# design 1

**Design 1: PDN straps and rails**

The bar under the picture is 20 um long. Pins as bars on the die edge. Tap cells in grey.
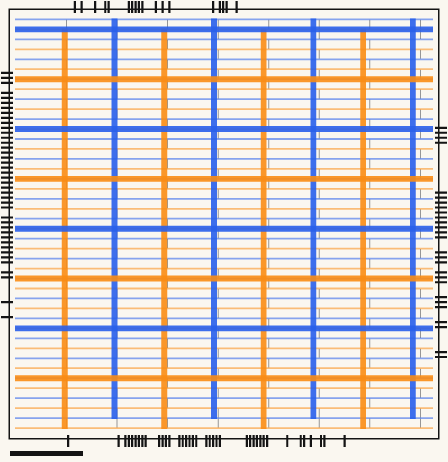

===== src/rtl/locked_adder_hd_meter.sv =====
// rtl/locked_adder_hd_meter.sv - Hamming-distance scoring of a key-locked adder over a vector window
//
// Purpose:
//   Recomputes the golden sum A+B for each vector, XORs it with the locked
//   adder's result and counts the corrupted output bits. Over a window of
//   win_len_i accepted vectors it accumulates the total distance, the number
//   of mismatching vectors and the worst single-vector distance.
//
// Ports:
//   clk, rst     clock, asynchronous active-high reset
//   start_i      pulse in IDLE: clear accumulators, latch win_len_i, open window
//   win_len_i    vectors in the window (0 gives an empty window)
//   vld_i        add1_i/add2_i/dut_res_i triple valid this cycle
//   add1_i       operand A as applied to the locked adder
//   add2_i       operand B as applied to the locked adder
//   dut_res_i    locked adder result (WIDTH+1 bits, carry included)
//   busy_o       high in RUN and DRAIN
//   done_o       one-cycle pulse when the window results are final
//   hd_sum_o     saturating sum of per-vector distances
//   err_cnt_o    saturating count of vectors with non-zero distance
//   max_hd_o     largest per-vector distance seen in the window

module locked_adder_hd_meter #(
    parameter int WIDTH = 16,
    parameter int CNT_W = 32,
    localparam int HD_W = $clog2(WIDTH + 2)
) (
    input  logic             clk,
    input  logic             rst,
    input  logic             start_i,
    input  logic [15:0]      win_len_i,
    input  logic             vld_i,
    input  logic [WIDTH-1:0] add1_i,
    input  logic [WIDTH-1:0] add2_i,
    input  logic [WIDTH:0]   dut_res_i,
    output logic             busy_o,
    output logic             done_o,
    output logic [CNT_W-1:0] hd_sum_o,
    output logic [15:0]      err_cnt_o,
    output logic [HD_W-1:0]  max_hd_o
);

    typedef enum logic [1:0] {
        ST_IDLE  = 2'd0,
        ST_RUN   = 2'd1,
        ST_DRAIN = 2'd2,
        ST_DONE  = 2'd3
    } state_t;

    state_t state;

    logic [15:0] len_q;
    logic [15:0] cnt_q;

    // Pipeline stage registers
    logic             s1_vld;
    logic [WIDTH:0]   s1_diff;
    logic             s2_vld;
    logic [HD_W-1:0]  s2_hd;

    logic             accept;
    logic             start_acc;
    logic [WIDTH:0]   golden;
    logic [HD_W-1:0]  popcnt;
    logic [CNT_W:0]   sum_ext;
    logic [16:0]      err_ext;

    // Vectors are taken only while the window still has room; once the last
    // one is accepted the FSM has already left RUN, so extras fall away.
    assign accept    = (state == ST_RUN) && vld_i && (cnt_q < len_q);
    assign start_acc = (state == ST_IDLE) && start_i;

    // Zero-extend before adding so the carry-out is compared too.
    assign golden = {1'b0, add1_i} + {1'b0, add2_i};

    always_comb begin
        popcnt = '0;
        for (int i = 0; i < WIDTH + 1; i++) begin
            popcnt = popcnt + HD_W'(s1_diff[i]);
        end
    end

    // One extra bit on each accumulator exposes overflow for saturation.
    assign sum_ext = {1'b0, hd_sum_o} + (CNT_W + 1)'(s2_hd);
    assign err_ext = {1'b0, err_cnt_o} + 17'(s2_hd != '0);

    // Control FSM
    always_ff @(posedge clk or posedge rst) begin
        if (rst) begin
            state  <= ST_IDLE;
            len_q  <= '0;
            cnt_q  <= '0;
            busy_o <= 1'b0;
            done_o <= 1'b0;
        end else begin
            case (state)
                ST_IDLE: begin
                    done_o <= 1'b0;
                    if (start_i) begin
                        len_q  <= win_len_i;
                        cnt_q  <= '0;
                        busy_o <= 1'b1;
                        state  <= (win_len_i != 16'd0) ? ST_RUN : ST_DRAIN;
                    end
                end
                ST_RUN: begin
                    if (accept) begin
                        cnt_q <= cnt_q + 16'd1;
                        if (cnt_q + 16'd1 == len_q) begin
                            state <= ST_DRAIN;
                        end
                    end
                end
                ST_DRAIN: begin
                    // Wait until the last accepted vector has reached the
                    // accumulators before declaring the results final.
                    if (!s1_vld && !s2_vld) begin
                        busy_o <= 1'b0;
                        done_o <= 1'b1;
                        state  <= ST_DONE;
                    end
                end
                ST_DONE: begin
                    done_o <= 1'b0;
                    state  <= ST_IDLE;
                end
                default: begin
                    busy_o <= 1'b0;
                    done_o <= 1'b0;
                    state  <= ST_IDLE;
                end
            endcase
        end
    end

    // Datapath pipeline: S1 diff, S2 popcount
    always_ff @(posedge clk or posedge rst) begin
        if (rst) begin
            s1_vld  <= 1'b0;
            s1_diff <= '0;
            s2_vld  <= 1'b0;
            s2_hd   <= '0;
        end else begin
            s1_vld <= accept;
            if (accept) begin
                s1_diff <= dut_res_i ^ golden;
            end
            s2_vld <= s1_vld;
            if (s1_vld) begin
                s2_hd <= popcnt;
            end
        end
    end

    // Accumulators (S3). The pipe is always empty in IDLE, so a clear on
    // start never collides with an in-flight update.
    always_ff @(posedge clk or posedge rst) begin
        if (rst) begin
            hd_sum_o  <= '0;
            err_cnt_o <= '0;
            max_hd_o  <= '0;
        end else if (start_acc) begin
            hd_sum_o  <= '0;
            err_cnt_o <= '0;
            max_hd_o  <= '0;
        end else if (s2_vld) begin
            hd_sum_o  <= sum_ext[CNT_W] ? {CNT_W{1'b1}} : sum_ext[CNT_W-1:0];
            err_cnt_o <= err_ext[16] ? 16'hFFFF : err_ext[15:0];
            if (s2_hd > max_hd_o) begin
                max_hd_o <= s2_hd;
            end
        end
    end

endmodule


===== config.mk =====
export PLATFORM = sky130hd
export DESIGN_NAME = locked_adder_hd_meter
export DESIGN_NICKNAME = d
export VERILOG_FILES = /design/src/rtl/locked_adder_hd_meter.sv
export SDC_FILE = /design/constraint.sdc
export NUM_CORES = 1
export LEC_CHECK = 0
export ABC_CLOCK_PERIOD_IN_PS = 6900
export CAP_MARGIN = 5
export CORE_UTILIZATION = 59
export CTS_CLUSTER_DIAMETER = 150
export DETAILED_ROUTE_END_ITERATION = 8
export PLACE_DENSITY = 0.94
export SYNTH_ARGS = -nofsm -noshare
export SYNTH_HDL_FRONTEND = slang
export SYNTH_SLANG_ARGS = --single-unit

===== constraint.sdc =====
create_clock -name clk -period 6.9 [get_ports clk]
set_clock_uncertainty 0.05 [all_clocks]
set_input_delay 1.38 -clock clk [delete_from_list [all_inputs] [get_ports clk]]
set_output_delay 1.38 -clock clk [all_outputs]
set_load 0.1 [all_outputs]

# design 2

<file path="config.mk">
export PLATFORM = sky130hd
export DESIGN_NAME = d5m_pattern_tx
export DESIGN_NICKNAME = d
export VERILOG_FILES = /design/src/rtl/d5m_pattern_tx.sv
export SDC_FILE = /design/constraint.sdc
export NUM_CORES = 1
export LEC_CHECK = 0
export CORE_MARGIN = 2
export CORE_UTILIZATION = 30
export CTS_CLUSTER_DIAMETER = 200
export DETAILED_ROUTE_END_ITERATION = 16
export SETUP_SLACK_MARGIN = 0.15
export SYNTH_ARGS = -nofsm -noshare
export SYNTH_HDL_FRONTEND = slang
export SYNTH_SLANG_ARGS = --single-unit
</file>
<file path="constraint.sdc">
create_clock -name i_clk -period 4.75 [get_ports i_clk]
set_input_delay 0.95 -clock i_clk [delete_from_list [all_inputs] [get_ports i_clk]]
set_output_delay 0.95 -clock i_clk [all_outputs]
set_load 0.1 [all_outputs]
</file>
<file path="src/rtl/d5m_pattern_tx.sv">
// Terasic D5M-style camera stream generator: FVAL/LVAL framing plus a selectable
// 12-bit raw Bayer test pattern, all outputs registered.
module d5m_pattern_tx #(
  parameter int H_ACTIVE = 640,
  parameter int V_ACTIVE = 480,
  parameter int H_BLANK  = 32,
  parameter int F2L      = 4,
  parameter int V_BLANK  = 64
) (
  input  logic        i_clk,
  input  logic        i_rst_n,
  input  logic        i_start,
  input  logic        i_stop,
  input  logic [1:0]  i_mode,
  output logic        o_fval,
  output logic        o_lval,
  output logic [11:0] o_data,
  output logic [15:0] o_frame_cnt,
  output logic        o_busy,
  output logic [2:0]  o_dbg_state
);

  if (H_ACTIVE < 1 || H_ACTIVE > 4095 || V_ACTIVE < 1 || V_ACTIVE > 4095 ||
      H_BLANK < 1 || H_BLANK > 4095 || F2L < 1 || F2L > 4095 ||
      V_BLANK < 1 || V_BLANK > 4095) begin : g_param_err
    $error("d5m_pattern_tx: every timing parameter must lie in 1..4095");
  end

  localparam logic [2:0] S_IDLE   = 3'd0;
  localparam logic [2:0] S_SETUP  = 3'd1;
  localparam logic [2:0] S_ACTIVE = 3'd2;
  localparam logic [2:0] S_HBLANK = 3'd3;
  localparam logic [2:0] S_VBLANK = 3'd4;

  localparam logic [11:0] H_LAST  = 12'(H_ACTIVE - 1);
  localparam logic [11:0] V_LAST  = 12'(V_ACTIVE - 1);
  localparam logic [11:0] HB_LAST = 12'(H_BLANK - 1);
  localparam logic [11:0] F2L_LAST = 12'(F2L - 1);
  localparam logic [11:0] VB_LAST = 12'(V_BLANK - 1);

  logic [2:0]  state_q, state_d;
  logic [11:0] cnt_q, cnt_d;
  logic [11:0] x_q, x_d;
  logic [11:0] y_q, y_d;
  logic [1:0]  mode_q, mode_d;
  logic        stop_q, stop_d;
  logic [15:0] frame_cnt_q, frame_cnt_d;
  logic        fval_q, fval_d;
  logic        lval_q, lval_d;
  logic        busy_q, busy_d;
  logic [11:0] data_q, data_d;

  // cnt_q times SETUP/HBLANK/VBLANK; x_q is the pixel index inside ACTIVE.
  always_comb begin
    state_d     = state_q;
    cnt_d       = cnt_q;
    x_d         = x_q;
    y_d         = y_q;
    mode_d      = mode_q;
    stop_d      = stop_q;
    frame_cnt_d = frame_cnt_q;
    if (state_q != S_IDLE && i_stop) begin
      stop_d = 1'b1;
    end
    case (state_q)
      S_IDLE: begin
        if (i_start && !i_stop) begin
          state_d = S_SETUP;
          cnt_d   = 12'd0;
          y_d     = 12'd0;
          mode_d  = i_mode;
        end
      end
      S_SETUP: begin
        if (cnt_q == F2L_LAST) begin
          state_d = S_ACTIVE;
          x_d     = 12'd0;
        end else begin
          cnt_d = cnt_q + 12'd1;
        end
      end
      S_ACTIVE: begin
        if (x_q == H_LAST) begin
          cnt_d = 12'd0;
          if (y_q == V_LAST) begin
            state_d     = S_VBLANK;
            frame_cnt_d = frame_cnt_q + 16'd1;
          end else begin
            state_d = S_HBLANK;
            y_d     = y_q + 12'd1;
          end
        end else begin
          x_d = x_q + 12'd1;
        end
      end
      S_HBLANK: begin
        if (cnt_q == HB_LAST) begin
          state_d = S_ACTIVE;
          x_d     = 12'd0;
        end else begin
          cnt_d = cnt_q + 12'd1;
        end
      end
      S_VBLANK: begin
        if (cnt_q == VB_LAST) begin
          if (stop_q || i_stop) begin
            state_d = S_IDLE;
          end else begin
            state_d = S_SETUP;
            cnt_d   = 12'd0;
            y_d     = 12'd0;
            mode_d  = i_mode;
          end
        end else begin
          cnt_d = cnt_q + 12'd1;
        end
      end
      default: state_d = S_IDLE;
    endcase
    if (state_d == S_IDLE) begin
      stop_d = 1'b0;
    end
  end

  // Outputs are decoded from the next state so they line up with state_q.
  always_comb begin
    fval_d = (state_d == S_SETUP) || (state_d == S_ACTIVE) || (state_d == S_HBLANK);
    lval_d = (state_d == S_ACTIVE);
    busy_d = (state_d != S_IDLE);
    data_d = 12'h000;
    if (lval_d) begin
      case (mode_d)
        2'd0: data_d = {x_d[9:0], 2'b00};
        2'd1: data_d = {y_d[9:0], 2'b00};
        2'd2: begin
          if (x_d[0] == y_d[0]) begin
            data_d = 12'h800;
          end else if (!y_d[0]) begin
            data_d = 12'hFFF;
          end else begin
            data_d = 12'h000;
          end
        end
        default: data_d = {frame_cnt_q[3:0], x_d[7:0]};
      endcase
    end
  end

  always_ff @(posedge i_clk or negedge i_rst_n) begin
    if (!i_rst_n) begin
      state_q     <= S_IDLE;
      cnt_q       <= 12'd0;
      x_q         <= 12'd0;
      y_q         <= 12'd0;
      mode_q      <= 2'd0;
      stop_q      <= 1'b0;
      frame_cnt_q <= 16'd0;
      fval_q      <= 1'b0;
      lval_q      <= 1'b0;
      busy_q      <= 1'b0;
      data_q      <= 12'h000;
    end else begin
      state_q     <= state_d;
      cnt_q       <= cnt_d;
      x_q         <= x_d;
      y_q         <= y_d;
      mode_q      <= mode_d;
      stop_q      <= stop_d;
      frame_cnt_q <= frame_cnt_d;
      fval_q      <= fval_d;
      lval_q      <= lval_d;
      busy_q      <= busy_d;
      data_q      <= data_d;
    end
  end

  assign o_fval      = fval_q;
  assign o_lval      = lval_q;
  assign o_data      = data_q;
  assign o_frame_cnt = frame_cnt_q;
  assign o_busy      = busy_q;
  assign o_dbg_state = state_q;

endmodule

</file>
# design 3

--- src/rtl/grid_pkg.sv ---
// ----------------------------------------------------------------------------
// grid_pkg
//   Definitions shared by the sudoku grid readout path:
//     - readout_state_t : one-hot readout FSM state, same encoding style as
//                         the grid FSM
//     - grid_len/grid_area/grid_dw/grid_pw/grid_aw : geometry derivations
//                         from the block order
//   Configuration macros:
//     GRID_ORD               default block order (3 when not supplied)
//     GRID_READOUT_CKSUM_EN  adds the CKSUM state for the trailing checksum beat
// ----------------------------------------------------------------------------
`ifndef GRID_ORD
`define GRID_ORD 3
`endif

package grid_pkg;

`ifdef GRID_READOUT_CKSUM_EN
    typedef enum logic [2:0] {
        IDLE   = 3'b001,
        STREAM = 3'b010,
        CKSUM  = 3'b100
    } readout_state_t;
`else
    typedef enum logic [1:0] {
        IDLE   = 2'b01,
        STREAM = 2'b10
    } readout_state_t;
`endif

    // Row/column length of the grid.
    function automatic int unsigned grid_len(input int unsigned ord);
        return ord * ord;
    endfunction

    // Number of tiles in the grid.
    function automatic int unsigned grid_area(input int unsigned ord);
        return grid_len(ord) * grid_len(ord);
    endfunction

    // Width of a binary digit index.
    function automatic int unsigned grid_dw(input int unsigned ord);
        return $clog2(grid_len(ord));
    endfunction

    // Width of a beat position; one extra code is reserved for the checksum beat.
    function automatic int unsigned grid_pw(input int unsigned ord);
        return $clog2(grid_area(ord) + 1);
    endfunction

    // Width of the tile index used to address the snapshot.
    function automatic int unsigned grid_aw(input int unsigned ord);
        return $clog2(grid_area(ord));
    endfunction

endpackage

--- src/rtl/grid_readout_onehot_enc.sv ---
// ----------------------------------------------------------------------------
// onehot_enc
//   Purely combinational one-hot to binary encoder with a validity flag.
//   Ports:
//     value  in  N  tile value, expected one-hot
//     digit  out W  index of the lowest set bit (0 when no bit is set)
//     bad    out 1  value is not exactly one-hot
// ----------------------------------------------------------------------------
module onehot_enc #(
    parameter int unsigned N = 9,
    parameter int unsigned W = $clog2(N)
) (
    input  logic [N-1:0] value,
    output logic [W-1:0] digit,
    output logic         bad
);

    always_comb begin
        digit = '0;
        // Scan from the top down so the lowest set bit wins.
        for (int unsigned i = N; i > 0; i--) begin
            if (value[i-1]) begin
                digit = W'(i - 1);
            end
        end
        bad = !$onehot(value);
    end

endmodule

--- src/rtl/grid_readout.sv ---
// ----------------------------------------------------------------------------
// grid_readout
//   Solution dump for the sudoku tile grid. On a request after a successful
//   solve, snapshots every tile's one-hot value and streams the snapshot one
//   cell per beat in row-major order over a valid/ready handshake.
//   Ports:
//     clock, reset   clock; synchronous active-high reset
//     grid_done      grid has reached DONE
//     grid_success   grid is solved
//     values         one-hot tiles, tile (r,c) at [(r*LEN+c)*LEN +: LEN]
//     rq_dump        dump request, sampled every cycle
//     rq_nack        1-cycle pulse when a request is refused
//     busy           high while not IDLE
//     out_valid/out_ready  beat handshake
//     out_digit      binary index of the tile's set bit
//     out_pos        row-major cell index of the beat
//     out_bad        tile was not exactly one-hot
//     out_last       final beat of the dump
//   Configuration:
//     GRID_READOUT_CKSUM_EN  appends a checksum beat (XOR of all digits,
//                            pos = AREA) after the last cell
// ----------------------------------------------------------------------------
`ifndef GRID_ORD
`define GRID_ORD 3
`endif

module grid_readout
    import grid_pkg::*;
#(
    parameter  int unsigned GRID_ORD = `GRID_ORD,
    localparam int unsigned LEN      = grid_len(GRID_ORD),
    localparam int unsigned AREA     = grid_area(GRID_ORD),
    localparam int unsigned DW       = grid_dw(GRID_ORD),
    localparam int unsigned PW       = grid_pw(GRID_ORD)
) (
    input  logic               clock,
    input  logic               reset,
    input  logic               grid_done,
    input  logic               grid_success,
    input  logic [AREA*LEN-1:0] values,
    input  logic               rq_dump,
    output logic               rq_nack,
    output logic               busy,
    output logic               out_valid,
    input  logic               out_ready,
    output logic [DW-1:0]      out_digit,
    output logic [PW-1:0]      out_pos,
    output logic               out_bad,
    output logic               out_last
);

    localparam int unsigned   AW       = grid_aw(GRID_ORD);
    localparam logic [AW-1:0] LAST_IDX = AW'(AREA - 1);

    readout_state_t state;
    logic [AW-1:0]  idx;
    logic [LEN-1:0] snap [AREA];
    logic [LEN-1:0] tile;
    logic [DW-1:0]  tile_digit;
    logic           tile_bad;
    logic           accept;
    logic           handshake;
`ifdef GRID_READOUT_CKSUM_EN
    logic [DW-1:0]  cksum;
`endif

    assign accept    = (state == IDLE) && rq_dump && grid_done && grid_success;
    assign handshake = out_valid && out_ready;
    assign tile      = snap[idx];

    onehot_enc #(
        .N(LEN),
        .W(DW)
    ) u_enc (
        .value(tile),
        .digit(tile_digit),
        .bad  (tile_bad)
    );

    // Snapshot is deliberately left out of reset; it is only read while streaming.
    always_ff @(posedge clock) begin
        if (accept) begin
            for (int unsigned i = 0; i < AREA; i++) begin
                snap[i] <= values[i*LEN +: LEN];
            end
        end
    end

    always_ff @(posedge clock) begin
        if (reset) begin
            state     <= IDLE;
            idx       <= '0;
            busy      <= 1'b0;
            out_valid <= 1'b0;
            rq_nack   <= 1'b0;
`ifdef GRID_READOUT_CKSUM_EN
            cksum     <= '0;
`endif
        end else begin
            rq_nack <= 1'b0;
            case (state)
                IDLE: begin
                    if (accept) begin
                        state     <= STREAM;
                        idx       <= '0;
                        busy      <= 1'b1;
                        out_valid <= 1'b1;
`ifdef GRID_READOUT_CKSUM_EN
                        cksum     <= '0;
`endif
                    end else if (rq_dump) begin
                        rq_nack <= 1'b1;
                    end
                end
                STREAM: begin
                    if (handshake) begin
`ifdef GRID_READOUT_CKSUM_EN
                        cksum <= cksum ^ tile_digit;
`endif
                        if (idx == LAST_IDX) begin
`ifdef GRID_READOUT_CKSUM_EN
                            state <= CKSUM;
`else
                            state     <= IDLE;
                            idx       <= '0;
                            busy      <= 1'b0;
                            out_valid <= 1'b0;
`endif
                        end else begin
                            idx <= idx + 1'b1;
                        end
                    end
                end
`ifdef GRID_READOUT_CKSUM_EN
                CKSUM: begin
                    if (handshake) begin
                        state     <= IDLE;
                        idx       <= '0;
                        busy      <= 1'b0;
                        out_valid <= 1'b0;
                    end
                end
`endif
                default: begin
                    state     <= IDLE;
                    idx       <= '0;
                    busy      <= 1'b0;
                    out_valid <= 1'b0;
                end
            endcase
        end
    end

    // Beat fields are gated by out_valid so they read as zero outside a dump,
    // since the unreset snapshot may hold anything.
    always_comb begin
        out_digit = '0;
        out_pos   = '0;
        out_bad   = 1'b0;
        out_last  = 1'b0;
        if (out_valid) begin
            out_digit = tile_digit;
            out_bad   = tile_bad;
            out_pos   = PW'(idx);
`ifdef GRID_READOUT_CKSUM_EN
            if (state == CKSUM) begin
                out_digit = cksum;
                out_bad   = 1'b0;
                out_pos   = PW'(AREA);
                out_last  = 1'b1;
            end
`else
            out_last = (idx == LAST_IDX);
`endif
        end
    end

endmodule
--- config.mk ---
export PLATFORM = sky130hd
export DESIGN_NAME = grid_readout
export DESIGN_NICKNAME = d
export VERILOG_FILES = /design/src/rtl/grid_pkg.sv /design/src/rtl/grid_readout_onehot_enc.sv /design/src/rtl/grid_readout.sv
export SDC_FILE = /design/constraint.sdc
export NUM_CORES = 1
export LEC_CHECK = 0
export ABC_AREA = 1
export CAP_MARGIN = 0
export CORE_AREA = 4 4 292 294
export CTS_BUF_LIST = sky130_fd_sc_hd__clkbuf_16
export DETAILED_ROUTE_END_ITERATION = 6
export DIE_AREA = 0 0 296 298
export HOLD_SLACK_MARGIN = 0.15
export PLACE_DENSITY = 0.6
export SLEW_MARGIN = 20
export SYNTH_ARGS = -nofsm -noshare
export SYNTH_HDL_FRONTEND = slang
export SYNTH_SLANG_ARGS = --single-unit
--- constraint.sdc ---
create_clock -name clock -period 55.6 [get_ports clock]
set_clock_uncertainty 0.15 [all_clocks]
set_input_delay 13.9 -clock clock [delete_from_list [all_inputs] [get_ports clock]]
set_output_delay 13.9 -clock clock [all_outputs]
set_load 0.02 [all_outputs]
**Design 1: M4 wires**

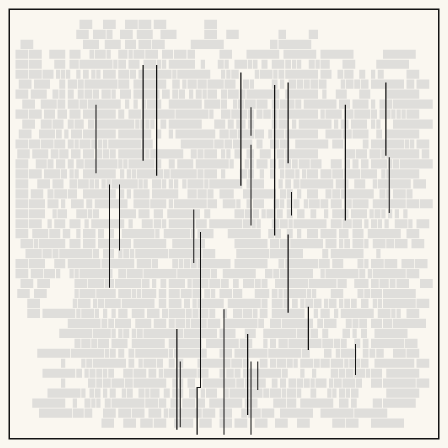
main direction = vertical
wire length on this layer = 553 um

Notes on 'PDN straps and rails' of design 1 above:
VDD -> blue
VSS -> orange
met4 straps = 8
signal pins = 124
tap cells = 172

==> impl_metrics.csv, design 1 <==
group,metric,value,unit
run_status,status,"completed",
drt,drc,0,
die,core_area,12700,sq um
drt,totalWireLength,20.4,mm
global_route,grt_pass1_wl,33.5,mm
power,leakagePower,4.19,nW
synth,syn_area,7780,sq um
sta,rsz0062_at_grt,"no",
global_route,antenna_found_initial,0,
critical_path,critPathRequiredTime,7.15,ns
drt,wl_met3,1.30,mm
power,p_sw,2.01,mW
clock_tree,cts_root_buffer,"clkbuf_16",
critical_path,cp_slowest_cell,"fa_1",
drt,ant_nets,0,
critical_path,r2r_cells,9,
synth,syn-num-nets,1017,
flow_run,warnings,28,
synth,synth_top_area_share,36.4,%
synth,synthTopCellsByCount,"dfrtp_1 (113), nand2_1 (76), inv_1 (74)",
critical_path,worstSetupEndpointType,"flip-flop",
layout,largest_register,"hd_sum_o",
synth,ff_type,"dfrtp_1",
drt,wl_met1,8.41,mm
flow_run,cap_violations,0,
critical_path,crit_top_cell,"fa_1",
clock_tree,cts_hold_buf,0,
drt,routedWlPerCell,17.3,um
synth,edf_count,0,
critical_path,worstPathMaxFanout,2,
sta,timing.fmax,259,MHz
clock_tree,htreeDepth,4,
layout,final_nets,1127,
critical_path,cp.arrival,4.12,ns
critical_path,crit_cells,9,
min_path,hp-start,"s1_diff[15]$_DFFE_PP0P_",
synth,ys.warnings.count,0,
layout,largest_reg_flops,32,
==> design 1: metrics by stage <==
step | hold WS [ns] | cell area [sq um]
after floorplan | 0.317 | 7780
after global placement | 0.428 | 9100
after detailed placement | 0.445 | 9100
after CTS | 0.463 | 9770
after global routing | 0.467 | 9770
final | 0.472 | 9770
==> design 1: worst paths after layout <==
path / end / slack, ns
worst max-delay path: s2_hd[2]$_DFFE_PP0P_ / 3.04
worst min-delay path: s1_diff[15]$_DFFE_PP0P_ / 0.47
worst max register to register: s2_hd[2]$_DFFE_PP0P_ / 3.04
worst min register to register: s1_diff[15]$_DFFE_PP0P_ / 0.47
max in group asynchronous: hd_sum_o[26]$_DFFE_PP0P_ / 4.19
min in group asynchronous: cnt_q[1]$_DFFE_PP0P_ / 1.31
==> design 1: cell type report <==
type,instances,area (sq um)
Multi-Input combinational cell,659,4520
Fill cell,882,2950
Sequential cell,113,2830
Timing Repair Buffer,127,1260
Clock buffer,20,457
Inverter,75,284
Tap cell,172,215
Clock inverter,12,210
==> design 1: kinds of logic after synthesis <==
kind of cell | count (synthesis)
and+or+nand+nor | 286
AOI/OAI and AO/OA | 234
DFF | 113
buffers and inverters | 111
adders and majority gates | 65
xor gates and xnor gates | 53
muxes | 21
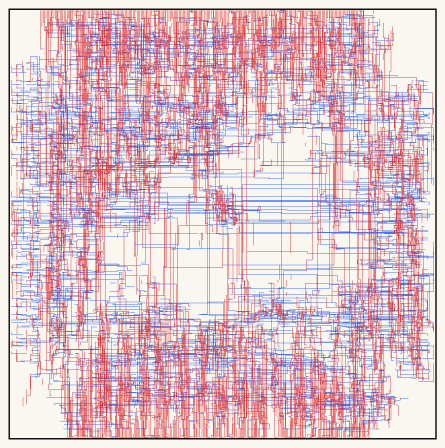
**Above:** design 3 (routed metal, one colour a layer).
Two of the layers only.
met2 -> red  # wire length 55.6 mm
met1 -> blue  # wire length 41.7 mm

==> impl_metrics.csv, design 3 <==
group,metric,value,unit
run_status,status,"completed",
die,tap_cells,1080,
die,ios,751,
synth,mux_area_share,0,%
synth,ys.warnings.count,0,
power,p_seq_share,48.1,%
clock_tree,cts.clk_slew.worst_paths,0.06,ns
global_route,grt_usage,23.9,%
synth,synthAoiAreaFrac,5.63,%
sta,slew_violations,0,
global_route,grt_pass1_wl,154,mm
sta,final_hold_viol_count,0,
layout,largest_register,"snap",
synth,syn-num-nets,3177,
layout,buf_share,18.9,%
layout,stdcell_count,4311,
die,core_area,82900,sq um
[design 3: cell usage after synthesis, drive strengths merged]
| library cell | instances | share of area [%] |
|---|---|---|
| o221ai | 41 | 1.2 |
| nand3 | 379 | 6.3 |
| clkinv | 1 | 0.013 |
| a31oi | 1 | 0.021 |
| nor2 | 185 | 2.3 |
| and3 | 1 | 0.021 |
| o21a | 1 | 0.025 |
| o31ai | 16 | 0.40 |
| a21oi | 53 | 0.89 |
| o22ai | 11 | 0.23 |
| o211ai | 10 | 0.25 |
| nor3 | 6 | 0.10 |
| inv | 51 | 0.64 |
| nand4 | 3 | 0.063 |
| buf | 104 | 1.7 |
| fa | 5 | 0.33 |
| o21ai | 155 | 2.6 |
| dfxtp | 17 | 1.1 |
| nor3b | 1 | 0.025 |
| ha | 9 | 0.38 |
| clkbuf | 52 | 0.65 |
| edfxtp | 729 | 73 |
| nand3b | 1 | 0.025 |
| a211oi | 1 | 0.025 |
| nand2 | 595 | 7.5 |
[design 3: layer usage]
layer	up-vias	track usage, %	wire [um]	share of wire (%)
met5	-	0	113	0.10
met4	18	8.87	3690	3.4
met3	187	5.37	8320	7.6
met2	971	41.1	55600	51
met1	11000	29.4	41700	38
li1	10200	-	-	-
**Design 2: register map, names as in the netlist**

Other sequential cells in the stronger grey, the rest of the logic in the fainter grey.
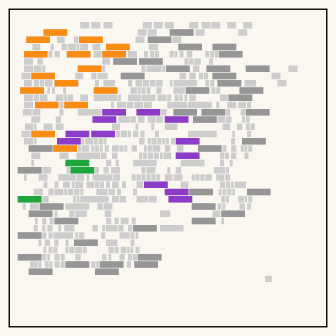
o_frame_cnt -> orange  # sequential cells 16, where upper left
o_dbg_state -> green  # sequential cells 3
y_q -> purple  # sequential cells 12, where centre
not coloured = 42
Finished Core Util: 37.7%
Seq group: 0.795 mW
Register Area: 1830 sq um
Seq/total area: 38.1%

==> impl_metrics.csv, design 2 <==
group,metric,value,unit
run_status,status,"completed",
global_route,antenna_found_initial,0,
power,switching_share,44.0,%
critical_path,cp.arrival,3.46,ns
synth,adder_share,1.27,%
power,power_density,555,nW/um^2
die,tap_cells,172,
power,combPwrFrac,42.1,%
drt,routedWlPerCell,15.5,um
sta,slew_violations,0,
global_route,grt_max_degree,74,
sta,timing.fmax,311,MHz
clock_tree,tritoncts,"done",
power,p_sw,1.17,mW
layout,clkCellAreaFrac,6.83,%
die,fp_util,31.0,%
die,fp.dieH,119,um
synth,syn_area,3940,sq um
critical_path,worstSetupEndpointType,"flip-flop",
synth,yosysTopAreaCell,"dfrtp_1",
drt,vias,3339,
clock_tree,ctsResizeCount,0,
power,ir_worst_vdd,339,uV
layout,nFillCells,1298,
layout,final_nets,459,
global_route,grtUsageMet2,22.2,%
layout,final_layout_top_logic_cells,"dfrtp_1 (73), clkdlybuf4s50_1 (38), o21ai_0 (37)",
synth,yosysUniqueCellTypes,70,
sta,slew_headroom,33.0,%
layout,clock_buffers,9,
sta,worstMarginPinSlew,1.00,ns
-- design 2: critical path, stage by stage --
cell and delay (ns):
clkdlybuf4s50_1 0.46, nor4bb_1 0.29, nand4_1 0.18, a21boi_4 0.37, mux2i_2 0.51, inv_2 0.13
nor2_1 0.25, a22oi_1 0.14, a21oi_1 0.18
-- design 2: per-stage QoR --
stage,hold slack (ns),instance area (sq um),power (mW),instances,setup slack (ns)
after global routing,0.513,4800,2.82,626,1.30
final,0.472,4800,2.67,626,1.54
after floorplan,0.451,3940,1.69,412,1.74
after CTS,0.478,4800,2.67,626,1.55
after detailed placement,0.467,4470,1.92,610,1.24
after global placement,0.456,4470,1.91,610,1.31
-- design 2: registers in the layout, indices dropped and copies added, names as in the netlist --
signal	count
cnt_q	12
mode_q	2
o_busy	1
o_data	12
o_dbg_state	3
o_frame_cnt	16
o_fval	1
o_lval	1
stop_q	1
x_q	12
y_q	12
-- design 2: metal layers --
layer  part of all wire (%)  wire, um
met1                     48      4670
met2                     46      4470
met3                    4.7       454
met5                      0         0
met4                    1.4       138

==> notes/layouts.md <==
Pictures saved along the way, in no particular order.

Routing congestion map.
panel A
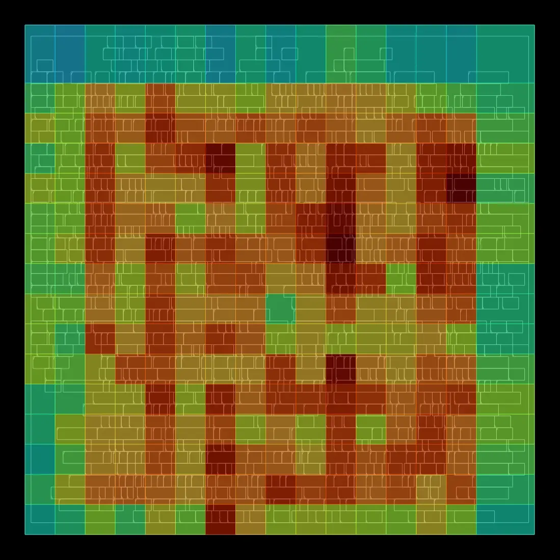
panel B
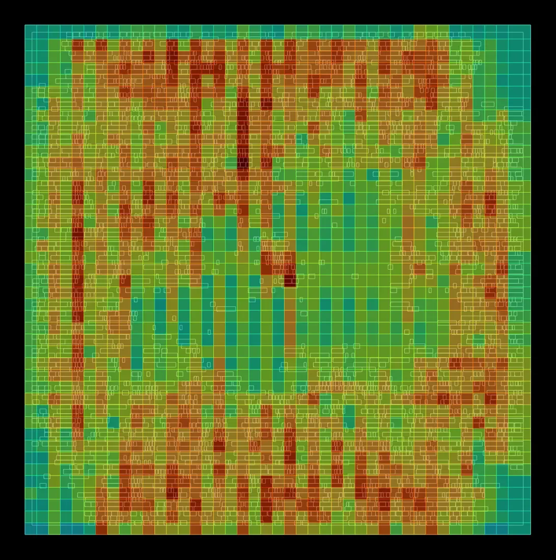
panel C
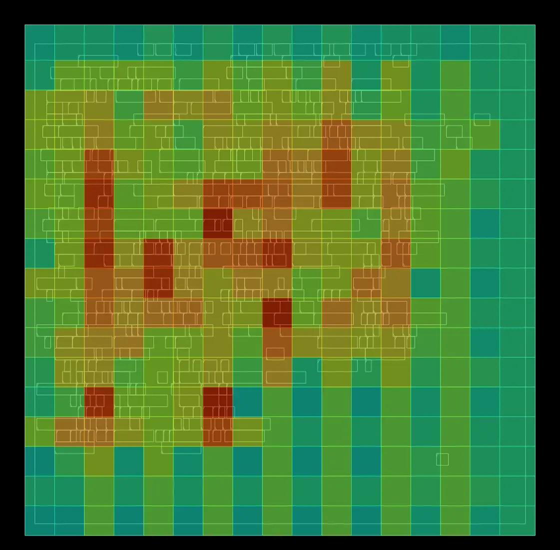
- design 2 = panel C
- design 1 = panel A
- design 3 = panel B
- highest track usage: panel A
- highest utilization: panel A


# design 4

**Design 4: PDN straps and rails**

The bar under the picture is 20 um long. Pins as bars on the die edge. Tap cells in grey.
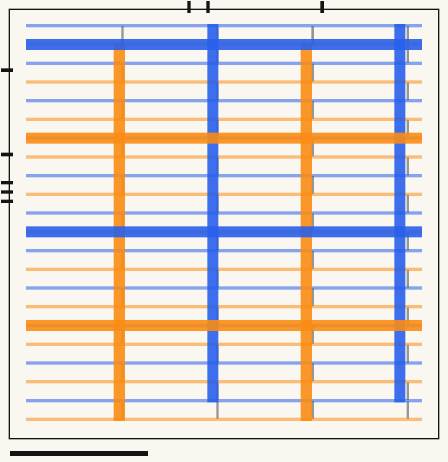

<file path="config.mk">
export PLATFORM = sky130hd
export DESIGN_NAME = uart_rx_ctrl
export DESIGN_NICKNAME = d
export VERILOG_FILES = /design/src/rtl/uart_rx_ctrl.sv
export SDC_FILE = /design/constraint.sdc
export NUM_CORES = 1
export LEC_CHECK = 0
export CORE_MARGIN = 2
export CORE_UTILIZATION = 27
export DETAILED_ROUTE_END_ITERATION = 8
export DONT_BUFFER_PORTS = 1
export PLACE_DENSITY = 0.45
export RECOVER_POWER = 25
export SLEW_MARGIN = 10
export SYNTH_ARGS = -nofsm -noshare
export SYNTH_HDL_FRONTEND = slang
export SYNTH_SLANG_ARGS = --single-unit
</file>
<file path="constraint.sdc">
create_clock -name CLOCK -period 3.31 [get_ports CLOCK]
set_input_delay 0.4965 -clock CLOCK [delete_from_list [all_inputs] [get_ports CLOCK]]
set_output_delay 0.4965 -clock CLOCK [all_outputs]
set_load 0.02 [all_outputs]
</file>
<file path="src/rtl/uart_rx_ctrl.sv">
// Purpose    : UART receive sequencer. Synchronises the raw Rx line, runs an
//              oversampling baud timer and a start/data/stop FSM, and strobes
//              the external shift register (shift / load_buffer) with the
//              sampled line value on rx_bit. Also flags framing errors.
// Latency    : Rx reaches rx_bit after 2 CLOCKs. The first shift strobe lands
//              in the 96th CLOCK after START entry (defaults), then one strobe
//              every BAUD_DIV*OVERSAMPLE CLOCKs.
// Backpressure: none. The block never stalls; buffer overflow is handled
//              downstream.
// Ports      :
//   CLOCK        in  system clock, all state on the rising edge
//   reset        in  asynchronous active-high reset
//   Rx           in  raw serial line, idle high, asynchronous to CLOCK
//   rx_bit       out synchronised line value, sampled by the shift register on shift
//   shift        out 1-CLOCK strobe: shift rx_bit into the shift register
//   load_buffer  out 1-CLOCK strobe: valid stop bit, move the word to the buffer
//   frame_err    out 1-CLOCK strobe: stop bit sampled low
//   busy         out high in every state except IDLE
module uart_rx_ctrl #(
  parameter int BAUD_DIV   = 4,   // CLOCKs per oversample tick (>=2)
  parameter int OVERSAMPLE = 16,  // oversample ticks per bit (even, >=4)
  parameter int DATA_BITS  = 8    // data bits per frame, LSB first (1..8)
) (
  input  logic CLOCK,
  input  logic reset,
  input  logic Rx,
  output logic rx_bit,
  output logic shift,
  output logic load_buffer,
  output logic frame_err,
  output logic busy
);

  localparam int DIV_W = $clog2(BAUD_DIV);
  localparam int OS_W  = $clog2(OVERSAMPLE);
  localparam int BIT_W = $clog2(DATA_BITS + 1);

  localparam logic [DIV_W-1:0] DIV_LAST = DIV_W'(BAUD_DIV - 1);
  localparam logic [OS_W-1:0]  OS_LAST  = OS_W'(OVERSAMPLE - 1);
  localparam logic [OS_W-1:0]  OS_HALF  = OS_W'(OVERSAMPLE / 2 - 1);
  localparam logic [BIT_W-1:0] BIT_LAST = BIT_W'(DATA_BITS - 1);

  typedef enum logic [2:0] {
    S_IDLE  = 3'd0,
    S_START = 3'd1,
    S_DATA  = 3'd2,
    S_STOP  = 3'd3,
    S_BREAK = 3'd4
  } state_t;

  state_t           state_q, state_d;
  logic             rx_meta_q, rx_s_q;
  logic [1:0]       sync_fill_q, sync_fill_d;
  logic             armed_q, armed_d;
  logic [DIV_W-1:0] div_cnt_q, div_cnt_d;
  logic [OS_W-1:0]  os_cnt_q, os_cnt_d;
  logic [BIT_W-1:0] bit_cnt_q, bit_cnt_d;

  logic os_tick;
  logic mid_start;   // tick at the centre of the start bit
  logic bit_end;     // tick at the centre of a data/stop bit

  assign os_tick   = (div_cnt_q == DIV_LAST);
  assign mid_start = os_tick && (os_cnt_q == OS_HALF);
  assign bit_end   = os_tick && (os_cnt_q == OS_LAST);

  // --------------------------------------------------------------------------
  // Two-flop synchroniser. Both flops reset to 1 (idle line), so rx_bit reads
  // 1 straight out of reset.
  // --------------------------------------------------------------------------
  always_ff @(posedge CLOCK or posedge reset) begin
    if (reset) begin
      rx_meta_q <= 1'b1;
      rx_s_q    <= 1'b1;
    end else begin
      rx_meta_q <= Rx;
      rx_s_q    <= rx_meta_q;
    end
  end

  assign rx_bit = rx_s_q;

  // The reset value of the synchroniser is not a real observation of the line.
  // sync_fill_q[1] rises once rx_s_q carries a genuinely sampled Rx value, so a
  // line held low through reset cannot arm the receiver via the reset value.
  assign sync_fill_d = {sync_fill_q[0], 1'b1};

  // Arm only after a real high has been seen while idle.
  assign armed_d = armed_q | ((state_q == S_IDLE) && sync_fill_q[1] && rx_s_q);

  // --------------------------------------------------------------------------
  // FSM: state register
  // --------------------------------------------------------------------------
  always_ff @(posedge CLOCK or posedge reset) begin
    if (reset) begin
      state_q     <= S_IDLE;
      sync_fill_q <= 2'b00;
      armed_q     <= 1'b0;
      div_cnt_q   <= '0;
      os_cnt_q    <= '0;
      bit_cnt_q   <= '0;
    end else begin
      state_q     <= state_d;
      sync_fill_q <= sync_fill_d;
      armed_q     <= armed_d;
      div_cnt_q   <= div_cnt_d;
      os_cnt_q    <= os_cnt_d;
      bit_cnt_q   <= bit_cnt_d;
    end
  end

  // --------------------------------------------------------------------------
  // FSM: next-state logic
  // --------------------------------------------------------------------------
  always_comb begin
    state_d = state_q;
    case (state_q)
      S_IDLE:  if (armed_q && !rx_s_q) state_d = S_START;
      // Line back high at mid start bit: treat as a glitch.
      S_START: if (mid_start) state_d = rx_s_q ? S_IDLE : S_DATA;
      S_DATA:  if (bit_end && (bit_cnt_q == BIT_LAST)) state_d = S_STOP;
      S_STOP:  if (bit_end) state_d = rx_s_q ? S_IDLE : S_BREAK;
      S_BREAK: if (rx_s_q) state_d = S_IDLE;
      default: state_d = S_IDLE;
    endcase
  end

  // --------------------------------------------------------------------------
  // Baud timer and bit counter. Counters are held at zero while idle (and in
  // BREAK), so START always begins with a fresh timer.
  // --------------------------------------------------------------------------
  always_comb begin
    div_cnt_d = div_cnt_q;
    os_cnt_d  = os_cnt_q;
    bit_cnt_d = bit_cnt_q;
    if ((state_q == S_IDLE) || (state_q == S_BREAK)) begin
      div_cnt_d = '0;
      os_cnt_d  = '0;
      bit_cnt_d = '0;
    end else begin
      div_cnt_d = os_tick ? '0 : div_cnt_q + 1'b1;
      if (os_tick) begin
        // The start bit phase ends at its centre; every following bit ends a
        // full bit period later, keeping sampling on bit centres.
        if (((state_q == S_START) && mid_start) ||
            ((state_q != S_START) && bit_end)) begin
          os_cnt_d = '0;
        end else begin
          os_cnt_d = os_cnt_q + 1'b1;
        end
      end
      if (state_q == S_START) begin
        bit_cnt_d = '0;
      end else if ((state_q == S_DATA) && bit_end) begin
        bit_cnt_d = bit_cnt_q + 1'b1;
      end
    end
  end

  // --------------------------------------------------------------------------
  // FSM: outputs. Strobes are decoded from state and counters, so each is
  // exactly one CLOCK wide and they are mutually exclusive by state.
  // --------------------------------------------------------------------------
  always_comb begin
    shift       = 1'b0;
    load_buffer = 1'b0;
    frame_err   = 1'b0;
    busy        = (state_q != S_IDLE);
    case (state_q)
      S_DATA: shift = bit_end;
      S_STOP: begin
        load_buffer = bit_end && rx_s_q;
        frame_err   = bit_end && !rx_s_q;
      end
      default: ;
    endcase
  end

endmodule
</file>
# design 5

### src/rtl/finish_grant_tracker.sv
// -----------------------------------------------------------------------------
// finish_grant_tracker
//
// Sits between the outer Grant channel and the client-side Grant port, just
// upstream of the 2-entry finish queue. Grant beats pass straight through with
// zero latency. Beats of multibeat grants are counted. Every grant that needs
// an acknowledgement produces exactly one Finish (manager_xact_id, manager_id)
// on its last beat. That Finish is held in a 1-entry register and offered on
// the finish enqueue interface.
//
// Optional feature (compile-time macro GRANT_BEAT_CHECK_EN):
//   When defined, each multibeat beat's addr_beat is compared against the
//   internal beat counter, and any mismatch sets the sticky io_err flag.
//   When undefined, no comparator is built and io_err is tied low.
//
// Ports:
//   clk, reset                 clock, asynchronous active-low reset
//   io_gin_*                   outer Grant channel (valid/ready + bits)
//   io_gout_*                  client Grant channel (valid/ready + bits)
//   io_fin_*                   Finish enqueue interface (valid/ready + ids)
//   io_beat                    current beat counter
//   io_err                     sticky beat-order error
// -----------------------------------------------------------------------------
module finish_grant_tracker #(
  parameter int BEATS  = 4,
  parameter int DATA_W = 64,
  localparam int BW    = $clog2(BEATS)
) (
  input  logic              clk,
  input  logic              reset,
  output logic              io_gin_ready,
  input  logic              io_gin_valid,
  input  logic              io_gin_bits_is_builtin,
  input  logic [3:0]        io_gin_bits_g_type,
  input  logic [BW-1:0]     io_gin_bits_addr_beat,
  input  logic [1:0]        io_gin_bits_client_xact_id,
  input  logic [1:0]        io_gin_bits_manager_xact_id,
  input  logic              io_gin_bits_manager_id,
  input  logic [DATA_W-1:0] io_gin_bits_data,
  input  logic              io_gout_ready,
  output logic              io_gout_valid,
  output logic              io_gout_bits_is_builtin,
  output logic [3:0]        io_gout_bits_g_type,
  output logic [BW-1:0]     io_gout_bits_addr_beat,
  output logic [1:0]        io_gout_bits_client_xact_id,
  output logic [1:0]        io_gout_bits_manager_xact_id,
  output logic              io_gout_bits_manager_id,
  output logic [DATA_W-1:0] io_gout_bits_data,
  input  logic              io_fin_ready,
  output logic              io_fin_valid,
  output logic [1:0]        io_fin_bits_manager_xact_id,
  output logic              io_fin_bits_manager_id,
  output logic [BW-1:0]     io_beat,
  output logic              io_err
);

  localparam logic [BW-1:0] LAST_BEAT = BW'(BEATS - 1);

  logic [BW-1:0] beat_cnt_r;
  logic          fin_pending_r;
  logic [1:0]    fin_xact_r;
  logic          fin_mgr_r;

  logic multibeat_s;
  logic needs_ack_s;
  logic last_beat_s;
  logic fin_stall_s;
  logic g_fire_s;
  logic fin_load_s;
  logic fin_drain_s;

  // Grant decode and handshake qualification
  always_comb begin
    multibeat_s = 1'b0;
    needs_ack_s = 1'b1;
    if (io_gin_bits_is_builtin) begin
      multibeat_s = (io_gin_bits_g_type == 4'd4);
      needs_ack_s = (io_gin_bits_g_type != 4'd0);
    end else begin
      multibeat_s = (io_gin_bits_g_type < 4'd2);
      needs_ack_s = 1'b1;
    end
    last_beat_s = !multibeat_s || (beat_cnt_r == LAST_BEAT);
    // Only a beat that would load a new Finish stalls, and only when the
    // holding register is occupied and cannot drain this cycle.
    fin_stall_s = needs_ack_s && last_beat_s && fin_pending_r && !io_fin_ready;
    g_fire_s    = io_gin_valid && io_gin_ready;
    fin_load_s  = g_fire_s && needs_ack_s && last_beat_s;
    fin_drain_s = fin_pending_r && io_fin_ready;
  end

  // Zero-latency Grant pass-through
  always_comb begin
    io_gin_ready                 = io_gout_ready && !fin_stall_s;
    io_gout_valid                = io_gin_valid && !fin_stall_s;
    io_gout_bits_is_builtin      = io_gin_bits_is_builtin;
    io_gout_bits_g_type          = io_gin_bits_g_type;
    io_gout_bits_addr_beat       = io_gin_bits_addr_beat;
    io_gout_bits_client_xact_id  = io_gin_bits_client_xact_id;
    io_gout_bits_manager_xact_id = io_gin_bits_manager_xact_id;
    io_gout_bits_manager_id      = io_gin_bits_manager_id;
    io_gout_bits_data            = io_gin_bits_data;
  end

  // Beat counter; power-of-two BEATS makes the natural wrap the modulo wrap
  always_ff @(posedge clk or negedge reset) begin
    if (!reset) begin
      beat_cnt_r <= '0;
    end else if (g_fire_s && multibeat_s) begin
      beat_cnt_r <= beat_cnt_r + BW'(1);
    end else begin
      beat_cnt_r <= beat_cnt_r;
    end
  end

  // Finish holding register; a same-cycle load overrides the drain
  always_ff @(posedge clk or negedge reset) begin
    if (!reset) begin
      fin_pending_r <= 1'b0;
      fin_xact_r    <= 2'd0;
      fin_mgr_r     <= 1'b0;
    end else if (fin_load_s) begin
      fin_pending_r <= 1'b1;
      fin_xact_r    <= io_gin_bits_manager_xact_id;
      fin_mgr_r     <= io_gin_bits_manager_id;
    end else if (fin_drain_s) begin
      fin_pending_r <= 1'b0;
    end else begin
      fin_pending_r <= fin_pending_r;
    end
  end

  assign io_fin_valid                = fin_pending_r;
  assign io_fin_bits_manager_xact_id = fin_xact_r;
  assign io_fin_bits_manager_id      = fin_mgr_r;
  assign io_beat                     = beat_cnt_r;

`ifdef GRANT_BEAT_CHECK_EN
  logic err_r;

  // Sticky beat-order error: addr_beat must track the internal counter
  always_ff @(posedge clk or negedge reset) begin
    if (!reset) begin
      err_r <= 1'b0;
    end else if (g_fire_s && multibeat_s && (io_gin_bits_addr_beat != beat_cnt_r)) begin
      err_r <= 1'b1;
    end else begin
      err_r <= err_r;
    end
  end

  assign io_err = err_r;
`else
  assign io_err = 1'b0;
`endif

endmodule

### config.mk
export PLATFORM = sky130hd
export DESIGN_NAME = finish_grant_tracker
export DESIGN_NICKNAME = d
export VERILOG_FILES = /design/src/rtl/finish_grant_tracker.sv
export SDC_FILE = /design/constraint.sdc
export NUM_CORES = 1
export LEC_CHECK = 0
export ABC_AREA = 1
export ABC_CLOCK_PERIOD_IN_PS = 1300
export CAP_MARGIN = 20
export CELL_PAD_IN_SITES_DETAIL_PLACEMENT = 1
export CELL_PAD_IN_SITES_GLOBAL_PLACEMENT = 1
export CORE_AREA = 3 3 94 96
export DETAILED_ROUTE_END_ITERATION = 7
export DIE_AREA = 0 0 97 99
export HOLD_SLACK_MARGIN = 0.1
export PLACE_DENSITY = 0.77
export SLEW_MARGIN = 30
export SYNTH_ARGS = -nofsm -noshare
export SYNTH_HDL_FRONTEND = slang
export SYNTH_SLANG_ARGS = --single-unit
export TNS_END_PERCENT = 50
### constraint.sdc
create_clock -name clk -period 1.3 [get_ports clk]
set_input_delay 0.13 -clock clk [delete_from_list [all_inputs] [get_ports clk]]
set_output_delay 0.13 -clock clk [all_outputs]
set_load 0.05 [all_outputs]

==> gallery <==
Sizing map.
The bar under the picture is 20 um long.
(a)
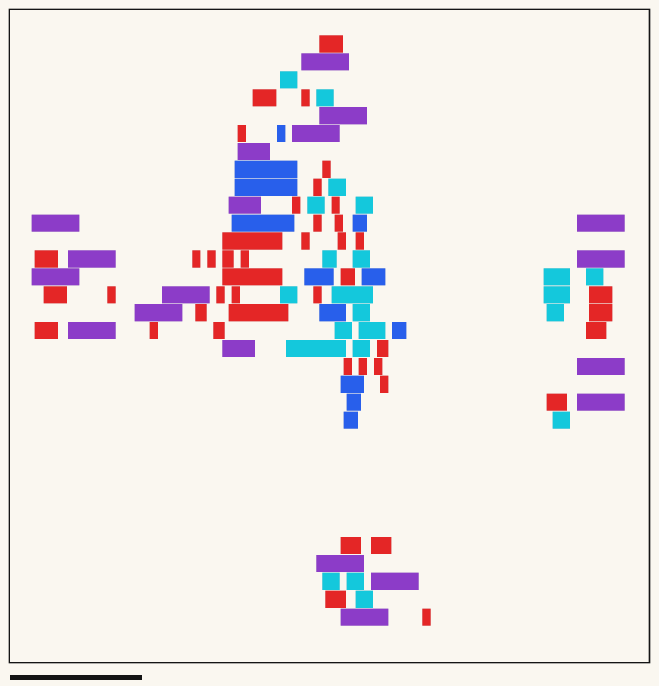
(b)
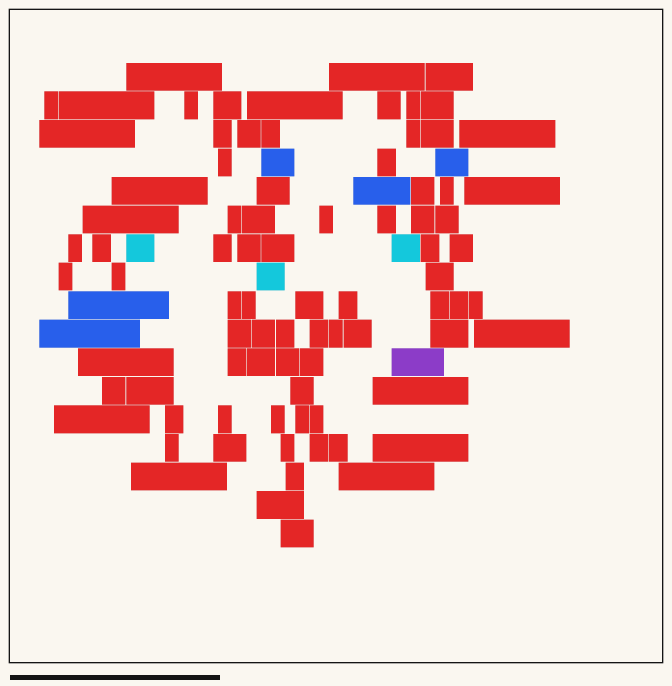
(b) is design 4.
(a) is design 5.
- largest die: (a)

**Design 5: M4 wires**

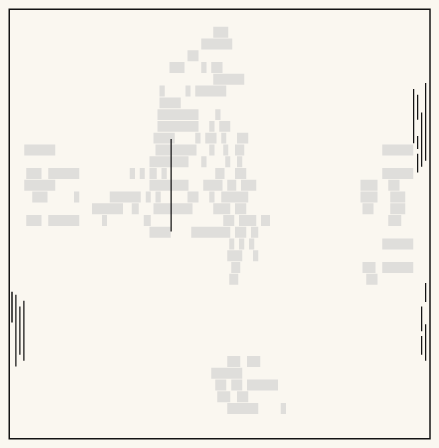
longest straight run = 21.1 um
nets with wire on the layer = 15
main direction = vertical
wire length on this layer = 145 um
via count: 546
Routed WL: 2.06 mm

==> impl_metrics.csv, design 5 <==
group,metric,value,unit
layout,final_nets,180,
placement,dp_hpwl,1.74,mm
layout,synthToLayoutAreaGrowth,20.2,%
die,die-area,9600,sq um
synth,yosys_cells,128,
power,ir_worst_vdd,256,uV
synth,yosys.area_share.simple,14.9,%
die,fp_util,11.8,%
synth,synthAoiAreaFrac,2.74,%
synth,syn_inst,128,
global_route,grt_max_degree,8,
sta,setup_violations,6,
critical_path,r2r_cells,9,
synth,yosysUniqueCellTypes,16,
power,intPower,0.811,mW
drt,wl_met1,679,um
critical_path,crit_top_cell,"nand2_4",
critical_path,worstSetupStartpointType,"flip-flop",
power,powerComb,0.754,mW
clock_tree,postCtsSetupRepairBufs,2,
die,die_w,97,um
clock_tree,htreeDepth,1,
die,rows,33,
drt,ant_nets,0,
power,powerSeq,0.285,mW
sta,skew,0.00285,ns
global_route,overflow,0,
synth,ff_type,"dfrtp_1",
placement,place.port_buffers,28,
synth,synthTopLogicFamily,"buffers and inverters",
synth,adder_share,1.31,%
power,leakagePower,0.496,nW
run_status,violations,"negative setup slack",
power,combPwrFrac,56.8,%
sta,fin_ws,-0.123,ns
critical_path,critPathRequiredTime,1.17,ns
layout,layout_top_cell,"buf_12",
synth,syn_area_per_cell,7.49,sq um
drt,routedWlPerCell,10.2,um
synth,synthArstFlopShare,100,%
die,fp.dieH,99,um
clock_tree,cts_hold_buf,0,
critical_path,timing.rr.end,"io_beat[0]$_DFFE_PN0P_",
clock_tree,ctsResizeCount,8,
run_status,status,"complete, but fails checks",
critical_path,worstPathMaxFanout,3,
sta,min_period,1.42,ns
sta,timing.fmax,703,MHz
synth,yosysChipArea,958,sq um
clock_tree,cts_buffers,3,
global_route,grtUsageMet2,6.69,%
sta,rsz0062_at_grt,"yes",
die,core_area,8130,sq um
critical_path,cp_slowest_cell,"dfrtp_2",
-- design 5: metrics by stage --
stage | std cells | area (sq um) | utilization, % | hold WS, ns | setup WS (ns)
after floorplan | 128 | 985 | - | -0.166 | -0.0818
after global placement | 195 | 1060 | 13.0 | 0.260 | -0.299
after detailed placement | 195 | 1060 | 13.0 | 0.260 | -0.385
after CTS | 201 | 1130 | 13.9 | 0.146 | -0.140
after global routing | 202 | 1150 | 14.2 | 0.148 | -0.198
final | 202 | 1150 | 14.2 | 0.144 | -0.123
-- design 5: sequential cells by signal (all words and copies together), names as in the netlist --
signal                       flops
io_fin_bits_manager_id           1
io_fin_valid                     1
io_beat                          2
io_fin_bits_manager_xact_id      2
-- design 5: cell type report --
cell class,count,area [sq um]
inverter,12,55.1
timing repair buffer,42,539
clock buffer,4,45.0
multi-input combinational,33,228
tap,105,131
sequential,6,154
fill,931,6980
-- design 5: worst reg2reg max path: cells and delay by family, from the launching register on --
kind / cells / cell delay [ns]
adder cells (fa/ha/maj): 1 / 0.18
buffers and inverters: 3 / 0.28
flip-flops: 1 / 0.42
AND/OR/NAND/NOR: 5 / 0.41
**Design 4: routed metal, one colour a layer**

Two of the layers only.
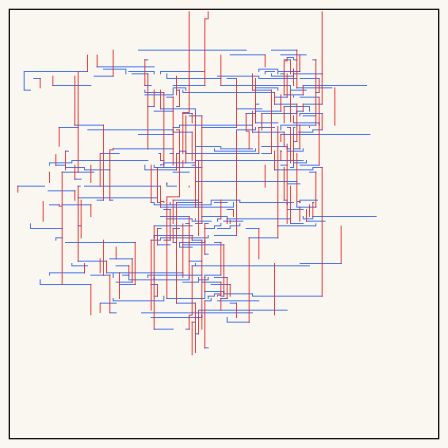
met1 -> blue  # wire length 892 um
met2 -> red  # wire length 749 um

## Picture notes: 'PDN straps and rails' of design 4
VSS -> orange
VDD -> blue
rows = 21
met4 straps = 4
signal pins = 8
met1 rails = 22
tap cells = 46

==> impl_metrics.csv, design 4 <==
group,metric,value,unit
flow_run,warnings,26,
sta,timing.fmax,413,MHz
synth,ff_type,"dfrtp_1",
sta,slew_headroom,47.4,%
drt,drc,0,
global_route,grt_max_degree,19,
run_status,status,"completed",
layout,stdcell_count,138,
critical_path,worstSetupEndpointType,"primary output",
layout,synthToLayoutAreaGrowth,6.45,%
synth,synthArstFlopShare,100,%
placement,gp_congestion,0.753,
synth,yosys.area_share.xor_xnor,2.88,%
placement,dp_hpwl,1.21,mm
placement,placed_cells,134,
die,ios,8,
clock_tree,numClockSinks,18,
drt,wl_met1,891,um
die,rows,21,
die,core_area,3280,sq um
-- design 4: power by group --
part	internal (mW)	switching, mW
sequential	0.265	0.0585
clock	0.0670	0.0670
combinational	0.0815	0.0969
-- design 4: Yosys cell counts, drive strengths merged (2+ instances only) --
cell type | instances | area [sq um]
dfstp | 2 | 52.6
inv | 5 | 18.8
o21ai | 7 | 35.0
nand3 | 4 | 20.0
ha | 3 | 37.5
dfrtp | 16 | 400
o211ai | 2 | 15.0
nand2 | 7 | 26.3
nor2b | 2 | 12.5
buf | 3 | 20.0
a31oi | 4 | 25.0
nor2 | 8 | 30.0
and3 | 3 | 18.8
clkbuf | 4 | 15.0
nand4 | 3 | 18.8
xnor2 | 2 | 17.5
a31o | 2 | 17.5
a21oi | 5 | 25.0
-- design 4: layout make-up --
cell class	instances	area, sq um
multi-input combinational	65	405
inverter	5	18.8
fill	362	2310
clock buffer	4	36.3
sequential	18	453
tap	46	57.6
-- design 4: sequential cells by signal, summed over array words and instances, names as in the netlist --
register     cells
state_q          3
bit_cnt_q        4
armed_q          1
sync_fill_q      2
os_cnt_q         4
div_cnt_q        2
rx_bit           1
rx_meta_q        1

# design 6

**Design 6: routed metal, one colour a layer**

Two of the layers only.
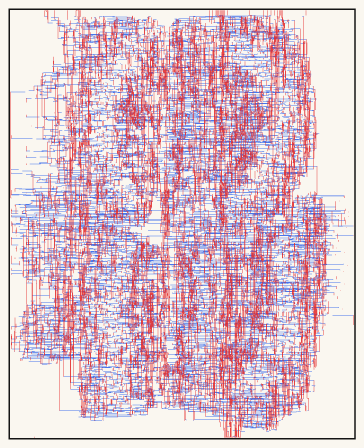

--- config.mk ---
export PLATFORM = sky130hd
export DESIGN_NAME = iir_multichannel
export DESIGN_NICKNAME = d
export VERILOG_FILES = /design/src/rtl/fm_radio_pkg.sv /design/src/rtl/iir_mac_lane.sv /design/src/rtl/iir_multichannel.sv
export SDC_FILE = /design/constraint.sdc
export NUM_CORES = 2
export LEC_CHECK = 0
export CORE_ASPECT_RATIO = 1.25
export CORE_MARGIN = 4
export CORE_UTILIZATION = 45
export DETAILED_ROUTE_END_ITERATION = 8
export GPL_ROUTABILITY_DRIVEN = 0
export PLACE_DENSITY = 0.62
export SYNTH_ARGS = -nofsm -noshare
export SYNTH_HDL_FRONTEND = slang
export SYNTH_SLANG_ARGS = --single-unit
--- constraint.sdc ---
create_clock -name clock -period 10.3 [get_ports clock]
set_input_delay 2.06 -clock clock [delete_from_list [all_inputs] [get_ports clock]]
set_output_delay 2.06 -clock clock [all_outputs]
set_load 0.005 [all_outputs]
--- src/rtl/fm_radio_pkg.sv ---
// Shared types and fixed-point helpers for the FM radio filter chain.
// Helpers work on a wide signed container so they serve any DATA_WIDTH up to 64.
package fm_radio_pkg;

   typedef enum logic [1:0] {
      READ  = 2'd0,
      MAC   = 2'd1,
      WRITE = 2'd2
   } state_t;

   localparam int MAX_W = 128;

   // Round toward zero: negative products get a bias of 2^frac_bits-1 before the shift.
   function automatic logic signed [MAX_W-1:0] dequantize(input logic signed [MAX_W-1:0] p,
                                                          input int frac_bits);
      logic signed [MAX_W-1:0] bias;
      bias = (MAX_W'(1) << frac_bits) - MAX_W'(1);
      if (p < 0) return (p + bias) >>> frac_bits;
      return p >>> frac_bits;
   endfunction

   function automatic logic signed [MAX_W-1:0] saturate(input logic signed [MAX_W-1:0] acc,
                                                        input int width);
      logic signed [MAX_W-1:0] max_v;
      logic signed [MAX_W-1:0] min_v;
      max_v = (MAX_W'(1) << (width - 1)) - MAX_W'(1);
      min_v = -max_v - MAX_W'(1);
      if (acc > max_v) return max_v;
      if (acc < min_v) return min_v;
      return acc;
   endfunction

endpackage

--- src/rtl/iir_mac_lane.sv ---
// One channel of the Direct-Form-I datapath: x/y histories, a one-tap-per-cycle
// MAC into a guarded accumulator, and the final reduction to DATA_WIDTH.
module iir_mac_lane
   import fm_radio_pkg::*;
#(
   parameter int TAPS       = 2,
   parameter int DATA_WIDTH = 32,
   parameter int FRAC_BITS  = 10,
   parameter int SATURATE   = 0,
   parameter logic [0:TAPS-1][DATA_WIDTH-1:0] B_COEFFS = '0,
   parameter logic [0:TAPS-1][DATA_WIDTH-1:0] A_COEFFS = '0
) (
   input  logic                      clock,
   input  logic                      reset,
   input  logic                      i_shift_x,
   input  logic [DATA_WIDTH-1:0]     i_x,
   input  logic                      i_clear,
   input  logic                      i_mac_en,
   input  logic [$clog2(TAPS)-1:0]   i_tap,
   input  logic                      i_commit,
   output logic [DATA_WIDTH-1:0]     o_y
);

   localparam int TAP_W = $clog2(TAPS);
   localparam int ACC_W = DATA_WIDTH + $clog2(2 * TAPS);

   logic signed [DATA_WIDTH-1:0] r_x_h [TAPS];
   logic signed [DATA_WIDTH-1:0] r_y_h [TAPS-1];  // r_y_h[k-1] holds y[n-k]
   logic signed [ACC_W-1:0]      r_acc;
   logic signed [DATA_WIDTH-1:0] r_y;

   logic [TAP_W-1:0]               w_y_idx;
   logic signed [DATA_WIDTH-1:0]   w_b;
   logic signed [DATA_WIDTH-1:0]   w_a;
   logic signed [DATA_WIDTH-1:0]   w_x_sel;
   logic signed [DATA_WIDTH-1:0]   w_y_sel;
   logic signed [2*DATA_WIDTH-1:0] w_prod_b;
   logic signed [2*DATA_WIDTH-1:0] w_prod_a;
   logic signed [DATA_WIDTH-1:0]   w_term_b;
   logic signed [DATA_WIDTH-1:0]   w_term_a;
   logic signed [DATA_WIDTH-1:0]   w_reduced;

   // Tap 0 has no feedback term; a[0] never reaches the accumulator.
   always_comb begin
      w_y_idx  = (i_tap == '0) ? '0 : i_tap - TAP_W'(1);
      w_b      = B_COEFFS[i_tap];
      w_a      = (i_tap == '0) ? '0 : A_COEFFS[i_tap];
      w_x_sel  = r_x_h[i_tap];
      w_y_sel  = (i_tap == '0) ? '0 : r_y_h[w_y_idx];
      w_prod_b = (2*DATA_WIDTH)'(w_b) * (2*DATA_WIDTH)'(w_x_sel);
      w_prod_a = (2*DATA_WIDTH)'(w_a) * (2*DATA_WIDTH)'(w_y_sel);
      w_term_b = DATA_WIDTH'(dequantize(MAX_W'(w_prod_b), FRAC_BITS));
      w_term_a = DATA_WIDTH'(dequantize(MAX_W'(w_prod_a), FRAC_BITS));
      if (SATURATE != 0) w_reduced = DATA_WIDTH'(saturate(MAX_W'(r_acc), DATA_WIDTH));
      else               w_reduced = r_acc[DATA_WIDTH-1:0];
   end

   always_ff @(posedge clock or posedge reset) begin
      if (reset) begin
         for (int k = 0; k < TAPS; k++)     r_x_h[k] <= '0;
         for (int k = 0; k < TAPS - 1; k++) r_y_h[k] <= '0;
         r_acc <= '0;
         r_y   <= '0;
      end else begin
         if (i_shift_x) begin
            r_x_h[0] <= i_x;
            for (int k = 1; k < TAPS; k++) r_x_h[k] <= r_x_h[k-1];
         end
         if (i_clear)       r_acc <= '0;
         else if (i_mac_en) r_acc <= r_acc + ACC_W'(w_term_b) + ACC_W'(w_term_a);
         if (i_commit) begin
            r_y      <= w_reduced;
            r_y_h[0] <= w_reduced;
            for (int k = 1; k < TAPS - 1; k++) r_y_h[k] <= r_y_h[k-1];
         end
      end
   end

   assign o_y = r_y;

endmodule

--- src/rtl/iir_multichannel.sv ---
// Lock-stepped multichannel DF-I IIR between FIFOs: READ (with decimation),
// MAC one tap per cycle, WRITE when every output FIFO has room.
module iir_multichannel
   import fm_radio_pkg::*;
#(
   parameter int CHANNELS   = 2,
   parameter int TAPS       = 2,
   parameter int DECIMATION = 1,
   parameter int DATA_WIDTH = 32,
   parameter int FRAC_BITS  = 10,
   parameter int SATURATE   = 0,
   parameter logic [0:TAPS-1][DATA_WIDTH-1:0] B_COEFFS = {32'd178, 32'd178},
   parameter logic [0:TAPS-1][DATA_WIDTH-1:0] A_COEFFS = {32'd0, 32'd666}
) (
   input  logic                           clock,
   input  logic                           reset,
   input  logic [CHANNELS*DATA_WIDTH-1:0] x_in,
   input  logic [CHANNELS-1:0]            x_empty,
   output logic                           x_rd_en,
   output logic [CHANNELS*DATA_WIDTH-1:0] y_out,
   input  logic [CHANNELS-1:0]            y_full,
   output logic                           y_wr_en,
   output logic [1:0]                     o_dbg_state
);

   localparam int TAP_W = $clog2(TAPS);
   localparam int DEC_W = (DECIMATION > 1) ? $clog2(DECIMATION) : 1;

   state_t           r_state;
   state_t           w_next;
   logic [DEC_W-1:0] r_dec_cnt;
   logic [TAP_W-1:0] r_tap_cnt;
   logic             r_y_wr_en;
   logic             w_rd;
   logic             w_clear;
   logic             w_mac_en;
   logic             w_commit;
   logic             w_last_dec;

   // Handshakes: a read happens in any READ cycle where every input FIFO is
   // non-empty; a write happens in a WRITE cycle where no output FIFO is full.
   always_comb begin
      w_next     = r_state;
      w_rd       = 1'b0;
      w_clear    = 1'b0;
      w_mac_en   = 1'b0;
      w_commit   = 1'b0;
      w_last_dec = (r_dec_cnt == DEC_W'(DECIMATION - 1));
      case (r_state)
         READ: begin
            if (x_empty == '0) begin
               w_rd = 1'b1;
               if (w_last_dec) begin
                  w_clear = 1'b1;
                  w_next  = MAC;
               end
            end
         end
         MAC: begin
            w_mac_en = 1'b1;
            if (r_tap_cnt == TAP_W'(TAPS - 1)) w_next = WRITE;
         end
         WRITE: begin
            if (y_full == '0) begin
               w_commit = 1'b1;
               w_next   = READ;
            end
         end
         default: w_next = READ;
      endcase
   end

   always_ff @(posedge clock or posedge reset) begin
      if (reset) begin
         r_state   <= READ;
         r_dec_cnt <= '0;
         r_tap_cnt <= '0;
         r_y_wr_en <= 1'b0;
      end else begin
         r_state   <= w_next;
         r_y_wr_en <= w_commit;
         if (w_rd) r_dec_cnt <= w_last_dec ? '0 : r_dec_cnt + DEC_W'(1);
         if (w_mac_en) r_tap_cnt <= (r_tap_cnt == TAP_W'(TAPS - 1)) ? '0 : r_tap_cnt + TAP_W'(1);
         else          r_tap_cnt <= '0;
      end
   end

   for (genvar c = 0; c < CHANNELS; c++) begin : g_lane
      iir_mac_lane #(
         .TAPS       (TAPS),
         .DATA_WIDTH (DATA_WIDTH),
         .FRAC_BITS  (FRAC_BITS),
         .SATURATE   (SATURATE),
         .B_COEFFS   (B_COEFFS),
         .A_COEFFS   (A_COEFFS)
      ) u_lane (
         .clock     (clock),
         .reset     (reset),
         .i_shift_x (w_rd),
         .i_x       (x_in[c*DATA_WIDTH +: DATA_WIDTH]),
         .i_clear   (w_clear),
         .i_mac_en  (w_mac_en),
         .i_tap     (r_tap_cnt),
         .i_commit  (w_commit),
         .o_y       (y_out[c*DATA_WIDTH +: DATA_WIDTH])
      );
   end

   assign x_rd_en     = w_rd;
   assign y_wr_en     = r_y_wr_en;
   assign o_dbg_state = r_state;

endmodule

# design 7

==> src/rtl/pcie_dma_pkg.sv <==
// pcie_dma_pkg: shared state encoding and size constants for the PCIe DMA schedulers
package pcie_dma_pkg;
  typedef enum logic [2:0] {IDLE, CALC, ISSUE, WAIT_LAST, DONE} sched_state_t;
  localparam logic [2:0] MPS_128 = 3'd0;
  localparam logic [2:0] MPS_256 = 3'd1;
  localparam logic [2:0] MPS_512 = 3'd2;
  localparam int DW_PER_4K = 1024;
  localparam int MAX_CHUNK_DW = 128;
endpackage

==> src/rtl/ips2l_pcie_dma_chunk_calc.sv <==
// ips2l_pcie_dma_chunk_calc: chunk length = min(remaining DW, payload-size DW, DW left to the 4 KB boundary)
module ips2l_pcie_dma_chunk_calc
  import pcie_dma_pkg::*;
#(
  parameter int LEN_WIDTH = 16
) (
  input  logic [LEN_WIDTH-1:0] rem,
  input  logic [2:0]           size_code,
  input  logic [9:0]           dw_offset,
  output logic [7:0]           len
);
  localparam int W = LEN_WIDTH > 11 ? LEN_WIDTH : 11;
  logic [W-1:0] rem_w, size_dw, dist4k, m_a, m_b;
  always_comb begin
    rem_w = W'(rem);
    size_dw = (size_code >= MPS_512) ? W'(MAX_CHUNK_DW) : W'(32) << size_code;
    dist4k = W'(DW_PER_4K) - W'(dw_offset);
    m_a = rem_w < size_dw ? rem_w : size_dw;
    m_b = m_a < dist4k ? m_a : dist4k;
    len = 8'(m_b);
  end
endmodule

==> src/rtl/ips2l_pcie_dma_mwr_sched.sv <==
// ips2l_pcie_dma_mwr_sched: splits a DMA write command into MWr-sized chunks and hands them
// one at a time to the rd controller, waiting for its last-beat pulse between chunks.
module ips2l_pcie_dma_mwr_sched
  import pcie_dma_pkg::*;
#(
  parameter int LEN_WIDTH = 16
) (
  input  logic                 clk,
  input  logic                 rst_n,
  input  logic                 i_cmd_valid,
  output logic                 o_cmd_ready,
  input  logic [63:0]          i_cmd_addr,
  input  logic [LEN_WIDTH-1:0] i_cmd_length,
  input  logic [2:0]           i_cfg_mps,
  input  logic                 i_abort,
  output logic                 o_rd_en,
  output logic [63:0]          o_rd_addr,
  output logic [9:0]           o_rd_length,
  input  logic                 i_last_data,
  output logic                 o_busy,
  output logic                 o_done,
  output logic [15:0]          o_tlp_cnt
);
  sched_state_t state;
  logic [63:0] addr;
  logic [LEN_WIDTH-1:0] rem, rem_nxt;
  logic [7:0] len;
  logic [15:0] tlp_cnt;

  ips2l_pcie_dma_chunk_calc #(.LEN_WIDTH(LEN_WIDTH)) u_calc (
    .rem(rem),
    .size_code(i_cfg_mps),
    .dw_offset(addr[11:2]),
    .len(len)
  );

  assign o_cmd_ready = rst_n && state == IDLE;
  assign o_busy = state != IDLE;
  assign o_tlp_cnt = tlp_cnt;
  assign rem_nxt = rem - LEN_WIDTH'(o_rd_length);

  // Chunk outputs are loaded in CALC so they are already valid during ISSUE.
  always_ff @(posedge clk or negedge rst_n) begin
    if (!rst_n) begin
      state <= IDLE;
      addr <= '0;
      rem <= '0;
      o_rd_en <= 1'b0;
      o_rd_addr <= '0;
      o_rd_length <= '0;
      o_done <= 1'b0;
      tlp_cnt <= '0;
    end else begin
      o_done <= 1'b0;
      if (state != IDLE && i_abort) begin
        state <= IDLE;
        o_rd_en <= 1'b0;
        rem <= '0;
      end else begin
        case (state)
          IDLE: if (i_cmd_valid) begin
            addr <= i_cmd_addr & ~64'd3;
            rem <= i_cmd_length;
            state <= i_cmd_length == '0 ? DONE : CALC;
            o_done <= i_cmd_length == '0;
          end
          CALC: begin
            o_rd_en <= 1'b1;
            o_rd_addr <= addr;
            o_rd_length <= {2'b00, len};
            tlp_cnt <= tlp_cnt + 16'd1;
            state <= ISSUE;
          end
          ISSUE: state <= WAIT_LAST;
          WAIT_LAST: if (i_last_data) begin
            o_rd_en <= 1'b0;
            addr <= addr + {52'd0, o_rd_length, 2'b00};
            rem <= rem_nxt;
            state <= rem_nxt == '0 ? DONE : CALC;
            o_done <= rem_nxt == '0;
          end
          DONE: state <= IDLE;
          default: state <= IDLE;
        endcase
      end
    end
  end
endmodule

==> config.mk <==
export PLATFORM = sky130hd
export DESIGN_NAME = ips2l_pcie_dma_mwr_sched
export DESIGN_NICKNAME = d
export VERILOG_FILES = /design/src/rtl/pcie_dma_pkg.sv /design/src/rtl/ips2l_pcie_dma_chunk_calc.sv /design/src/rtl/ips2l_pcie_dma_mwr_sched.sv
export SDC_FILE = /design/constraint.sdc
export NUM_CORES = 1
export LEC_CHECK = 0
export ABC_AREA = 1
export CORE_ASPECT_RATIO = 1.75
export CORE_MARGIN = 2
export CORE_UTILIZATION = 40
export CTS_BUF_LIST = sky130_fd_sc_hd__clkbuf_2
export CTS_CLUSTER_SIZE = 8
export DETAILED_ROUTE_END_ITERATION = 10
export PLACE_DENSITY = 0.68
export SYNTH_ARGS = -nofsm -noshare
export SYNTH_HDL_FRONTEND = slang
export SYNTH_HIERARCHICAL = 1
export SYNTH_SLANG_ARGS = --single-unit
==> constraint.sdc <==
create_clock -name clk -period 5.95 [get_ports clk]
set_input_delay 0.595 -clock clk [delete_from_list [all_inputs] [get_ports clk]]
set_output_delay 0.595 -clock clk [all_outputs]
set_load 0.01 [all_outputs]
**Design 7: routed metal, one colour a layer**

Two of the layers only.
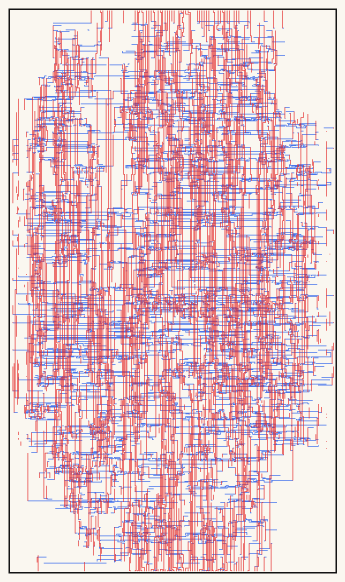
met2 -> red  # wire length 21.3 mm
met1 -> blue  # wire length 13,900 um
gr usage total: 27.7%
via count: 11.1k

==> impl_metrics.csv, design 7 <==
group,metric,value,unit
critical_path,r2r_cells,12,
sta,slew_violations,0,
global_route,use_met3,3.52,%
run_status,status,"completed",
synth,syn_inst,1594,
critical_path,crit_chain,"inv_2 > nor3_4 > buf_4 > inv_2 > buf_4 > nor2_2 > nand2_2 > o21ai_4 > nor2_4 > buf_4 > o21ai_0 > o21ai_0",
layout,flop_area,4230,sq um
drt,wl_met1,13.9,mm
sta,fin_crit_sh,59.2,%
synth,edf_count,0,
clock_tree,cts_hold_buf,1,
synth,yosysTopAreaCell,"dfrtp_1",
global_route,first_global_vias,11100,
sta,slew_headroom,25.7,%
clock_tree,postCtsSetupRepairBufs,0,
-- design 7: how the worst min path moves through the flow --
stage,start,end,slack [ns],depth (start not counted)
after CTS,rst_n,rem[6]$_DFFE_PN0P_,0.11,2
after floorplan,rst_n,addr[10]$_DFFE_PN0P_,0.30,0
after detailed placement,o_rd_addr[7]$_DFFE_PN0P_,o_rd_addr[7]$_DFFE_PN0P_,0.46,2
after global placement,o_rd_addr[4]$_DFFE_PN0P_,o_rd_addr[4]$_DFFE_PN0P_,0.45,2
final,rst_n,o_rd_length[0]$_DFFE_PN0P_,0.19,2
after global routing,rst_n,o_rd_length[5]$_DFFE_PN0P_,0.15,2
-- design 7: cell usage in the layout, fill, tap and decap left out, types with 6 or more instances in the layout --
cell / instances
o211ai_1: 13
inv_1: 191
or2_2: 9
nand4_1: 34
clkdlybuf4s50_1: 174
o21ai_0: 144
nor2_2: 7
buf_4: 8
dfrtp_1: 169
xnor2_1: 16
nor3_1: 36
o21ai_1: 19
xor2_1: 24
nor4_1: 11
nand3_1: 118
o21a_1: 6
a21oi_1: 39
ha_1: 32
o22ai_1: 18
inv_2: 6
nand2_1: 429
nand2_2: 9
clkbuf_2: 23
nor2_1: 168
conb_1: 7
**Design 6: PDN straps and rails**

The bar under the picture is 100 um long. Pins as bars on the die edge. Tap cells in grey.
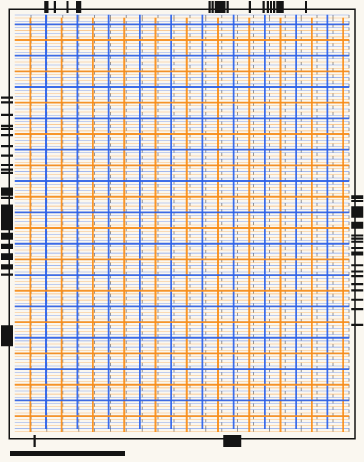
VDD -> blue
VSS -> orange
tap cells = 1,417
met1 rails = 134
signal pins = 138

## Picture notes: 'routed metal, one colour a layer' of design 6
met1 -> blue  # wire length 54.7 mm
met2 -> red  # wire length 52.3 mm
via count: 36.9k
gr usage total: 20.1%
Routed WL: 114 mm
drt wl/cell: 16.2 um

==> impl_metrics.csv, design 6 <==
group,metric,value,unit
synth,yosysTopAreaCell,"ha_1",
critical_path,crit_top_cell,"ha_1",
die,fp.dieH,372,um
min_path,hp-start,"g_lane[1].u_lane.r_x_h[29]$_DFFE_PP0P_",
run_status,status,"completed",
critical_path,r2r_start,"r_tap_cnt$_DFF_PP0_",
flow_run,cap_violations,0,
critical_path,cp-endpoint,"g_lane[1].u_lane.r_acc[31]$_DFFE_PP0P_",
sta,skew,0.0180,ns
critical_path,critical-path-max-stage-delay,0.55,ns
placement,placed_cells,6904,
sta,tns,0,ns
layout,clkCellAreaFrac,1.90,%
layout,drive_gt1_share,11.0,%
layout,num-nonclk-buffers,348,
critical_path,r2r_cells,37,
clock_tree,cts_root_buffer,"clkbuf_16",
[design 6: through the flow]
| stage | instance area, sq um | setup slack, ns |
|---|---|---|
| 2_1_floorplan | 47600 | 0.0162 |
| 3_3_place_gp | 51400 | -0.334 |
| 3_5_place_dp | 51400 | -0.471 |
| 4_1_cts | 52500 | 0.0153 |
| 5_1_grt | 53900 | -0.148 |
| 6_report | 53900 | 0.301 |
[design 6: kinds of logic (layout without fill, tap and decap cells)]
| group | count (synthesis) | after routing | share of synthesized area, % |
|---|---|---|---|
| buffers and inverters | 1021 | 1286 | 8.17 |
| adder cells (fa/ha/maj) | 1488 | 1488 | 44.5 |
| XOR/XNOR | 273 | 273 | 5.06 |
| AND/OR/NAND/NOR | 1384 | 1384 | 14.2 |
| multiplexers | 137 | 137 | 3.20 |
| AND-OR/OR-AND | 759 | 759 | 11.1 |
| other | 1 | 11 | 0.00788 |
| flip-flops | 260 | 260 | 13.7 |
[design 6: metal layers]
metal	wire length, um	part of all wire [%]
met5	0	0
met4	2370	2.1
met3	4210	3.7
met2	52300	46
met1	54700	48

# design 8

### src/rtl/hazard_control_pkg.sv
// Shared encodings for the hazard_control pipeline sequencer and its forwarding unit.
package hazard_control_pkg;

    localparam int PC_WIDTH = 32;

    typedef enum logic [1:0] {
        FWD_NONE = 2'b00,
        FWD_MEM  = 2'b01,
        FWD_WB   = 2'b10
    } fwd_sel_e;

    typedef enum logic {
        HC_IDLE  = 1'b0,
        HC_FLUSH = 1'b1
    } hc_state_e;

    // MEM is the younger result, so it wins over WB when both match.
    function automatic fwd_sel_e fwd_pick(input logic mem_hit, input logic wb_hit);
        if (mem_hit)     return FWD_MEM;
        else if (wb_hit) return FWD_WB;
        else             return FWD_NONE;
    endfunction

endpackage

### src/rtl/hazard_control_forward.sv
// hc_forward: purely combinational rs/rt operand forwarding select for the EX-stage ALU.
module hc_forward
    import hazard_control_pkg::*;
#(
    parameter int REG_ADDR_W = 5
) (
    input  logic [REG_ADDR_W-1:0] i_ex_rs,
    input  logic [REG_ADDR_W-1:0] i_ex_rt,
    input  logic [REG_ADDR_W-1:0] i_mem_rd,
    input  logic                  i_mem_regwrite,
    input  logic [REG_ADDR_W-1:0] i_wb_rd,
    input  logic                  i_wb_regwrite,
    output logic [1:0]            o_fwd_a,
    output logic [1:0]            o_fwd_b
);

    logic w_mem_ok;
    logic w_wb_ok;

    // Register 0 is hard-wired, so a write to it must never be forwarded.
    assign w_mem_ok = i_mem_regwrite && (i_mem_rd != '0);
    assign w_wb_ok  = i_wb_regwrite  && (i_wb_rd  != '0);

    assign o_fwd_a = fwd_pick(w_mem_ok && (i_mem_rd == i_ex_rs), w_wb_ok && (i_wb_rd == i_ex_rs));
    assign o_fwd_b = fwd_pick(w_mem_ok && (i_mem_rd == i_ex_rt), w_wb_ok && (i_wb_rd == i_ex_rt));

endmodule

### src/rtl/hazard_control.sv
// hazard_control: load-use bubble, timed redirect squash and forwarding selects around EX.
// Optional performance counters are built when HC_PERF_CNT_EN is defined.
module hazard_control
    import hazard_control_pkg::*;
#(
    parameter int REG_ADDR_W   = 5,
    parameter int FLUSH_CYCLES = 2
) (
    input  logic                  hc_i_clk,
    input  logic                  hc_i_rst_n,
    input  logic [REG_ADDR_W-1:0] hc_i_id_rs,
    input  logic [REG_ADDR_W-1:0] hc_i_id_rt,
    input  logic                  hc_i_id_use_rt,
    input  logic                  hc_i_ex_ce,
    input  logic [REG_ADDR_W-1:0] hc_i_ex_rd,
    input  logic                  hc_i_ex_memread,
    input  logic [REG_ADDR_W-1:0] hc_i_ex_rs,
    input  logic [REG_ADDR_W-1:0] hc_i_ex_rt,
    input  logic [REG_ADDR_W-1:0] hc_i_mem_rd,
    input  logic                  hc_i_mem_regwrite,
    input  logic [REG_ADDR_W-1:0] hc_i_wb_rd,
    input  logic                  hc_i_wb_regwrite,
    input  logic                  hc_i_change_pc,
    input  logic [PC_WIDTH-1:0]   hc_i_target_pc,
    output logic                  hc_o_stall_if,
    output logic                  hc_o_stall_id,
    output logic                  hc_o_flush_id,
    output logic                  hc_o_flush_ex,
    output logic                  hc_o_redirect,
    output logic [PC_WIDTH-1:0]   hc_o_redirect_pc,
`ifdef HC_PERF_CNT_EN
    output logic [31:0]           hc_o_stall_cnt,
    output logic [31:0]           hc_o_flush_cnt,
`endif
    output logic [1:0]            hc_o_fwd_a,
    output logic [1:0]            hc_o_fwd_b
);

    localparam int CNT_W = $clog2(FLUSH_CYCLES + 1);

    hc_state_e        r_state;
    hc_state_e        w_next_state;
    logic [CNT_W-1:0] r_cnt;
    logic [CNT_W-1:0] w_next_cnt;
    logic             w_load_use;
    logic             w_stall;
    logic             w_flush;
    logic             w_redirect;
    logic [1:0]       w_fwd_a;
    logic [1:0]       w_fwd_b;

    assign w_load_use = hc_i_ex_ce && hc_i_ex_memread && (hc_i_ex_rd != '0) &&
                        ((hc_i_ex_rd == hc_i_id_rs) ||
                         (hc_i_id_use_rt && (hc_i_ex_rd == hc_i_id_rt)));

    // NOTE: every always_comb output gets a default first, so no path can infer a latch.
    always_comb begin
        w_next_state = r_state;
        w_next_cnt   = r_cnt;
        w_stall      = 1'b0;
        w_flush      = 1'b0;
        w_redirect   = 1'b0;
        unique case (r_state)
            HC_IDLE: begin
                if (hc_i_change_pc) begin
                    w_redirect = 1'b1;
                    w_flush    = 1'b1;
                    if (FLUSH_CYCLES > 1) begin
                        w_next_state = HC_FLUSH;
                        w_next_cnt   = CNT_W'(FLUSH_CYCLES - 1);
                    end
                end else if (w_load_use) begin
                    w_stall = 1'b1;
                end
            end
            HC_FLUSH: begin
                w_flush = 1'b1;
                if (r_cnt <= CNT_W'(1)) begin
                    w_next_state = HC_IDLE;
                    w_next_cnt   = '0;
                end else begin
                    w_next_cnt   = r_cnt - CNT_W'(1);
                end
            end
            default: w_next_state = HC_IDLE;
        endcase
        // Outputs are forced quiet while reset is held, regardless of inputs.
        if (!hc_i_rst_n) begin
            w_stall    = 1'b0;
            w_flush    = 1'b0;
            w_redirect = 1'b0;
        end
    end

    // NOTE: state registers use non-blocking assignments so all flops update from pre-edge values.
    always_ff @(posedge hc_i_clk or negedge hc_i_rst_n) begin
        if (!hc_i_rst_n) begin
            r_state <= HC_IDLE;
            r_cnt   <= '0;
        end else begin
            r_state <= w_next_state;
            r_cnt   <= w_next_cnt;
        end
    end

    hc_forward #(
        .REG_ADDR_W(REG_ADDR_W)
    ) u_forward (
        .i_ex_rs       (hc_i_ex_rs),
        .i_ex_rt       (hc_i_ex_rt),
        .i_mem_rd      (hc_i_mem_rd),
        .i_mem_regwrite(hc_i_mem_regwrite),
        .i_wb_rd       (hc_i_wb_rd),
        .i_wb_regwrite (hc_i_wb_regwrite),
        .o_fwd_a       (w_fwd_a),
        .o_fwd_b       (w_fwd_b)
    );

    assign hc_o_stall_if    = w_stall;
    assign hc_o_stall_id    = w_stall;
    assign hc_o_flush_id    = w_flush;
    assign hc_o_flush_ex    = w_flush || w_stall;
    assign hc_o_redirect    = w_redirect;
    assign hc_o_redirect_pc = w_redirect ? hc_i_target_pc : '0;
    assign hc_o_fwd_a       = hc_i_rst_n ? w_fwd_a : FWD_NONE;
    assign hc_o_fwd_b       = hc_i_rst_n ? w_fwd_b : FWD_NONE;

`ifdef HC_PERF_CNT_EN
    logic [31:0] r_stall_cnt;
    logic [31:0] r_flush_cnt;

    always_ff @(posedge hc_i_clk or negedge hc_i_rst_n) begin
        if (!hc_i_rst_n) begin
            r_stall_cnt <= '0;
            r_flush_cnt <= '0;
        end else begin
            if (w_stall && (r_stall_cnt != '1))
                r_stall_cnt <= r_stall_cnt + 32'd1;
            if (w_redirect && (r_flush_cnt != '1))
                r_flush_cnt <= r_flush_cnt + 32'd1;
        end
    end

    assign hc_o_stall_cnt = r_stall_cnt;
    assign hc_o_flush_cnt = r_flush_cnt;
`endif

endmodule
### config.mk
export PLATFORM = sky130hd
export DESIGN_NAME = hazard_control
export DESIGN_NICKNAME = d
export VERILOG_FILES = /design/src/rtl/hazard_control_pkg.sv /design/src/rtl/hazard_control_forward.sv /design/src/rtl/hazard_control.sv
export SDC_FILE = /design/constraint.sdc
export NUM_CORES = 1
export LEC_CHECK = 0
export ABC_AREA = 1
export CAP_MARGIN = 20
export CORE_MARGIN = 3
export CORE_UTILIZATION = 30
export CTS_CLUSTER_DIAMETER = 50
export DETAILED_ROUTE_END_ITERATION = 10
export GPL_TIMING_DRIVEN = 0
export PLACE_DENSITY = 0.89
export SLEW_MARGIN = 5
export SYNTH_ARGS = -nofsm -noshare
export SYNTH_HDL_FRONTEND = slang
export SYNTH_SLANG_ARGS = --single-unit
### constraint.sdc
create_clock -name hc_i_clk -period 2.48 [get_ports hc_i_clk]
set_input_delay 0.248 -clock hc_i_clk [delete_from_list [all_inputs] [get_ports hc_i_clk]]
set_output_delay 0.248 -clock hc_i_clk [all_outputs]
set_load 0.02 [all_outputs]
# design 9

### config.mk
export PLATFORM = sky130hd
export DESIGN_NAME = tx_scheduler
export DESIGN_NICKNAME = d
export VERILOG_FILES = /design/src/rtl/tx_scheduler_pkg.sv /design/src/rtl/tx_scheduler.sv
export SDC_FILE = /design/constraint.sdc
export NUM_CORES = 1
export LEC_CHECK = 0
export CAP_MARGIN = 5
export CORE_UTILIZATION = 36
export CTS_CLUSTER_SIZE = 40
export DETAILED_ROUTE_END_ITERATION = 8
export PLACE_DENSITY = 0.59
export SYNTH_ARGS = -nofsm -noshare
export SYNTH_HDL_FRONTEND = slang
export SYNTH_SLANG_ARGS = --single-unit
### constraint.sdc
create_clock -name gmii_tx_clk -period 4.45 [get_ports gmii_tx_clk]
set_input_delay 0.6675 -clock gmii_tx_clk [delete_from_list [all_inputs] [get_ports gmii_tx_clk]]
set_output_delay 0.6675 -clock gmii_tx_clk [all_outputs]
set_load 0.02 [all_outputs]
### src/rtl/tx_scheduler_pkg.sv
// Shared TX slot definitions: header layout, default limits, fault codes and
// scheduler state encoding. The sender and host writer import the same package.
package tx_scheduler_pkg;

    localparam logic [15:0] DEF_MAGIC   = 16'h5555;
    localparam logic [15:0] DEF_MIN_LEN = 16'd60;
    localparam logic [15:0] DEF_MAX_LEN = 16'd1518;

    localparam int HDR_MAGIC   = 0;
    localparam int HDR_LEN     = 1;
    localparam int HDR_TS      = 2;
    localparam int HDR_TS_LAST = 5;
    localparam int HDR_HASH    = 6;
    localparam int HDR_WORDS   = 8;

    localparam logic [1:0] ERR_NONE  = 2'd0;
    localparam logic [1:0] ERR_MAGIC = 2'd1;
    localparam logic [1:0] ERR_LEN   = 2'd2;

    typedef enum logic [2:0] {
        ST_IDLE,
        ST_HDR,
        ST_WAIT,
        ST_RELEASE,
        ST_HALT
    } sched_state_t;

    // Header plus payload rounded up to whole 16-bit words, mod 2^14.
    function automatic logic [13:0] frame_words(input logic [15:0] frame_len);
        return 14'(HDR_WORDS) + 14'(({1'b0, frame_len} + 17'd1) >> 1);
    endfunction

endpackage

### src/rtl/tx_scheduler.sv
// Releases whole TX frames to the GMII sender once their timestamp is due,
// parsing each slot header through a second read port of the slot memory.
module tx_scheduler
    import tx_scheduler_pkg::*;
#(
    parameter logic [15:0] MAGIC   = DEF_MAGIC,
    parameter logic [15:0] MIN_LEN = DEF_MIN_LEN,
    parameter logic [15:0] MAX_LEN = DEF_MAX_LEN
) (
    input  logic        gmii_tx_clk,
    input  logic        sys_rst,
    input  logic [63:0] global_counter,
    input  logic        sched_en,
    input  logic [13:0] host_wr_ptr,
    output logic [13:0] sched_rd_addr,
    input  logic [15:0] sched_rd_q,
    output logic [13:0] sched_wr_ptr,
    output logic        busy,
    output logic        err,
    output logic [1:0]  err_code,
    output logic [15:0] late_cnt,
    output logic [31:0] sent_cnt
);

    sched_state_t state_reg;
    logic [2:0]   hdr_idx_reg;
    logic [13:0]  scan_ptr_reg;
    logic [13:0]  rd_addr_reg;
    logic [13:0]  wr_ptr_reg;
    logic [15:0]  len_reg;
    logic [63:0]  ts_reg;
    logic         late_reg;
    logic         err_reg;
    logic [1:0]   err_code_reg;
    logic [15:0]  late_cnt_reg;
    logic [31:0]  sent_cnt_reg;

    logic [13:0]  avail;
    logic [13:0]  fwords;
    logic         ts_due;
    logic         release_ok;

    assign avail      = host_wr_ptr - scan_ptr_reg;
    assign fwords     = frame_words(len_reg);
    assign ts_due     = (ts_reg == 64'd0) || (global_counter >= ts_reg);
    assign release_ok = sched_en && (avail >= fwords) && ts_due;

    always_ff @(posedge gmii_tx_clk) begin
        if (sys_rst) begin
            state_reg    <= ST_IDLE;
            hdr_idx_reg  <= 3'd0;
            scan_ptr_reg <= 14'd0;
            rd_addr_reg  <= 14'd0;
            wr_ptr_reg   <= 14'd0;
            len_reg      <= 16'd0;
            ts_reg       <= 64'd0;
            late_reg     <= 1'b0;
            err_reg      <= 1'b0;
            err_code_reg <= ERR_NONE;
            late_cnt_reg <= 16'd0;
            sent_cnt_reg <= 32'd0;
        end else begin
            case (state_reg)
                ST_IDLE: begin
                    if (avail >= 14'(HDR_WORDS)) begin
                        rd_addr_reg <= scan_ptr_reg;
                        hdr_idx_reg <= 3'd0;
                        state_reg   <= ST_HDR;
                    end
                end
                ST_HDR: begin
                    // Word k arrives on sched_rd_q while hdr_idx == k + 1.
                    hdr_idx_reg <= hdr_idx_reg + 3'd1;
                    if (hdr_idx_reg < 3'(HDR_TS_LAST))
                        rd_addr_reg <= scan_ptr_reg + 14'(hdr_idx_reg) + 14'd1;
                    case (hdr_idx_reg)
                        3'(HDR_MAGIC + 1): begin
                            if (sched_rd_q != MAGIC) begin
                                err_reg      <= 1'b1;
                                err_code_reg <= ERR_MAGIC;
                                state_reg    <= ST_HALT;
                            end
                        end
                        3'(HDR_LEN + 1): begin
                            len_reg <= sched_rd_q;
                            if (sched_rd_q < MIN_LEN || sched_rd_q > MAX_LEN) begin
                                err_reg      <= 1'b1;
                                err_code_reg <= ERR_LEN;
                                state_reg    <= ST_HALT;
                            end
                        end
                        3'(HDR_TS + 1), 3'(HDR_TS + 2), 3'(HDR_TS + 3): begin
                            ts_reg <= {ts_reg[47:0], sched_rd_q};
                        end
                        3'(HDR_TS_LAST + 1): begin
                            ts_reg    <= {ts_reg[47:0], sched_rd_q};
                            state_reg <= ST_WAIT;
                        end
                        default: ;
                    endcase
                end
                ST_WAIT: begin
                    if (release_ok) begin
                        late_reg  <= (ts_reg != 64'd0) && (global_counter > ts_reg);
                        state_reg <= ST_RELEASE;
                    end
                end
                ST_RELEASE: begin
                    wr_ptr_reg   <= scan_ptr_reg + fwords;
                    scan_ptr_reg <= scan_ptr_reg + fwords;
                    sent_cnt_reg <= sent_cnt_reg + 32'd1;
                    if (late_reg && late_cnt_reg != 16'hFFFF)
                        late_cnt_reg <= late_cnt_reg + 16'd1;
                    state_reg <= ST_IDLE;
                end
                ST_HALT: ;
                default: state_reg <= ST_HALT;
            endcase
        end
    end

    assign sched_rd_addr = rd_addr_reg;
    assign sched_wr_ptr  = wr_ptr_reg;
    assign busy          = (state_reg != ST_IDLE);
    assign err           = err_reg;
    assign err_code      = err_code_reg;
    assign late_cnt      = late_cnt_reg;
    assign sent_cnt      = sent_cnt_reg;

endmodule


==> layout pictures side by side <==
Routing congestion map.
image #1
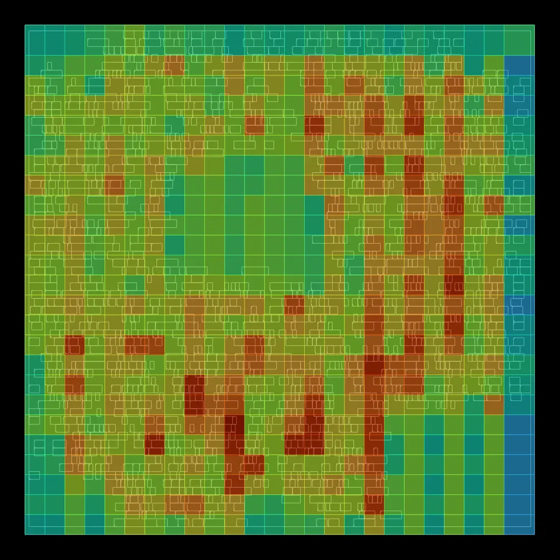
image #2
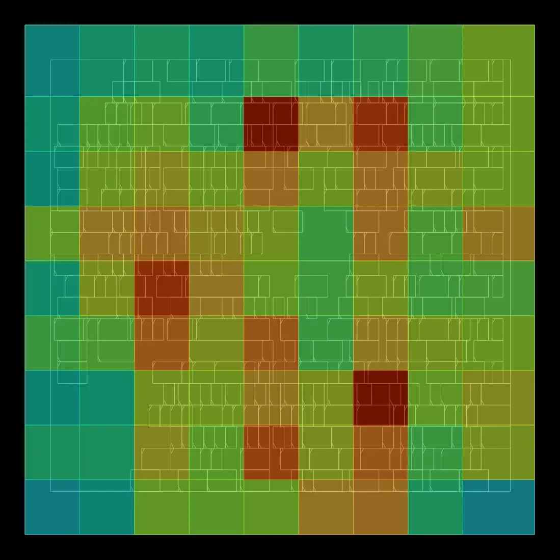
design 8 -> image #2
design 9 -> image #1
- most wire per cell: image #1

**Design 8: sizing map**

The bar under the picture is 20 um long.
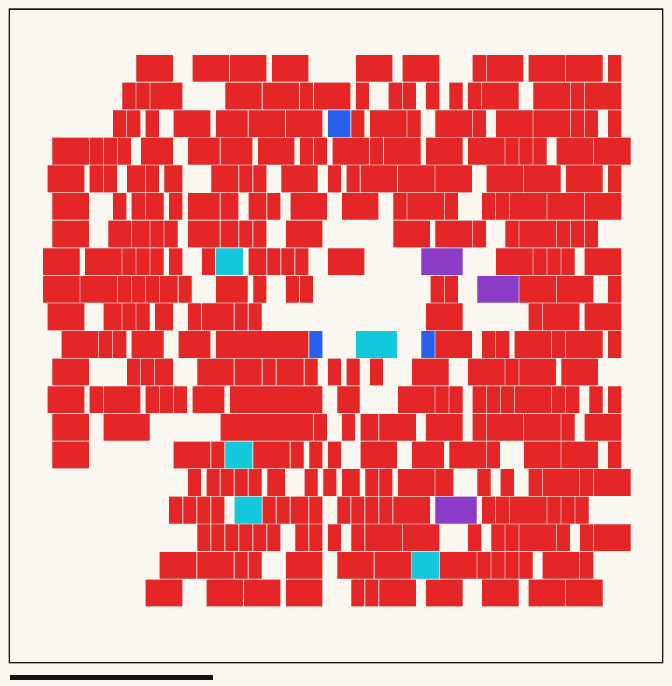
drive 6 and up -> purple  # cells 3, share 0.89%
drive 3 to 4 -> cyan  # cells 5, share 1.5%
drive 1 or less -> red  # cells 326, share 97%
drive 2 -> blue  # cells 3, share 0.89%
count of plain and timing-repair buffers: 120
P&R area growth vs syn: 122%

**Design 8: zoomed window**

Region (36, 4) to (61, 29) um. Cells in grey, sequential cells in the stronger grey; small squares are vias.
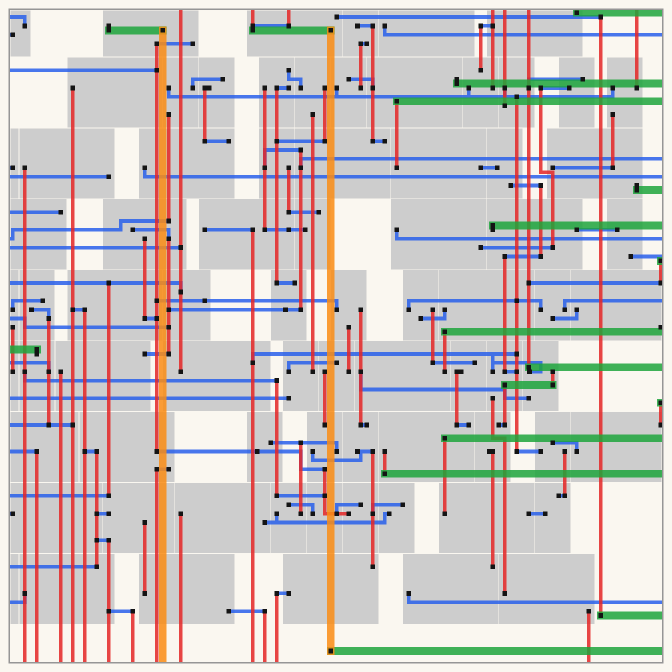
met2 -> red
met4 -> orange
met3 -> green
met1 -> blue
most frequent = clkdlybuf4s50_1 (32), inv_1 (14), nor2_1 (12)
sequential cells in the window = 0
cells with their middle in the window = 72

==> impl_metrics.csv, design 8 <==
group,metric,value,unit
synth,edf_count,0,
placement,placed_area,2220,sq um
synth,syn-num-nets,292,
power,p_sw,0.167,mW
critical_path,worstSetupPathType,"in -> out",
synth,adder_share,0,%
power,combPwrFrac,69.2,%
layout,diodes,0,
synth,ys_ff,3,
die,rows,20,
placement,dp_hpwl,3.51,mm
power,p_seq_share,12.1,%
clock_tree,cts_hold_buf,0,
sta,fin_ws,0.155,ns
layout,clkCellAreaFrac,1.16,%
die,tap_cells,44,
sta,worstMarginPinSlew,0.255,ns
global_route,grt_max_degree,11,
global_route,grtUsageMet2,35.2,%
placement,place.port_buffers,115,
critical_path,cp.arrival,2.08,ns
power,intPower,0.304,mW
drt,drc,0,
clock_tree,cts_buffer_depth,2,
sta,setup_violations,0,
layout,comb_area,657,sq um
sta,slew_headroom,83.0,%
synth,top_cell,"inv_1",
global_route,grt_usage,19.0,%
global_route,grt-busiest-layer,"met2",
run_status,status,"completed",
sta,fin_crit_sh,93.7,%
## design 8: registers in the layout, indices dropped and copies added, names as in the netlist
register / count
r_cnt: 2
r_state: 1
## design 8: power groups by stage
stage	clock network (mW)	logic, mW	registers [mW]
floorplan	0	0.132	0.0567
global placement	0	0.317	0.0569
detailed placement	0	0.323	0.0574
CTS	0.0893	0.325	0.0568
global route	0.0921	0.356	0.0576
finish	0.0881	0.325	0.0568
## design 8: final timing paths
kind	startpoint	slack, ns	cells after the start	endpoint
hold / removal	r_cnt[0]$_DFFE_PN0N_	0.49	1	r_cnt[0]$_DFFE_PN0N_
setup / recovery	hc_i_ex_rd[4]	0.16	11	hc_o_stall_if
hold reg to reg	r_cnt[0]$_DFFE_PN0N_	0.49	1	r_cnt[0]$_DFFE_PN0N_
max in group asynchronous	hc_i_rst_n	1.80	2	r_cnt[0]$_DFFE_PN0N_
setup reg to reg	r_state$_DFF_PN0_	1.57	2	r_cnt[1]$_DFFE_PN0N_
min in group asynchronous	hc_i_rst_n	0.53	2	r_state$_DFF_PN0_
**Design 9: zoomed window**

Region (120, 32) to (145, 57) um. Cells in grey, sequential cells in the stronger grey; small squares are vias.
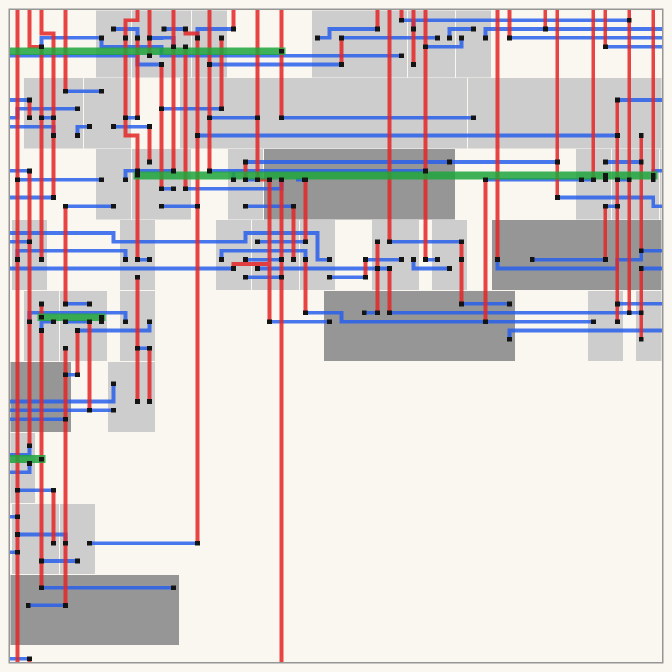
met2 -> red
met3 -> green
met1 -> blue
most frequent = nand2_1 (15), a21oi_1 (8), dfxtp_1 (4)
netlist names of flops here include = ts_reg (3), len_reg (1)
cells with their middle in the window = 35
sequential cells in the window = 4

**Design 9: PDN straps and rails**

The bar under the picture is 50 um long. Pins as bars on the die edge. Tap cells in grey.
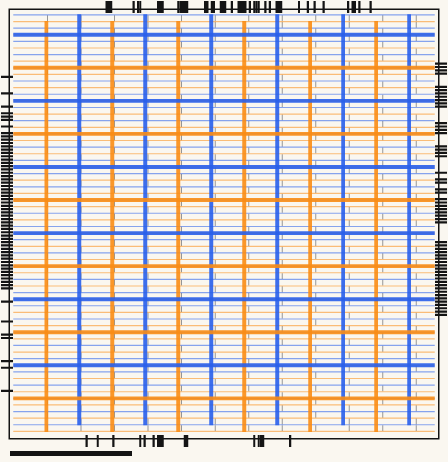
VSS -> orange
VDD -> blue
met1 rails = 64
met4 straps = 12
met5 straps = 12
tap cells = 390
signal pins = 177

==> impl_metrics.csv, design 9 <==
group,metric,value,unit
run_status,status,"completed",
global_route,grt-busiest-layer,"met2",
min_path,hp-class,"reg -> reg",
power,clock_power_share,42.2,%
drt,routedWlPerCell,15.8,um
global_route,use_met3,4.61,%
sta,fin_ws,0.436,ns
global_route,first_global_vias,9575,
synth,yosys_cells,1409,
drt,wl_met3,2.02,mm
synth,ff_type,"dfxtp_1",
drt,wl_met1,14.8,mm
sta,slew_headroom,18.2,%
critical_path,worstSetupPathType,"in -> reg",
synth,yosys.area_share.simple,23.7,%
layout,layout_top_cell,"nand2_1",
die,die_w,176,um
clock_tree,htreeDepth,4,
clock_tree,cts.clk_slew.worst_paths,0.07,ns
layout,final_layout_top_logic_cells,"nand2_1 (232), clkdlybuf4s50_1 (175), dfxtp_1 (165)",
clock_tree,cts_buffers,17,
sta,tns,0,ns
clock_tree,ctsResizeCount,0,
drt,vias,10200,
global_route,met1_usage,27.0,%
layout,final_nets,1776,
critical_path,cp.buffers_inverters,2,
sta,fin_crit_sh,90.2,%
critical_path,crit_chain,"clkdlybuf4s50_1 > ha_1 > nor2b_1 > o31ai_1 > a21oi_1 > o41ai_1 > inv_1 > ha_1 > o21ai_0 > a2111oi_0 > nor3_1 > o21ai_0 > o311ai_1 > a31oi_1 > a21oi_1 > a211oi_1",
synth,adder_share,13.6,%
power,ir_worst_vdd,193,uV
layout,fin_area,13600,sq um
sta,min_period,4.01,ns
power,clk-power,1.49,mW
==> design 9: cell usage after synthesis, drive strengths merged, types with 16 or more instances <==
| cell type | number | area share (%) |
|---|---|---|
| nand3 | 34 | 1.7 |
| nand4 | 30 | 1.7 |
| ha | 114 | 13 |
| a21o | 41 | 2.8 |
| clkbuf | 45 | 1.7 |
| o21ai | 40 | 1.8 |
| nor3 | 25 | 1.2 |
| or3 | 22 | 1.3 |
| nor4 | 23 | 1.3 |
| xnor2 | 42 | 3.4 |
| nor2 | 101 | 3.5 |
| nand2 | 232 | 8.0 |
| xor2 | 47 | 3.8 |
| and3 | 17 | 0.97 |
| dfxtp | 165 | 30 |
| buf | 16 | 1.1 |
| nor2b | 23 | 1.3 |
| a21oi | 145 | 6.7 |
| inv | 111 | 3.8 |
==> design 9: area by class of cell <==
type / count / area [sq um] / share of cell area (%)
clock inverter: 14 / 145 / 1.07
timing repair buffer: 195 / 1910 / 14.1
multi-input combinational: 1072 / 6900 / 50.7
inverter: 111 / 417 / 3.06
sequential: 165 / 3300 / 24.3
tap: 390 / 488 / 3.59
clock buffer: 18 / 439 / 3.23

# design 10

**Design 10: PDN straps and rails**

The bar under the picture is 20 um long. Pins as bars on the die edge. Tap cells in grey.
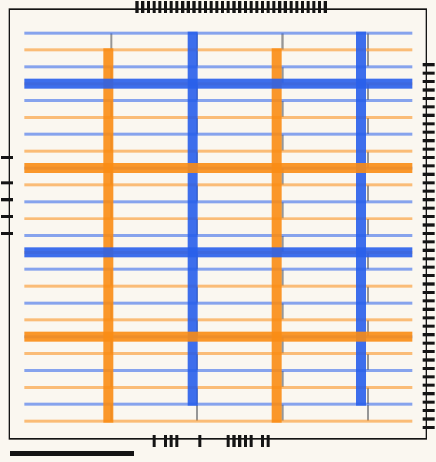

[config.mk]
export PLATFORM = sky130hd
export DESIGN_NAME = fifo_wr_arbiter
export DESIGN_NICKNAME = d
export VERILOG_FILES = /design/src/rtl/fifo_wr_arbiter.sv
export SDC_FILE = /design/constraint.sdc
export NUM_CORES = 1
export LEC_CHECK = 0
export ABC_CLOCK_PERIOD_IN_PS = 1850
export CAP_MARGIN = 20
export CORE_AREA = 2 2 65 67
export DETAILED_ROUTE_END_ITERATION = 6
export DIE_AREA = 0 0 67 69
export PLACE_DENSITY = 0.79
export SLEW_MARGIN = 20
export SYNTH_ARGS = -nofsm -noshare
export SYNTH_HDL_FRONTEND = slang
export SYNTH_SLANG_ARGS = --single-unit
export TNS_END_PERCENT = 5
[constraint.sdc]
create_clock -name clk -period 1.85 [get_ports clk]
set_input_delay 0.37 -clock clk [delete_from_list [all_inputs] [get_ports clk]]
set_output_delay 0.37 -clock clk [all_outputs]
set_load 0.02 [all_outputs]
[src/rtl/fifo_wr_arbiter.sv]
// Round-robin arbiter that shares one FIFO write port among NUM_REQ valid/ready requesters.
// Each grant is capped at BURST_MAX beats, and every release is followed by one idle cycle.
//
//   state    | meaning
//   ---------+--------------------------------------------------------------
//   ST_IDLE  | no grant held; picks the next requester after last_grant
//   ST_GRANT | grant_id owns the write port; words pass straight to the FIFO
module fifo_wr_arbiter #(
    parameter int width     = 16,
    parameter int NUM_REQ   = 4,
    parameter int BURST_MAX = 4,
    parameter int ID_W      = 2
) (
    input  logic                     clk,
    input  logic                     rst,
    input  logic [NUM_REQ-1:0]       req_valid,
    input  logic [NUM_REQ*width-1:0] req_data,
    output logic [NUM_REQ-1:0]       req_ready,
    input  logic                     fifo_full,
    output logic                     fifo_we,
    output logic [width-1:0]         fifo_data_in,
    output logic [ID_W-1:0]          grant_id,
    output logic                     busy
);

    localparam int CNT_W = $clog2(BURST_MAX) + 1;

    typedef enum logic {
        ST_IDLE  = 1'b0,
        ST_GRANT = 1'b1
    } state_t;

    state_t            state;
    state_t            state_nxt;
    logic [ID_W-1:0]   last_grant;
    logic [CNT_W-1:0]  beat_cnt;
    logic              arb_found;
    logic [ID_W-1:0]   arb_idx;
    logic              g_valid;
    logic              beat;

    // Search starts one past the last winner so every requester gets a turn.
    always_comb begin
        arb_found = 1'b0;
        arb_idx   = '0;
        for (int k = 1; k <= NUM_REQ; k++) begin
            if (!arb_found && req_valid[(int'(last_grant) + k) % NUM_REQ]) begin
                arb_found = 1'b1;
                arb_idx   = ID_W'((int'(last_grant) + k) % NUM_REQ);
            end
        end
    end

    always_comb begin
        state_nxt    = state;
        req_ready    = '0;
        fifo_we      = 1'b0;
        fifo_data_in = '0;
        g_valid      = 1'b0;
        beat         = 1'b0;
        case (state)
            ST_IDLE: begin
                if (arb_found) begin
                    state_nxt = ST_GRANT;
                end
            end
            ST_GRANT: begin
                g_valid = req_valid[grant_id];
                if (g_valid && !fifo_full) begin
                    req_ready[grant_id] = 1'b1;
                    fifo_we             = 1'b1;
                    fifo_data_in        = req_data[int'(grant_id)*width +: width];
                    beat                = 1'b1;
                end
                // A full FIFO only stalls; a dropped valid releases even while full.
                if (!g_valid) begin
                    state_nxt = ST_IDLE;
                end else if (beat && beat_cnt == CNT_W'(BURST_MAX - 1)) begin
                    state_nxt = ST_IDLE;
                end
            end
            default: state_nxt = ST_IDLE;
        endcase
    end

    always_ff @(posedge clk or posedge rst) begin
        if (rst) begin
            state      <= ST_IDLE;
            grant_id   <= '0;
            last_grant <= ID_W'(NUM_REQ - 1);
            beat_cnt   <= '0;
        end else begin
            state <= state_nxt;
            if (state == ST_IDLE && arb_found) begin
                grant_id   <= arb_idx;
                last_grant <= arb_idx;
                beat_cnt   <= '0;
            end else if (beat) begin
                beat_cnt <= beat_cnt + CNT_W'(1);
            end
        end
    end

    assign busy = (state == ST_GRANT);

endmodule

# design 11

<file path="src/rtl/dpram_wr_arbiter.sv">
// dpram_wr_arbiter
//   Round-robin arbiter and write sequencer for the clk1 write port of the
//   dual-port CDC RAM. One requester at a time is granted the shared
//   addr_1/data_1/wr_en port. Each write is held for HOLD_CYC cycles and is
//   followed by GAP_CYC idle cycles, so the RAM's handshake CDC can settle.
//
// Ports
//   clk1      in   RAM write-side clock, rising edge
//   rst       in   asynchronous, active-high reset
//   req       in   [NUM_REQ]          per-requester write request (level)
//   req_addr  in   [NUM_REQ*ADDR_W]   requester i address at [i*ADDR_W +: ADDR_W]
//   req_data  in   [NUM_REQ*DATA_W]   requester i data at [i*DATA_W +: DATA_W]
//   gnt       out  [NUM_REQ]          one-hot, one-cycle grant pulse
//   wr_en     out  RAM write enable
//   addr_1    out  [ADDR_W]           RAM write address
//   data_1    out  [DATA_W]           RAM write data
//   busy      out  high whenever the sequencer is not idle
module dpram_wr_arbiter #(
  parameter int unsigned NUM_REQ  = 4,
  parameter int unsigned DATA_W   = 8,
  parameter int unsigned ADDR_W   = 10,
  parameter int unsigned HOLD_CYC = 2,
  parameter int unsigned GAP_CYC  = 3
) (
  input  logic                      clk1,
  input  logic                      rst,
  input  logic [NUM_REQ-1:0]        req,
  input  logic [NUM_REQ*ADDR_W-1:0] req_addr,
  input  logic [NUM_REQ*DATA_W-1:0] req_data,
  output logic [NUM_REQ-1:0]        gnt,
  output logic                      wr_en,
  output logic [ADDR_W-1:0]         addr_1,
  output logic [DATA_W-1:0]         data_1,
  output logic                      busy
);

  localparam int unsigned PTR_W   = (NUM_REQ > 1) ? $clog2(NUM_REQ) : 1;
  localparam int unsigned SUM_W   = PTR_W + 1;
  localparam int unsigned CNT_MAX = (HOLD_CYC > GAP_CYC) ? HOLD_CYC : GAP_CYC;
  localparam int unsigned CNT_W   = (CNT_MAX > 1) ? $clog2(CNT_MAX) : 1;

  localparam logic [CNT_W-1:0] HOLD_LD  = CNT_W'(HOLD_CYC - 1);
  localparam logic [CNT_W-1:0] GAP_LD   = (GAP_CYC > 0) ? CNT_W'(GAP_CYC - 1) : '0;
  localparam logic [PTR_W-1:0] PTR_LAST = PTR_W'(NUM_REQ - 1);
  localparam logic [SUM_W-1:0] SUM_WRAP = SUM_W'(NUM_REQ);

  typedef enum logic [1:0] {
    IDLE  = 2'd0,
    WRITE = 2'd1,
    GAP   = 2'd2
  } state_t;

  state_t              state, state_nxt;
  logic [CNT_W-1:0]    cnt, cnt_nxt;
  logic [PTR_W-1:0]    ptr, ptr_nxt;
  logic [NUM_REQ-1:0]  gnt_nxt;
  logic                wr_en_nxt;
  logic [ADDR_W-1:0]   addr_nxt;
  logic [DATA_W-1:0]   data_nxt;
  logic                busy_nxt;

  logic [2*NUM_REQ-1:0] req_rot;
  logic [PTR_W-1:0]     win_off;
  logic [SUM_W-1:0]     win_sum;
  logic [PTR_W-1:0]     win_idx;
  logic                 win_vld;

  // Rotate requests so bit 0 is the requester at ptr; lowest set bit wins.
  assign req_rot = {req, req} >> ptr;

  // Winner search: offset from ptr, then wrap back into 0..NUM_REQ-1.
  always_comb begin
    win_off = '0;
    win_vld = |req;
    for (int k = int'(NUM_REQ) - 1; k >= 0; k--) begin
      if (req_rot[k]) win_off = PTR_W'(k);
    end
    win_sum = {1'b0, ptr} + {1'b0, win_off};
    win_idx = (win_sum >= SUM_WRAP) ? PTR_W'(win_sum - SUM_WRAP) : PTR_W'(win_sum);
  end

  // State and output registers.
  always_ff @(posedge clk1 or posedge rst) begin
    if (rst) begin
      state  <= IDLE;
      cnt    <= '0;
      ptr    <= '0;
      gnt    <= '0;
      wr_en  <= 1'b0;
      addr_1 <= '0;
      data_1 <= '0;
      busy   <= 1'b0;
    end else begin
      state  <= state_nxt;
      cnt    <= cnt_nxt;
      ptr    <= ptr_nxt;
      gnt    <= gnt_nxt;
      wr_en  <= wr_en_nxt;
      addr_1 <= addr_nxt;
      data_1 <= data_nxt;
      busy   <= busy_nxt;
    end
  end

  // Next-state and next-output logic.
  always_comb begin
    state_nxt = state;
    cnt_nxt   = cnt;
    ptr_nxt   = ptr;
    gnt_nxt   = '0;
    wr_en_nxt = 1'b0;
    addr_nxt  = addr_1;
    data_nxt  = data_1;

    case (state)
      IDLE: begin
        if (win_vld) begin
          state_nxt = WRITE;
          cnt_nxt   = HOLD_LD;
          gnt_nxt   = NUM_REQ'(1) << win_idx;
          wr_en_nxt = 1'b1;
          addr_nxt  = req_addr[win_idx*ADDR_W +: ADDR_W];
          data_nxt  = req_data[win_idx*DATA_W +: DATA_W];
          ptr_nxt   = (win_idx == PTR_LAST) ? '0 : win_idx + PTR_W'(1);
        end
      end
      WRITE: begin
        if (cnt == '0) begin
          // Last hold cycle: drop wr_en and settle (or skip straight to idle).
          if (GAP_CYC == 0) begin
            state_nxt = IDLE;
          end else begin
            state_nxt = GAP;
            cnt_nxt   = GAP_LD;
          end
        end else begin
          wr_en_nxt = 1'b1;
          cnt_nxt   = cnt - CNT_W'(1);
        end
      end
      GAP: begin
        if (cnt == '0) state_nxt = IDLE;
        else           cnt_nxt   = cnt - CNT_W'(1);
      end
      default: begin
        state_nxt = IDLE;
      end
    endcase

    busy_nxt = (state_nxt != IDLE);
  end

endmodule

</file>
<file path="config.mk">
export PLATFORM = sky130hd
export DESIGN_NAME = dpram_wr_arbiter
export DESIGN_NICKNAME = d
export VERILOG_FILES = /design/src/rtl/dpram_wr_arbiter.sv
export SDC_FILE = /design/constraint.sdc
export NUM_CORES = 1
export LEC_CHECK = 0
export CORE_MARGIN = 8
export CORE_UTILIZATION = 47
export CTS_BUF_LIST = sky130_fd_sc_hd__clkbuf_8
export CTS_CLUSTER_DIAMETER = 40
export DETAILED_ROUTE_END_ITERATION = 16
export PLACE_DENSITY = 0.88
export SETUP_SLACK_MARGIN = 0.3
export SLEW_MARGIN = 20
export SYNTH_ARGS = -nofsm -noshare
export SYNTH_HDL_FRONTEND = slang
export SYNTH_SLANG_ARGS = --single-unit
</file>
<file path="constraint.sdc">
create_clock -name clk1 -period 8.2 [get_ports clk1]
set_input_delay 1.23 -clock clk1 [delete_from_list [all_inputs] [get_ports clk1]]
set_output_delay 1.23 -clock clk1 [all_outputs]
set_load 0.1 [all_outputs]
</file>
**Design 10: routed metal, one colour a layer**

Two of the layers only.
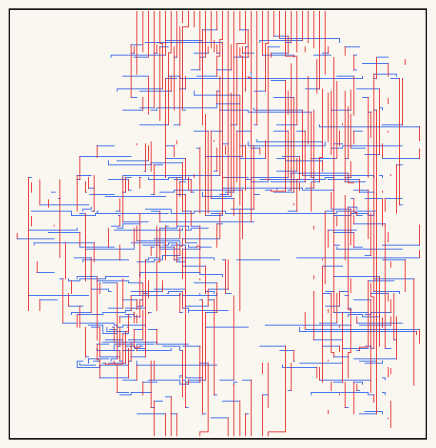
met1 -> blue  # wire length 1,440 um
met2 -> red  # wire length 2,110 um
via count: 1,282
drt wl/cell: 15.9 um
Routed WL: 4.19 mm
gr usage total: 18.4%

About 'PDN straps and rails' of design 10:
VDD -> blue
VSS -> orange
met5 straps = 4
tap cells = 50
Core Region: 3910 sq um
die width: 67 um

==> impl_metrics.csv, design 10 <==
group,metric,value,unit
synth,synthTopLogicFamily,"multiplexers",
synth,synthAoiAreaFrac,9.55,%
placement,placed_area,2210,sq um
sta,rsz0062_at_grt,"yes",
synth,yosys.area_share.simple,20.8,%
drt,drt-initial-drc-count,30,
flow_run,cap_violations,0,
layout,largest_register,"beat_cnt",
critical_path,crit_chain,"mux2_4 > a2bb2oi_4 > nand2b_4 > nor2b_1 > buf_4",
critical_path,r2r_setup_slack,0.03,ns
run_status,status,"complete, but fails checks",
critical_path,cp.buffers_inverters,1,
drt,wl_met1,1.44,mm
sta,setup_violations,19,
run_status,violations,"negative setup slack",
synth,edf_count,0,
placement,gp_congestion,0.835,
placement,placed_cells,254,
clock_tree,cts_root_buffer,"clkbuf_8",
synth,ff_type,"dfrtp_1",
synth,synth_seq_share,19.1,%
min_path,hp-class,"in -> async",
synth,yosys.area_share.xor_xnor,0,%
synth,adder_share,2.36,%
flow_run,warnings,29,
sta,fin_ws,-0.261,ns
global_route,grt_max_degree,19,
global_route,antenna_found_initial,0,
sta,fin_crit_sh,114,%
sta,slew_violations,0,
synth,ys.warnings.count,0,
layout,fin_area,2290,sq um
drt,wl_met3,485,um
layout,stdcell_count,264,
## design 10: worst paths after layout
| check | start | to |
|---|---|---|
| setup / recovery | grant_id[0]$_DFFE_PP0P_ | fifo_data_in[6] |
| hold / removal | rst | beat_cnt[1]$_DFFE_PP0P_ |
| setup reg to reg | grant_id[0]$_DFFE_PP0P_ | beat_cnt[1]$_DFFE_PP0P_ |
| hold reg to reg | beat_cnt[0]$_DFFE_PP0P_ | beat_cnt[0]$_DFFE_PP0P_ |
| max in group asynchronous | rst | last_grant[0]$_DFFE_PP1P_ |
| min in group clk | beat_cnt[0]$_DFFE_PP0P_ | beat_cnt[0]$_DFFE_PP0P_ |
## design 10: stage by stage
stage | utilization [%] | setup TNS (ns)
floorplan | - | -1.30
global placement | 56.4 | -17.24
detailed placement | 56.4 | -17.72
CTS | 57.9 | -3.91
global route | 58.6 | -4.80
finish | 58.6 | -3.70
## design 10: area by class of cell
type / instances / area share (%)
Clock buffer: 4 / 1.96
Timing Repair Buffer: 114 / 45.6
Sequential cell: 8 / 8.95
Inverter: 8 / 1.31
Multi-Input combinational cell: 80 / 39.5
Tap cell: 50 / 2.73
**Design 11: zoomed window**

Region (52, 9) to (77, 34) um. Cells in grey, sequential cells in the stronger grey; small squares are vias.
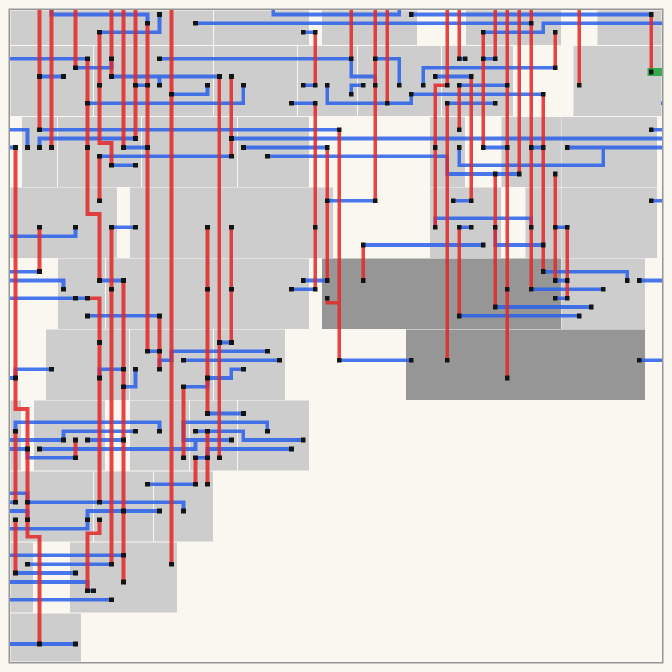
met3 -> green
met1 -> blue
met2 -> red
cells with their middle in the window = 36
most frequent = nor2b_1 (5), clkdlybuf4s50_1 (5)
netlist names of flops here include = addr_1 (1), data_1 (1)
sequential cells in the window = 2

**Design 11: routing congestion map**

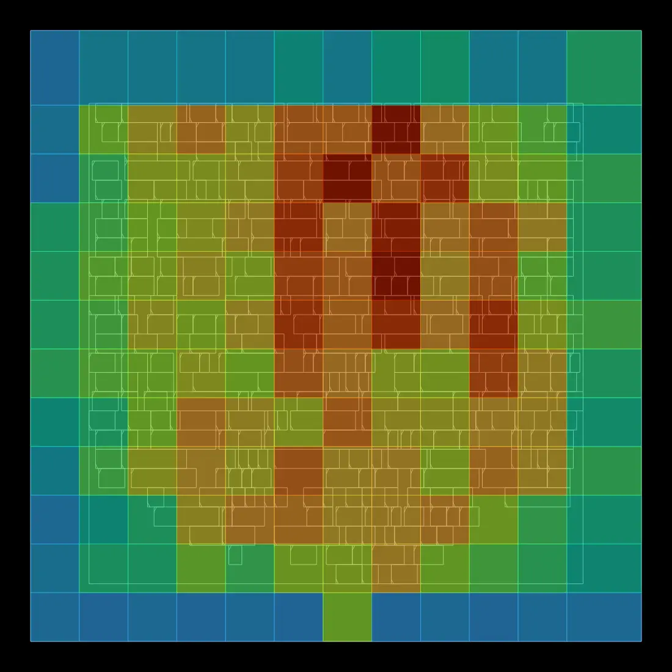
drt wl/cell: 17.6 um
Finished Core Util: 73.6%
met2 usage in global routing: 32.0%
layer with the highest usage: met2
met1 Use GR: 21.2%

==> impl_metrics.csv, design 11 <==
group,metric,value,unit
layout,flop_area,751,sq um
synth,synthTopCellsByCount,"nor2b_1 (39), dfrtp_1 (30), nand2_1 (29)",
synth,yosysUniqueCellTypes,41,
layout,synthToLayoutAreaGrowth,49.9,%
placement,gp_congestion,0.799,
critical_path,worstSetupEndpointType,"flip-flop",
critical_path,r2r_cells,10,
drt,wl_met3,505,um
synth,synth_seq_share,32.2,%
synth,synthAoiAreaFrac,33.4,%
flow_run,warnings,32,
synth,synth_top_area_share,32.2,%
clock_tree,numClockSinks,30,
drt,ant_nets,0,
global_route,overflow,0,
placement,dp_hpwl,5.12,mm
synth,ys.warnings.count,0,
sta,skew,0.00857,ns
drt,vias,2155,
synth,synthTopLogicFamily,"AND-OR/OR-AND gates",
run_status,status,"completed",
clock_tree,tritoncts,"done",
die,die-area,7480,sq um
synth,mux_area_share,0.912,%
clock_tree,cts_buffer_depth,2,
global_route,grt_pass1_wl,11.1,mm
placement,placed_cells,388,
critical_path,timing.rr.end,"ptr[1]$_DFFE_PP0P_",
design 11: stage by stage:
| step | util [%] | hold WS (ns) | area (sq um) | setup slack [ns] |
|---|---|---|---|---|
| 6_report | 73.6 | 0.481 | 3500 | 3.94 |
| 3_3_place_gp | 70.6 | 0.459 | 3350 | 3.74 |
| 5_1_grt | 73.6 | 0.499 | 3500 | 3.72 |
| 3_5_place_dp | 70.6 | 0.465 | 3350 | 3.64 |
| 4_1_cts | 73.6 | 0.482 | 3500 | 3.97 |
| 2_1_floorplan | - | 0.534 | 2330 | 4.79 |
design 11: cell usage in the layout (no fill, tap or decap), drive strengths merged, types with 3 or more instances in the layout:
cell type      Yosys  layout
inv                9       9
a2111oi           18      18
o21ai              8       8
clkbuf             9       6
nor3               3       3
ha                10      10
buf                9       4
nand2             29      29
o31ai             20      20
nor2b             39      39
clkdlybuf4s50      0     101
a221oi            18      18
dfrtp             30      30
nor2               7       7
design 11: state kept, by name (all words and copies together), names as in the netlist:
signal / count
busy: 1
gnt: 4
wr_en: 1
addr_1: 10
cnt: 2
ptr: 2
state: 2
data_1: 8


==> screenshots <==
Routing congestion map.
Plate I
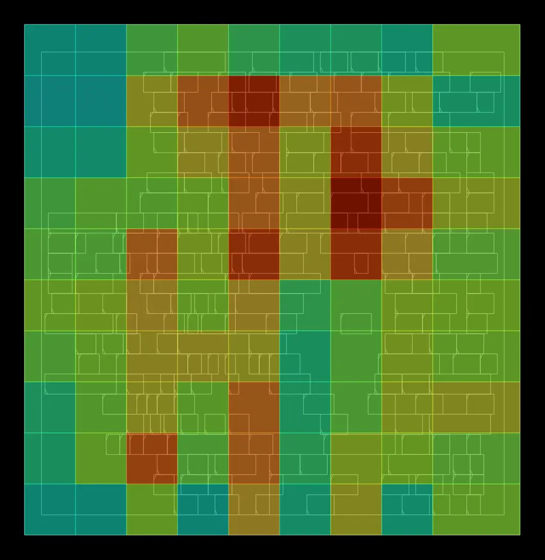
Plate II
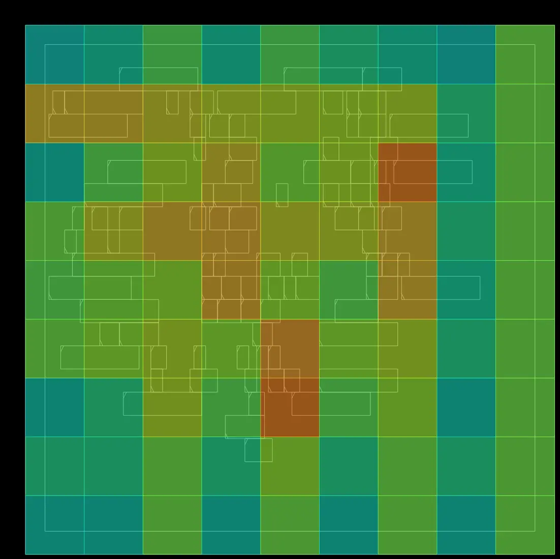
Plate III
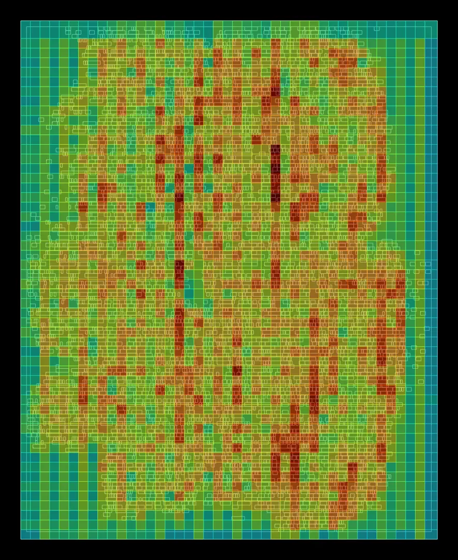
Plate IV
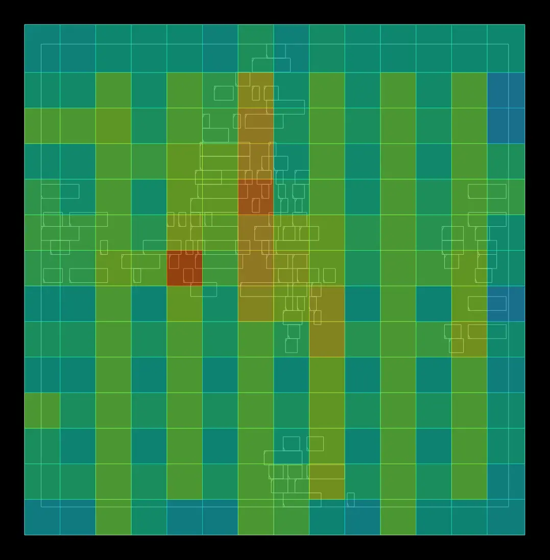
Plate V
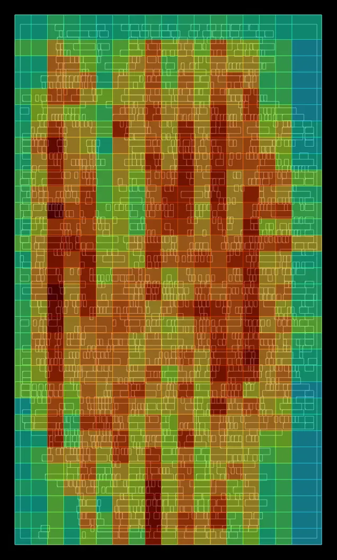
The one with the least wire per cell is Plate IV.
The one with the lowest track usage is Plate IV.
design 4 -> Plate II
design 7 -> Plate V
design 10 -> Plate I
design 5 -> Plate IV
design 6 -> Plate III


## Gallery

M4 wires.
shot_01.png
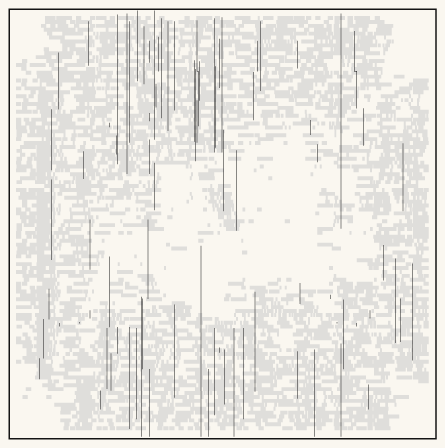
shot_02.png
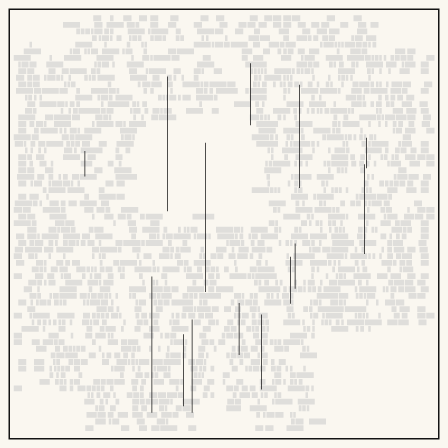
shot_03.png
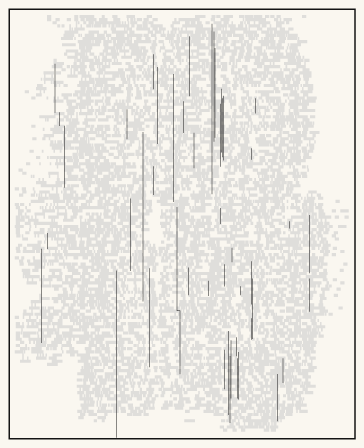
shot_04.png
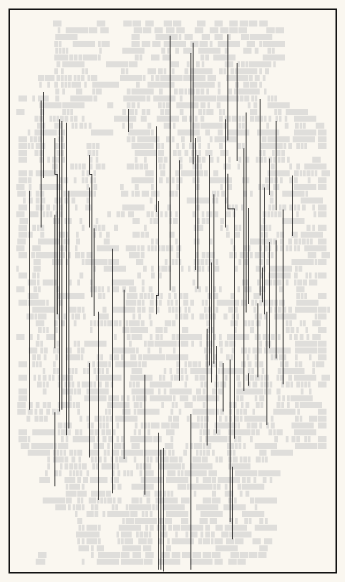
shot_05.png
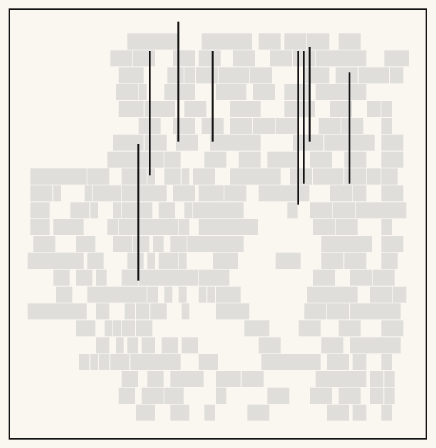
- shot_04.png = design 7
- shot_02.png = design 9
- shot_03.png = design 6
- shot_05.png = design 10
- shot_01.png = design 3

Key to shot_01.png:
share of all routed wire = 3.4%
longest straight run = 150 um
nets with wire on the layer = 57
wire length on this layer = 3,690 um

No activity file was given, so power comes from the tool's default toggle rates.
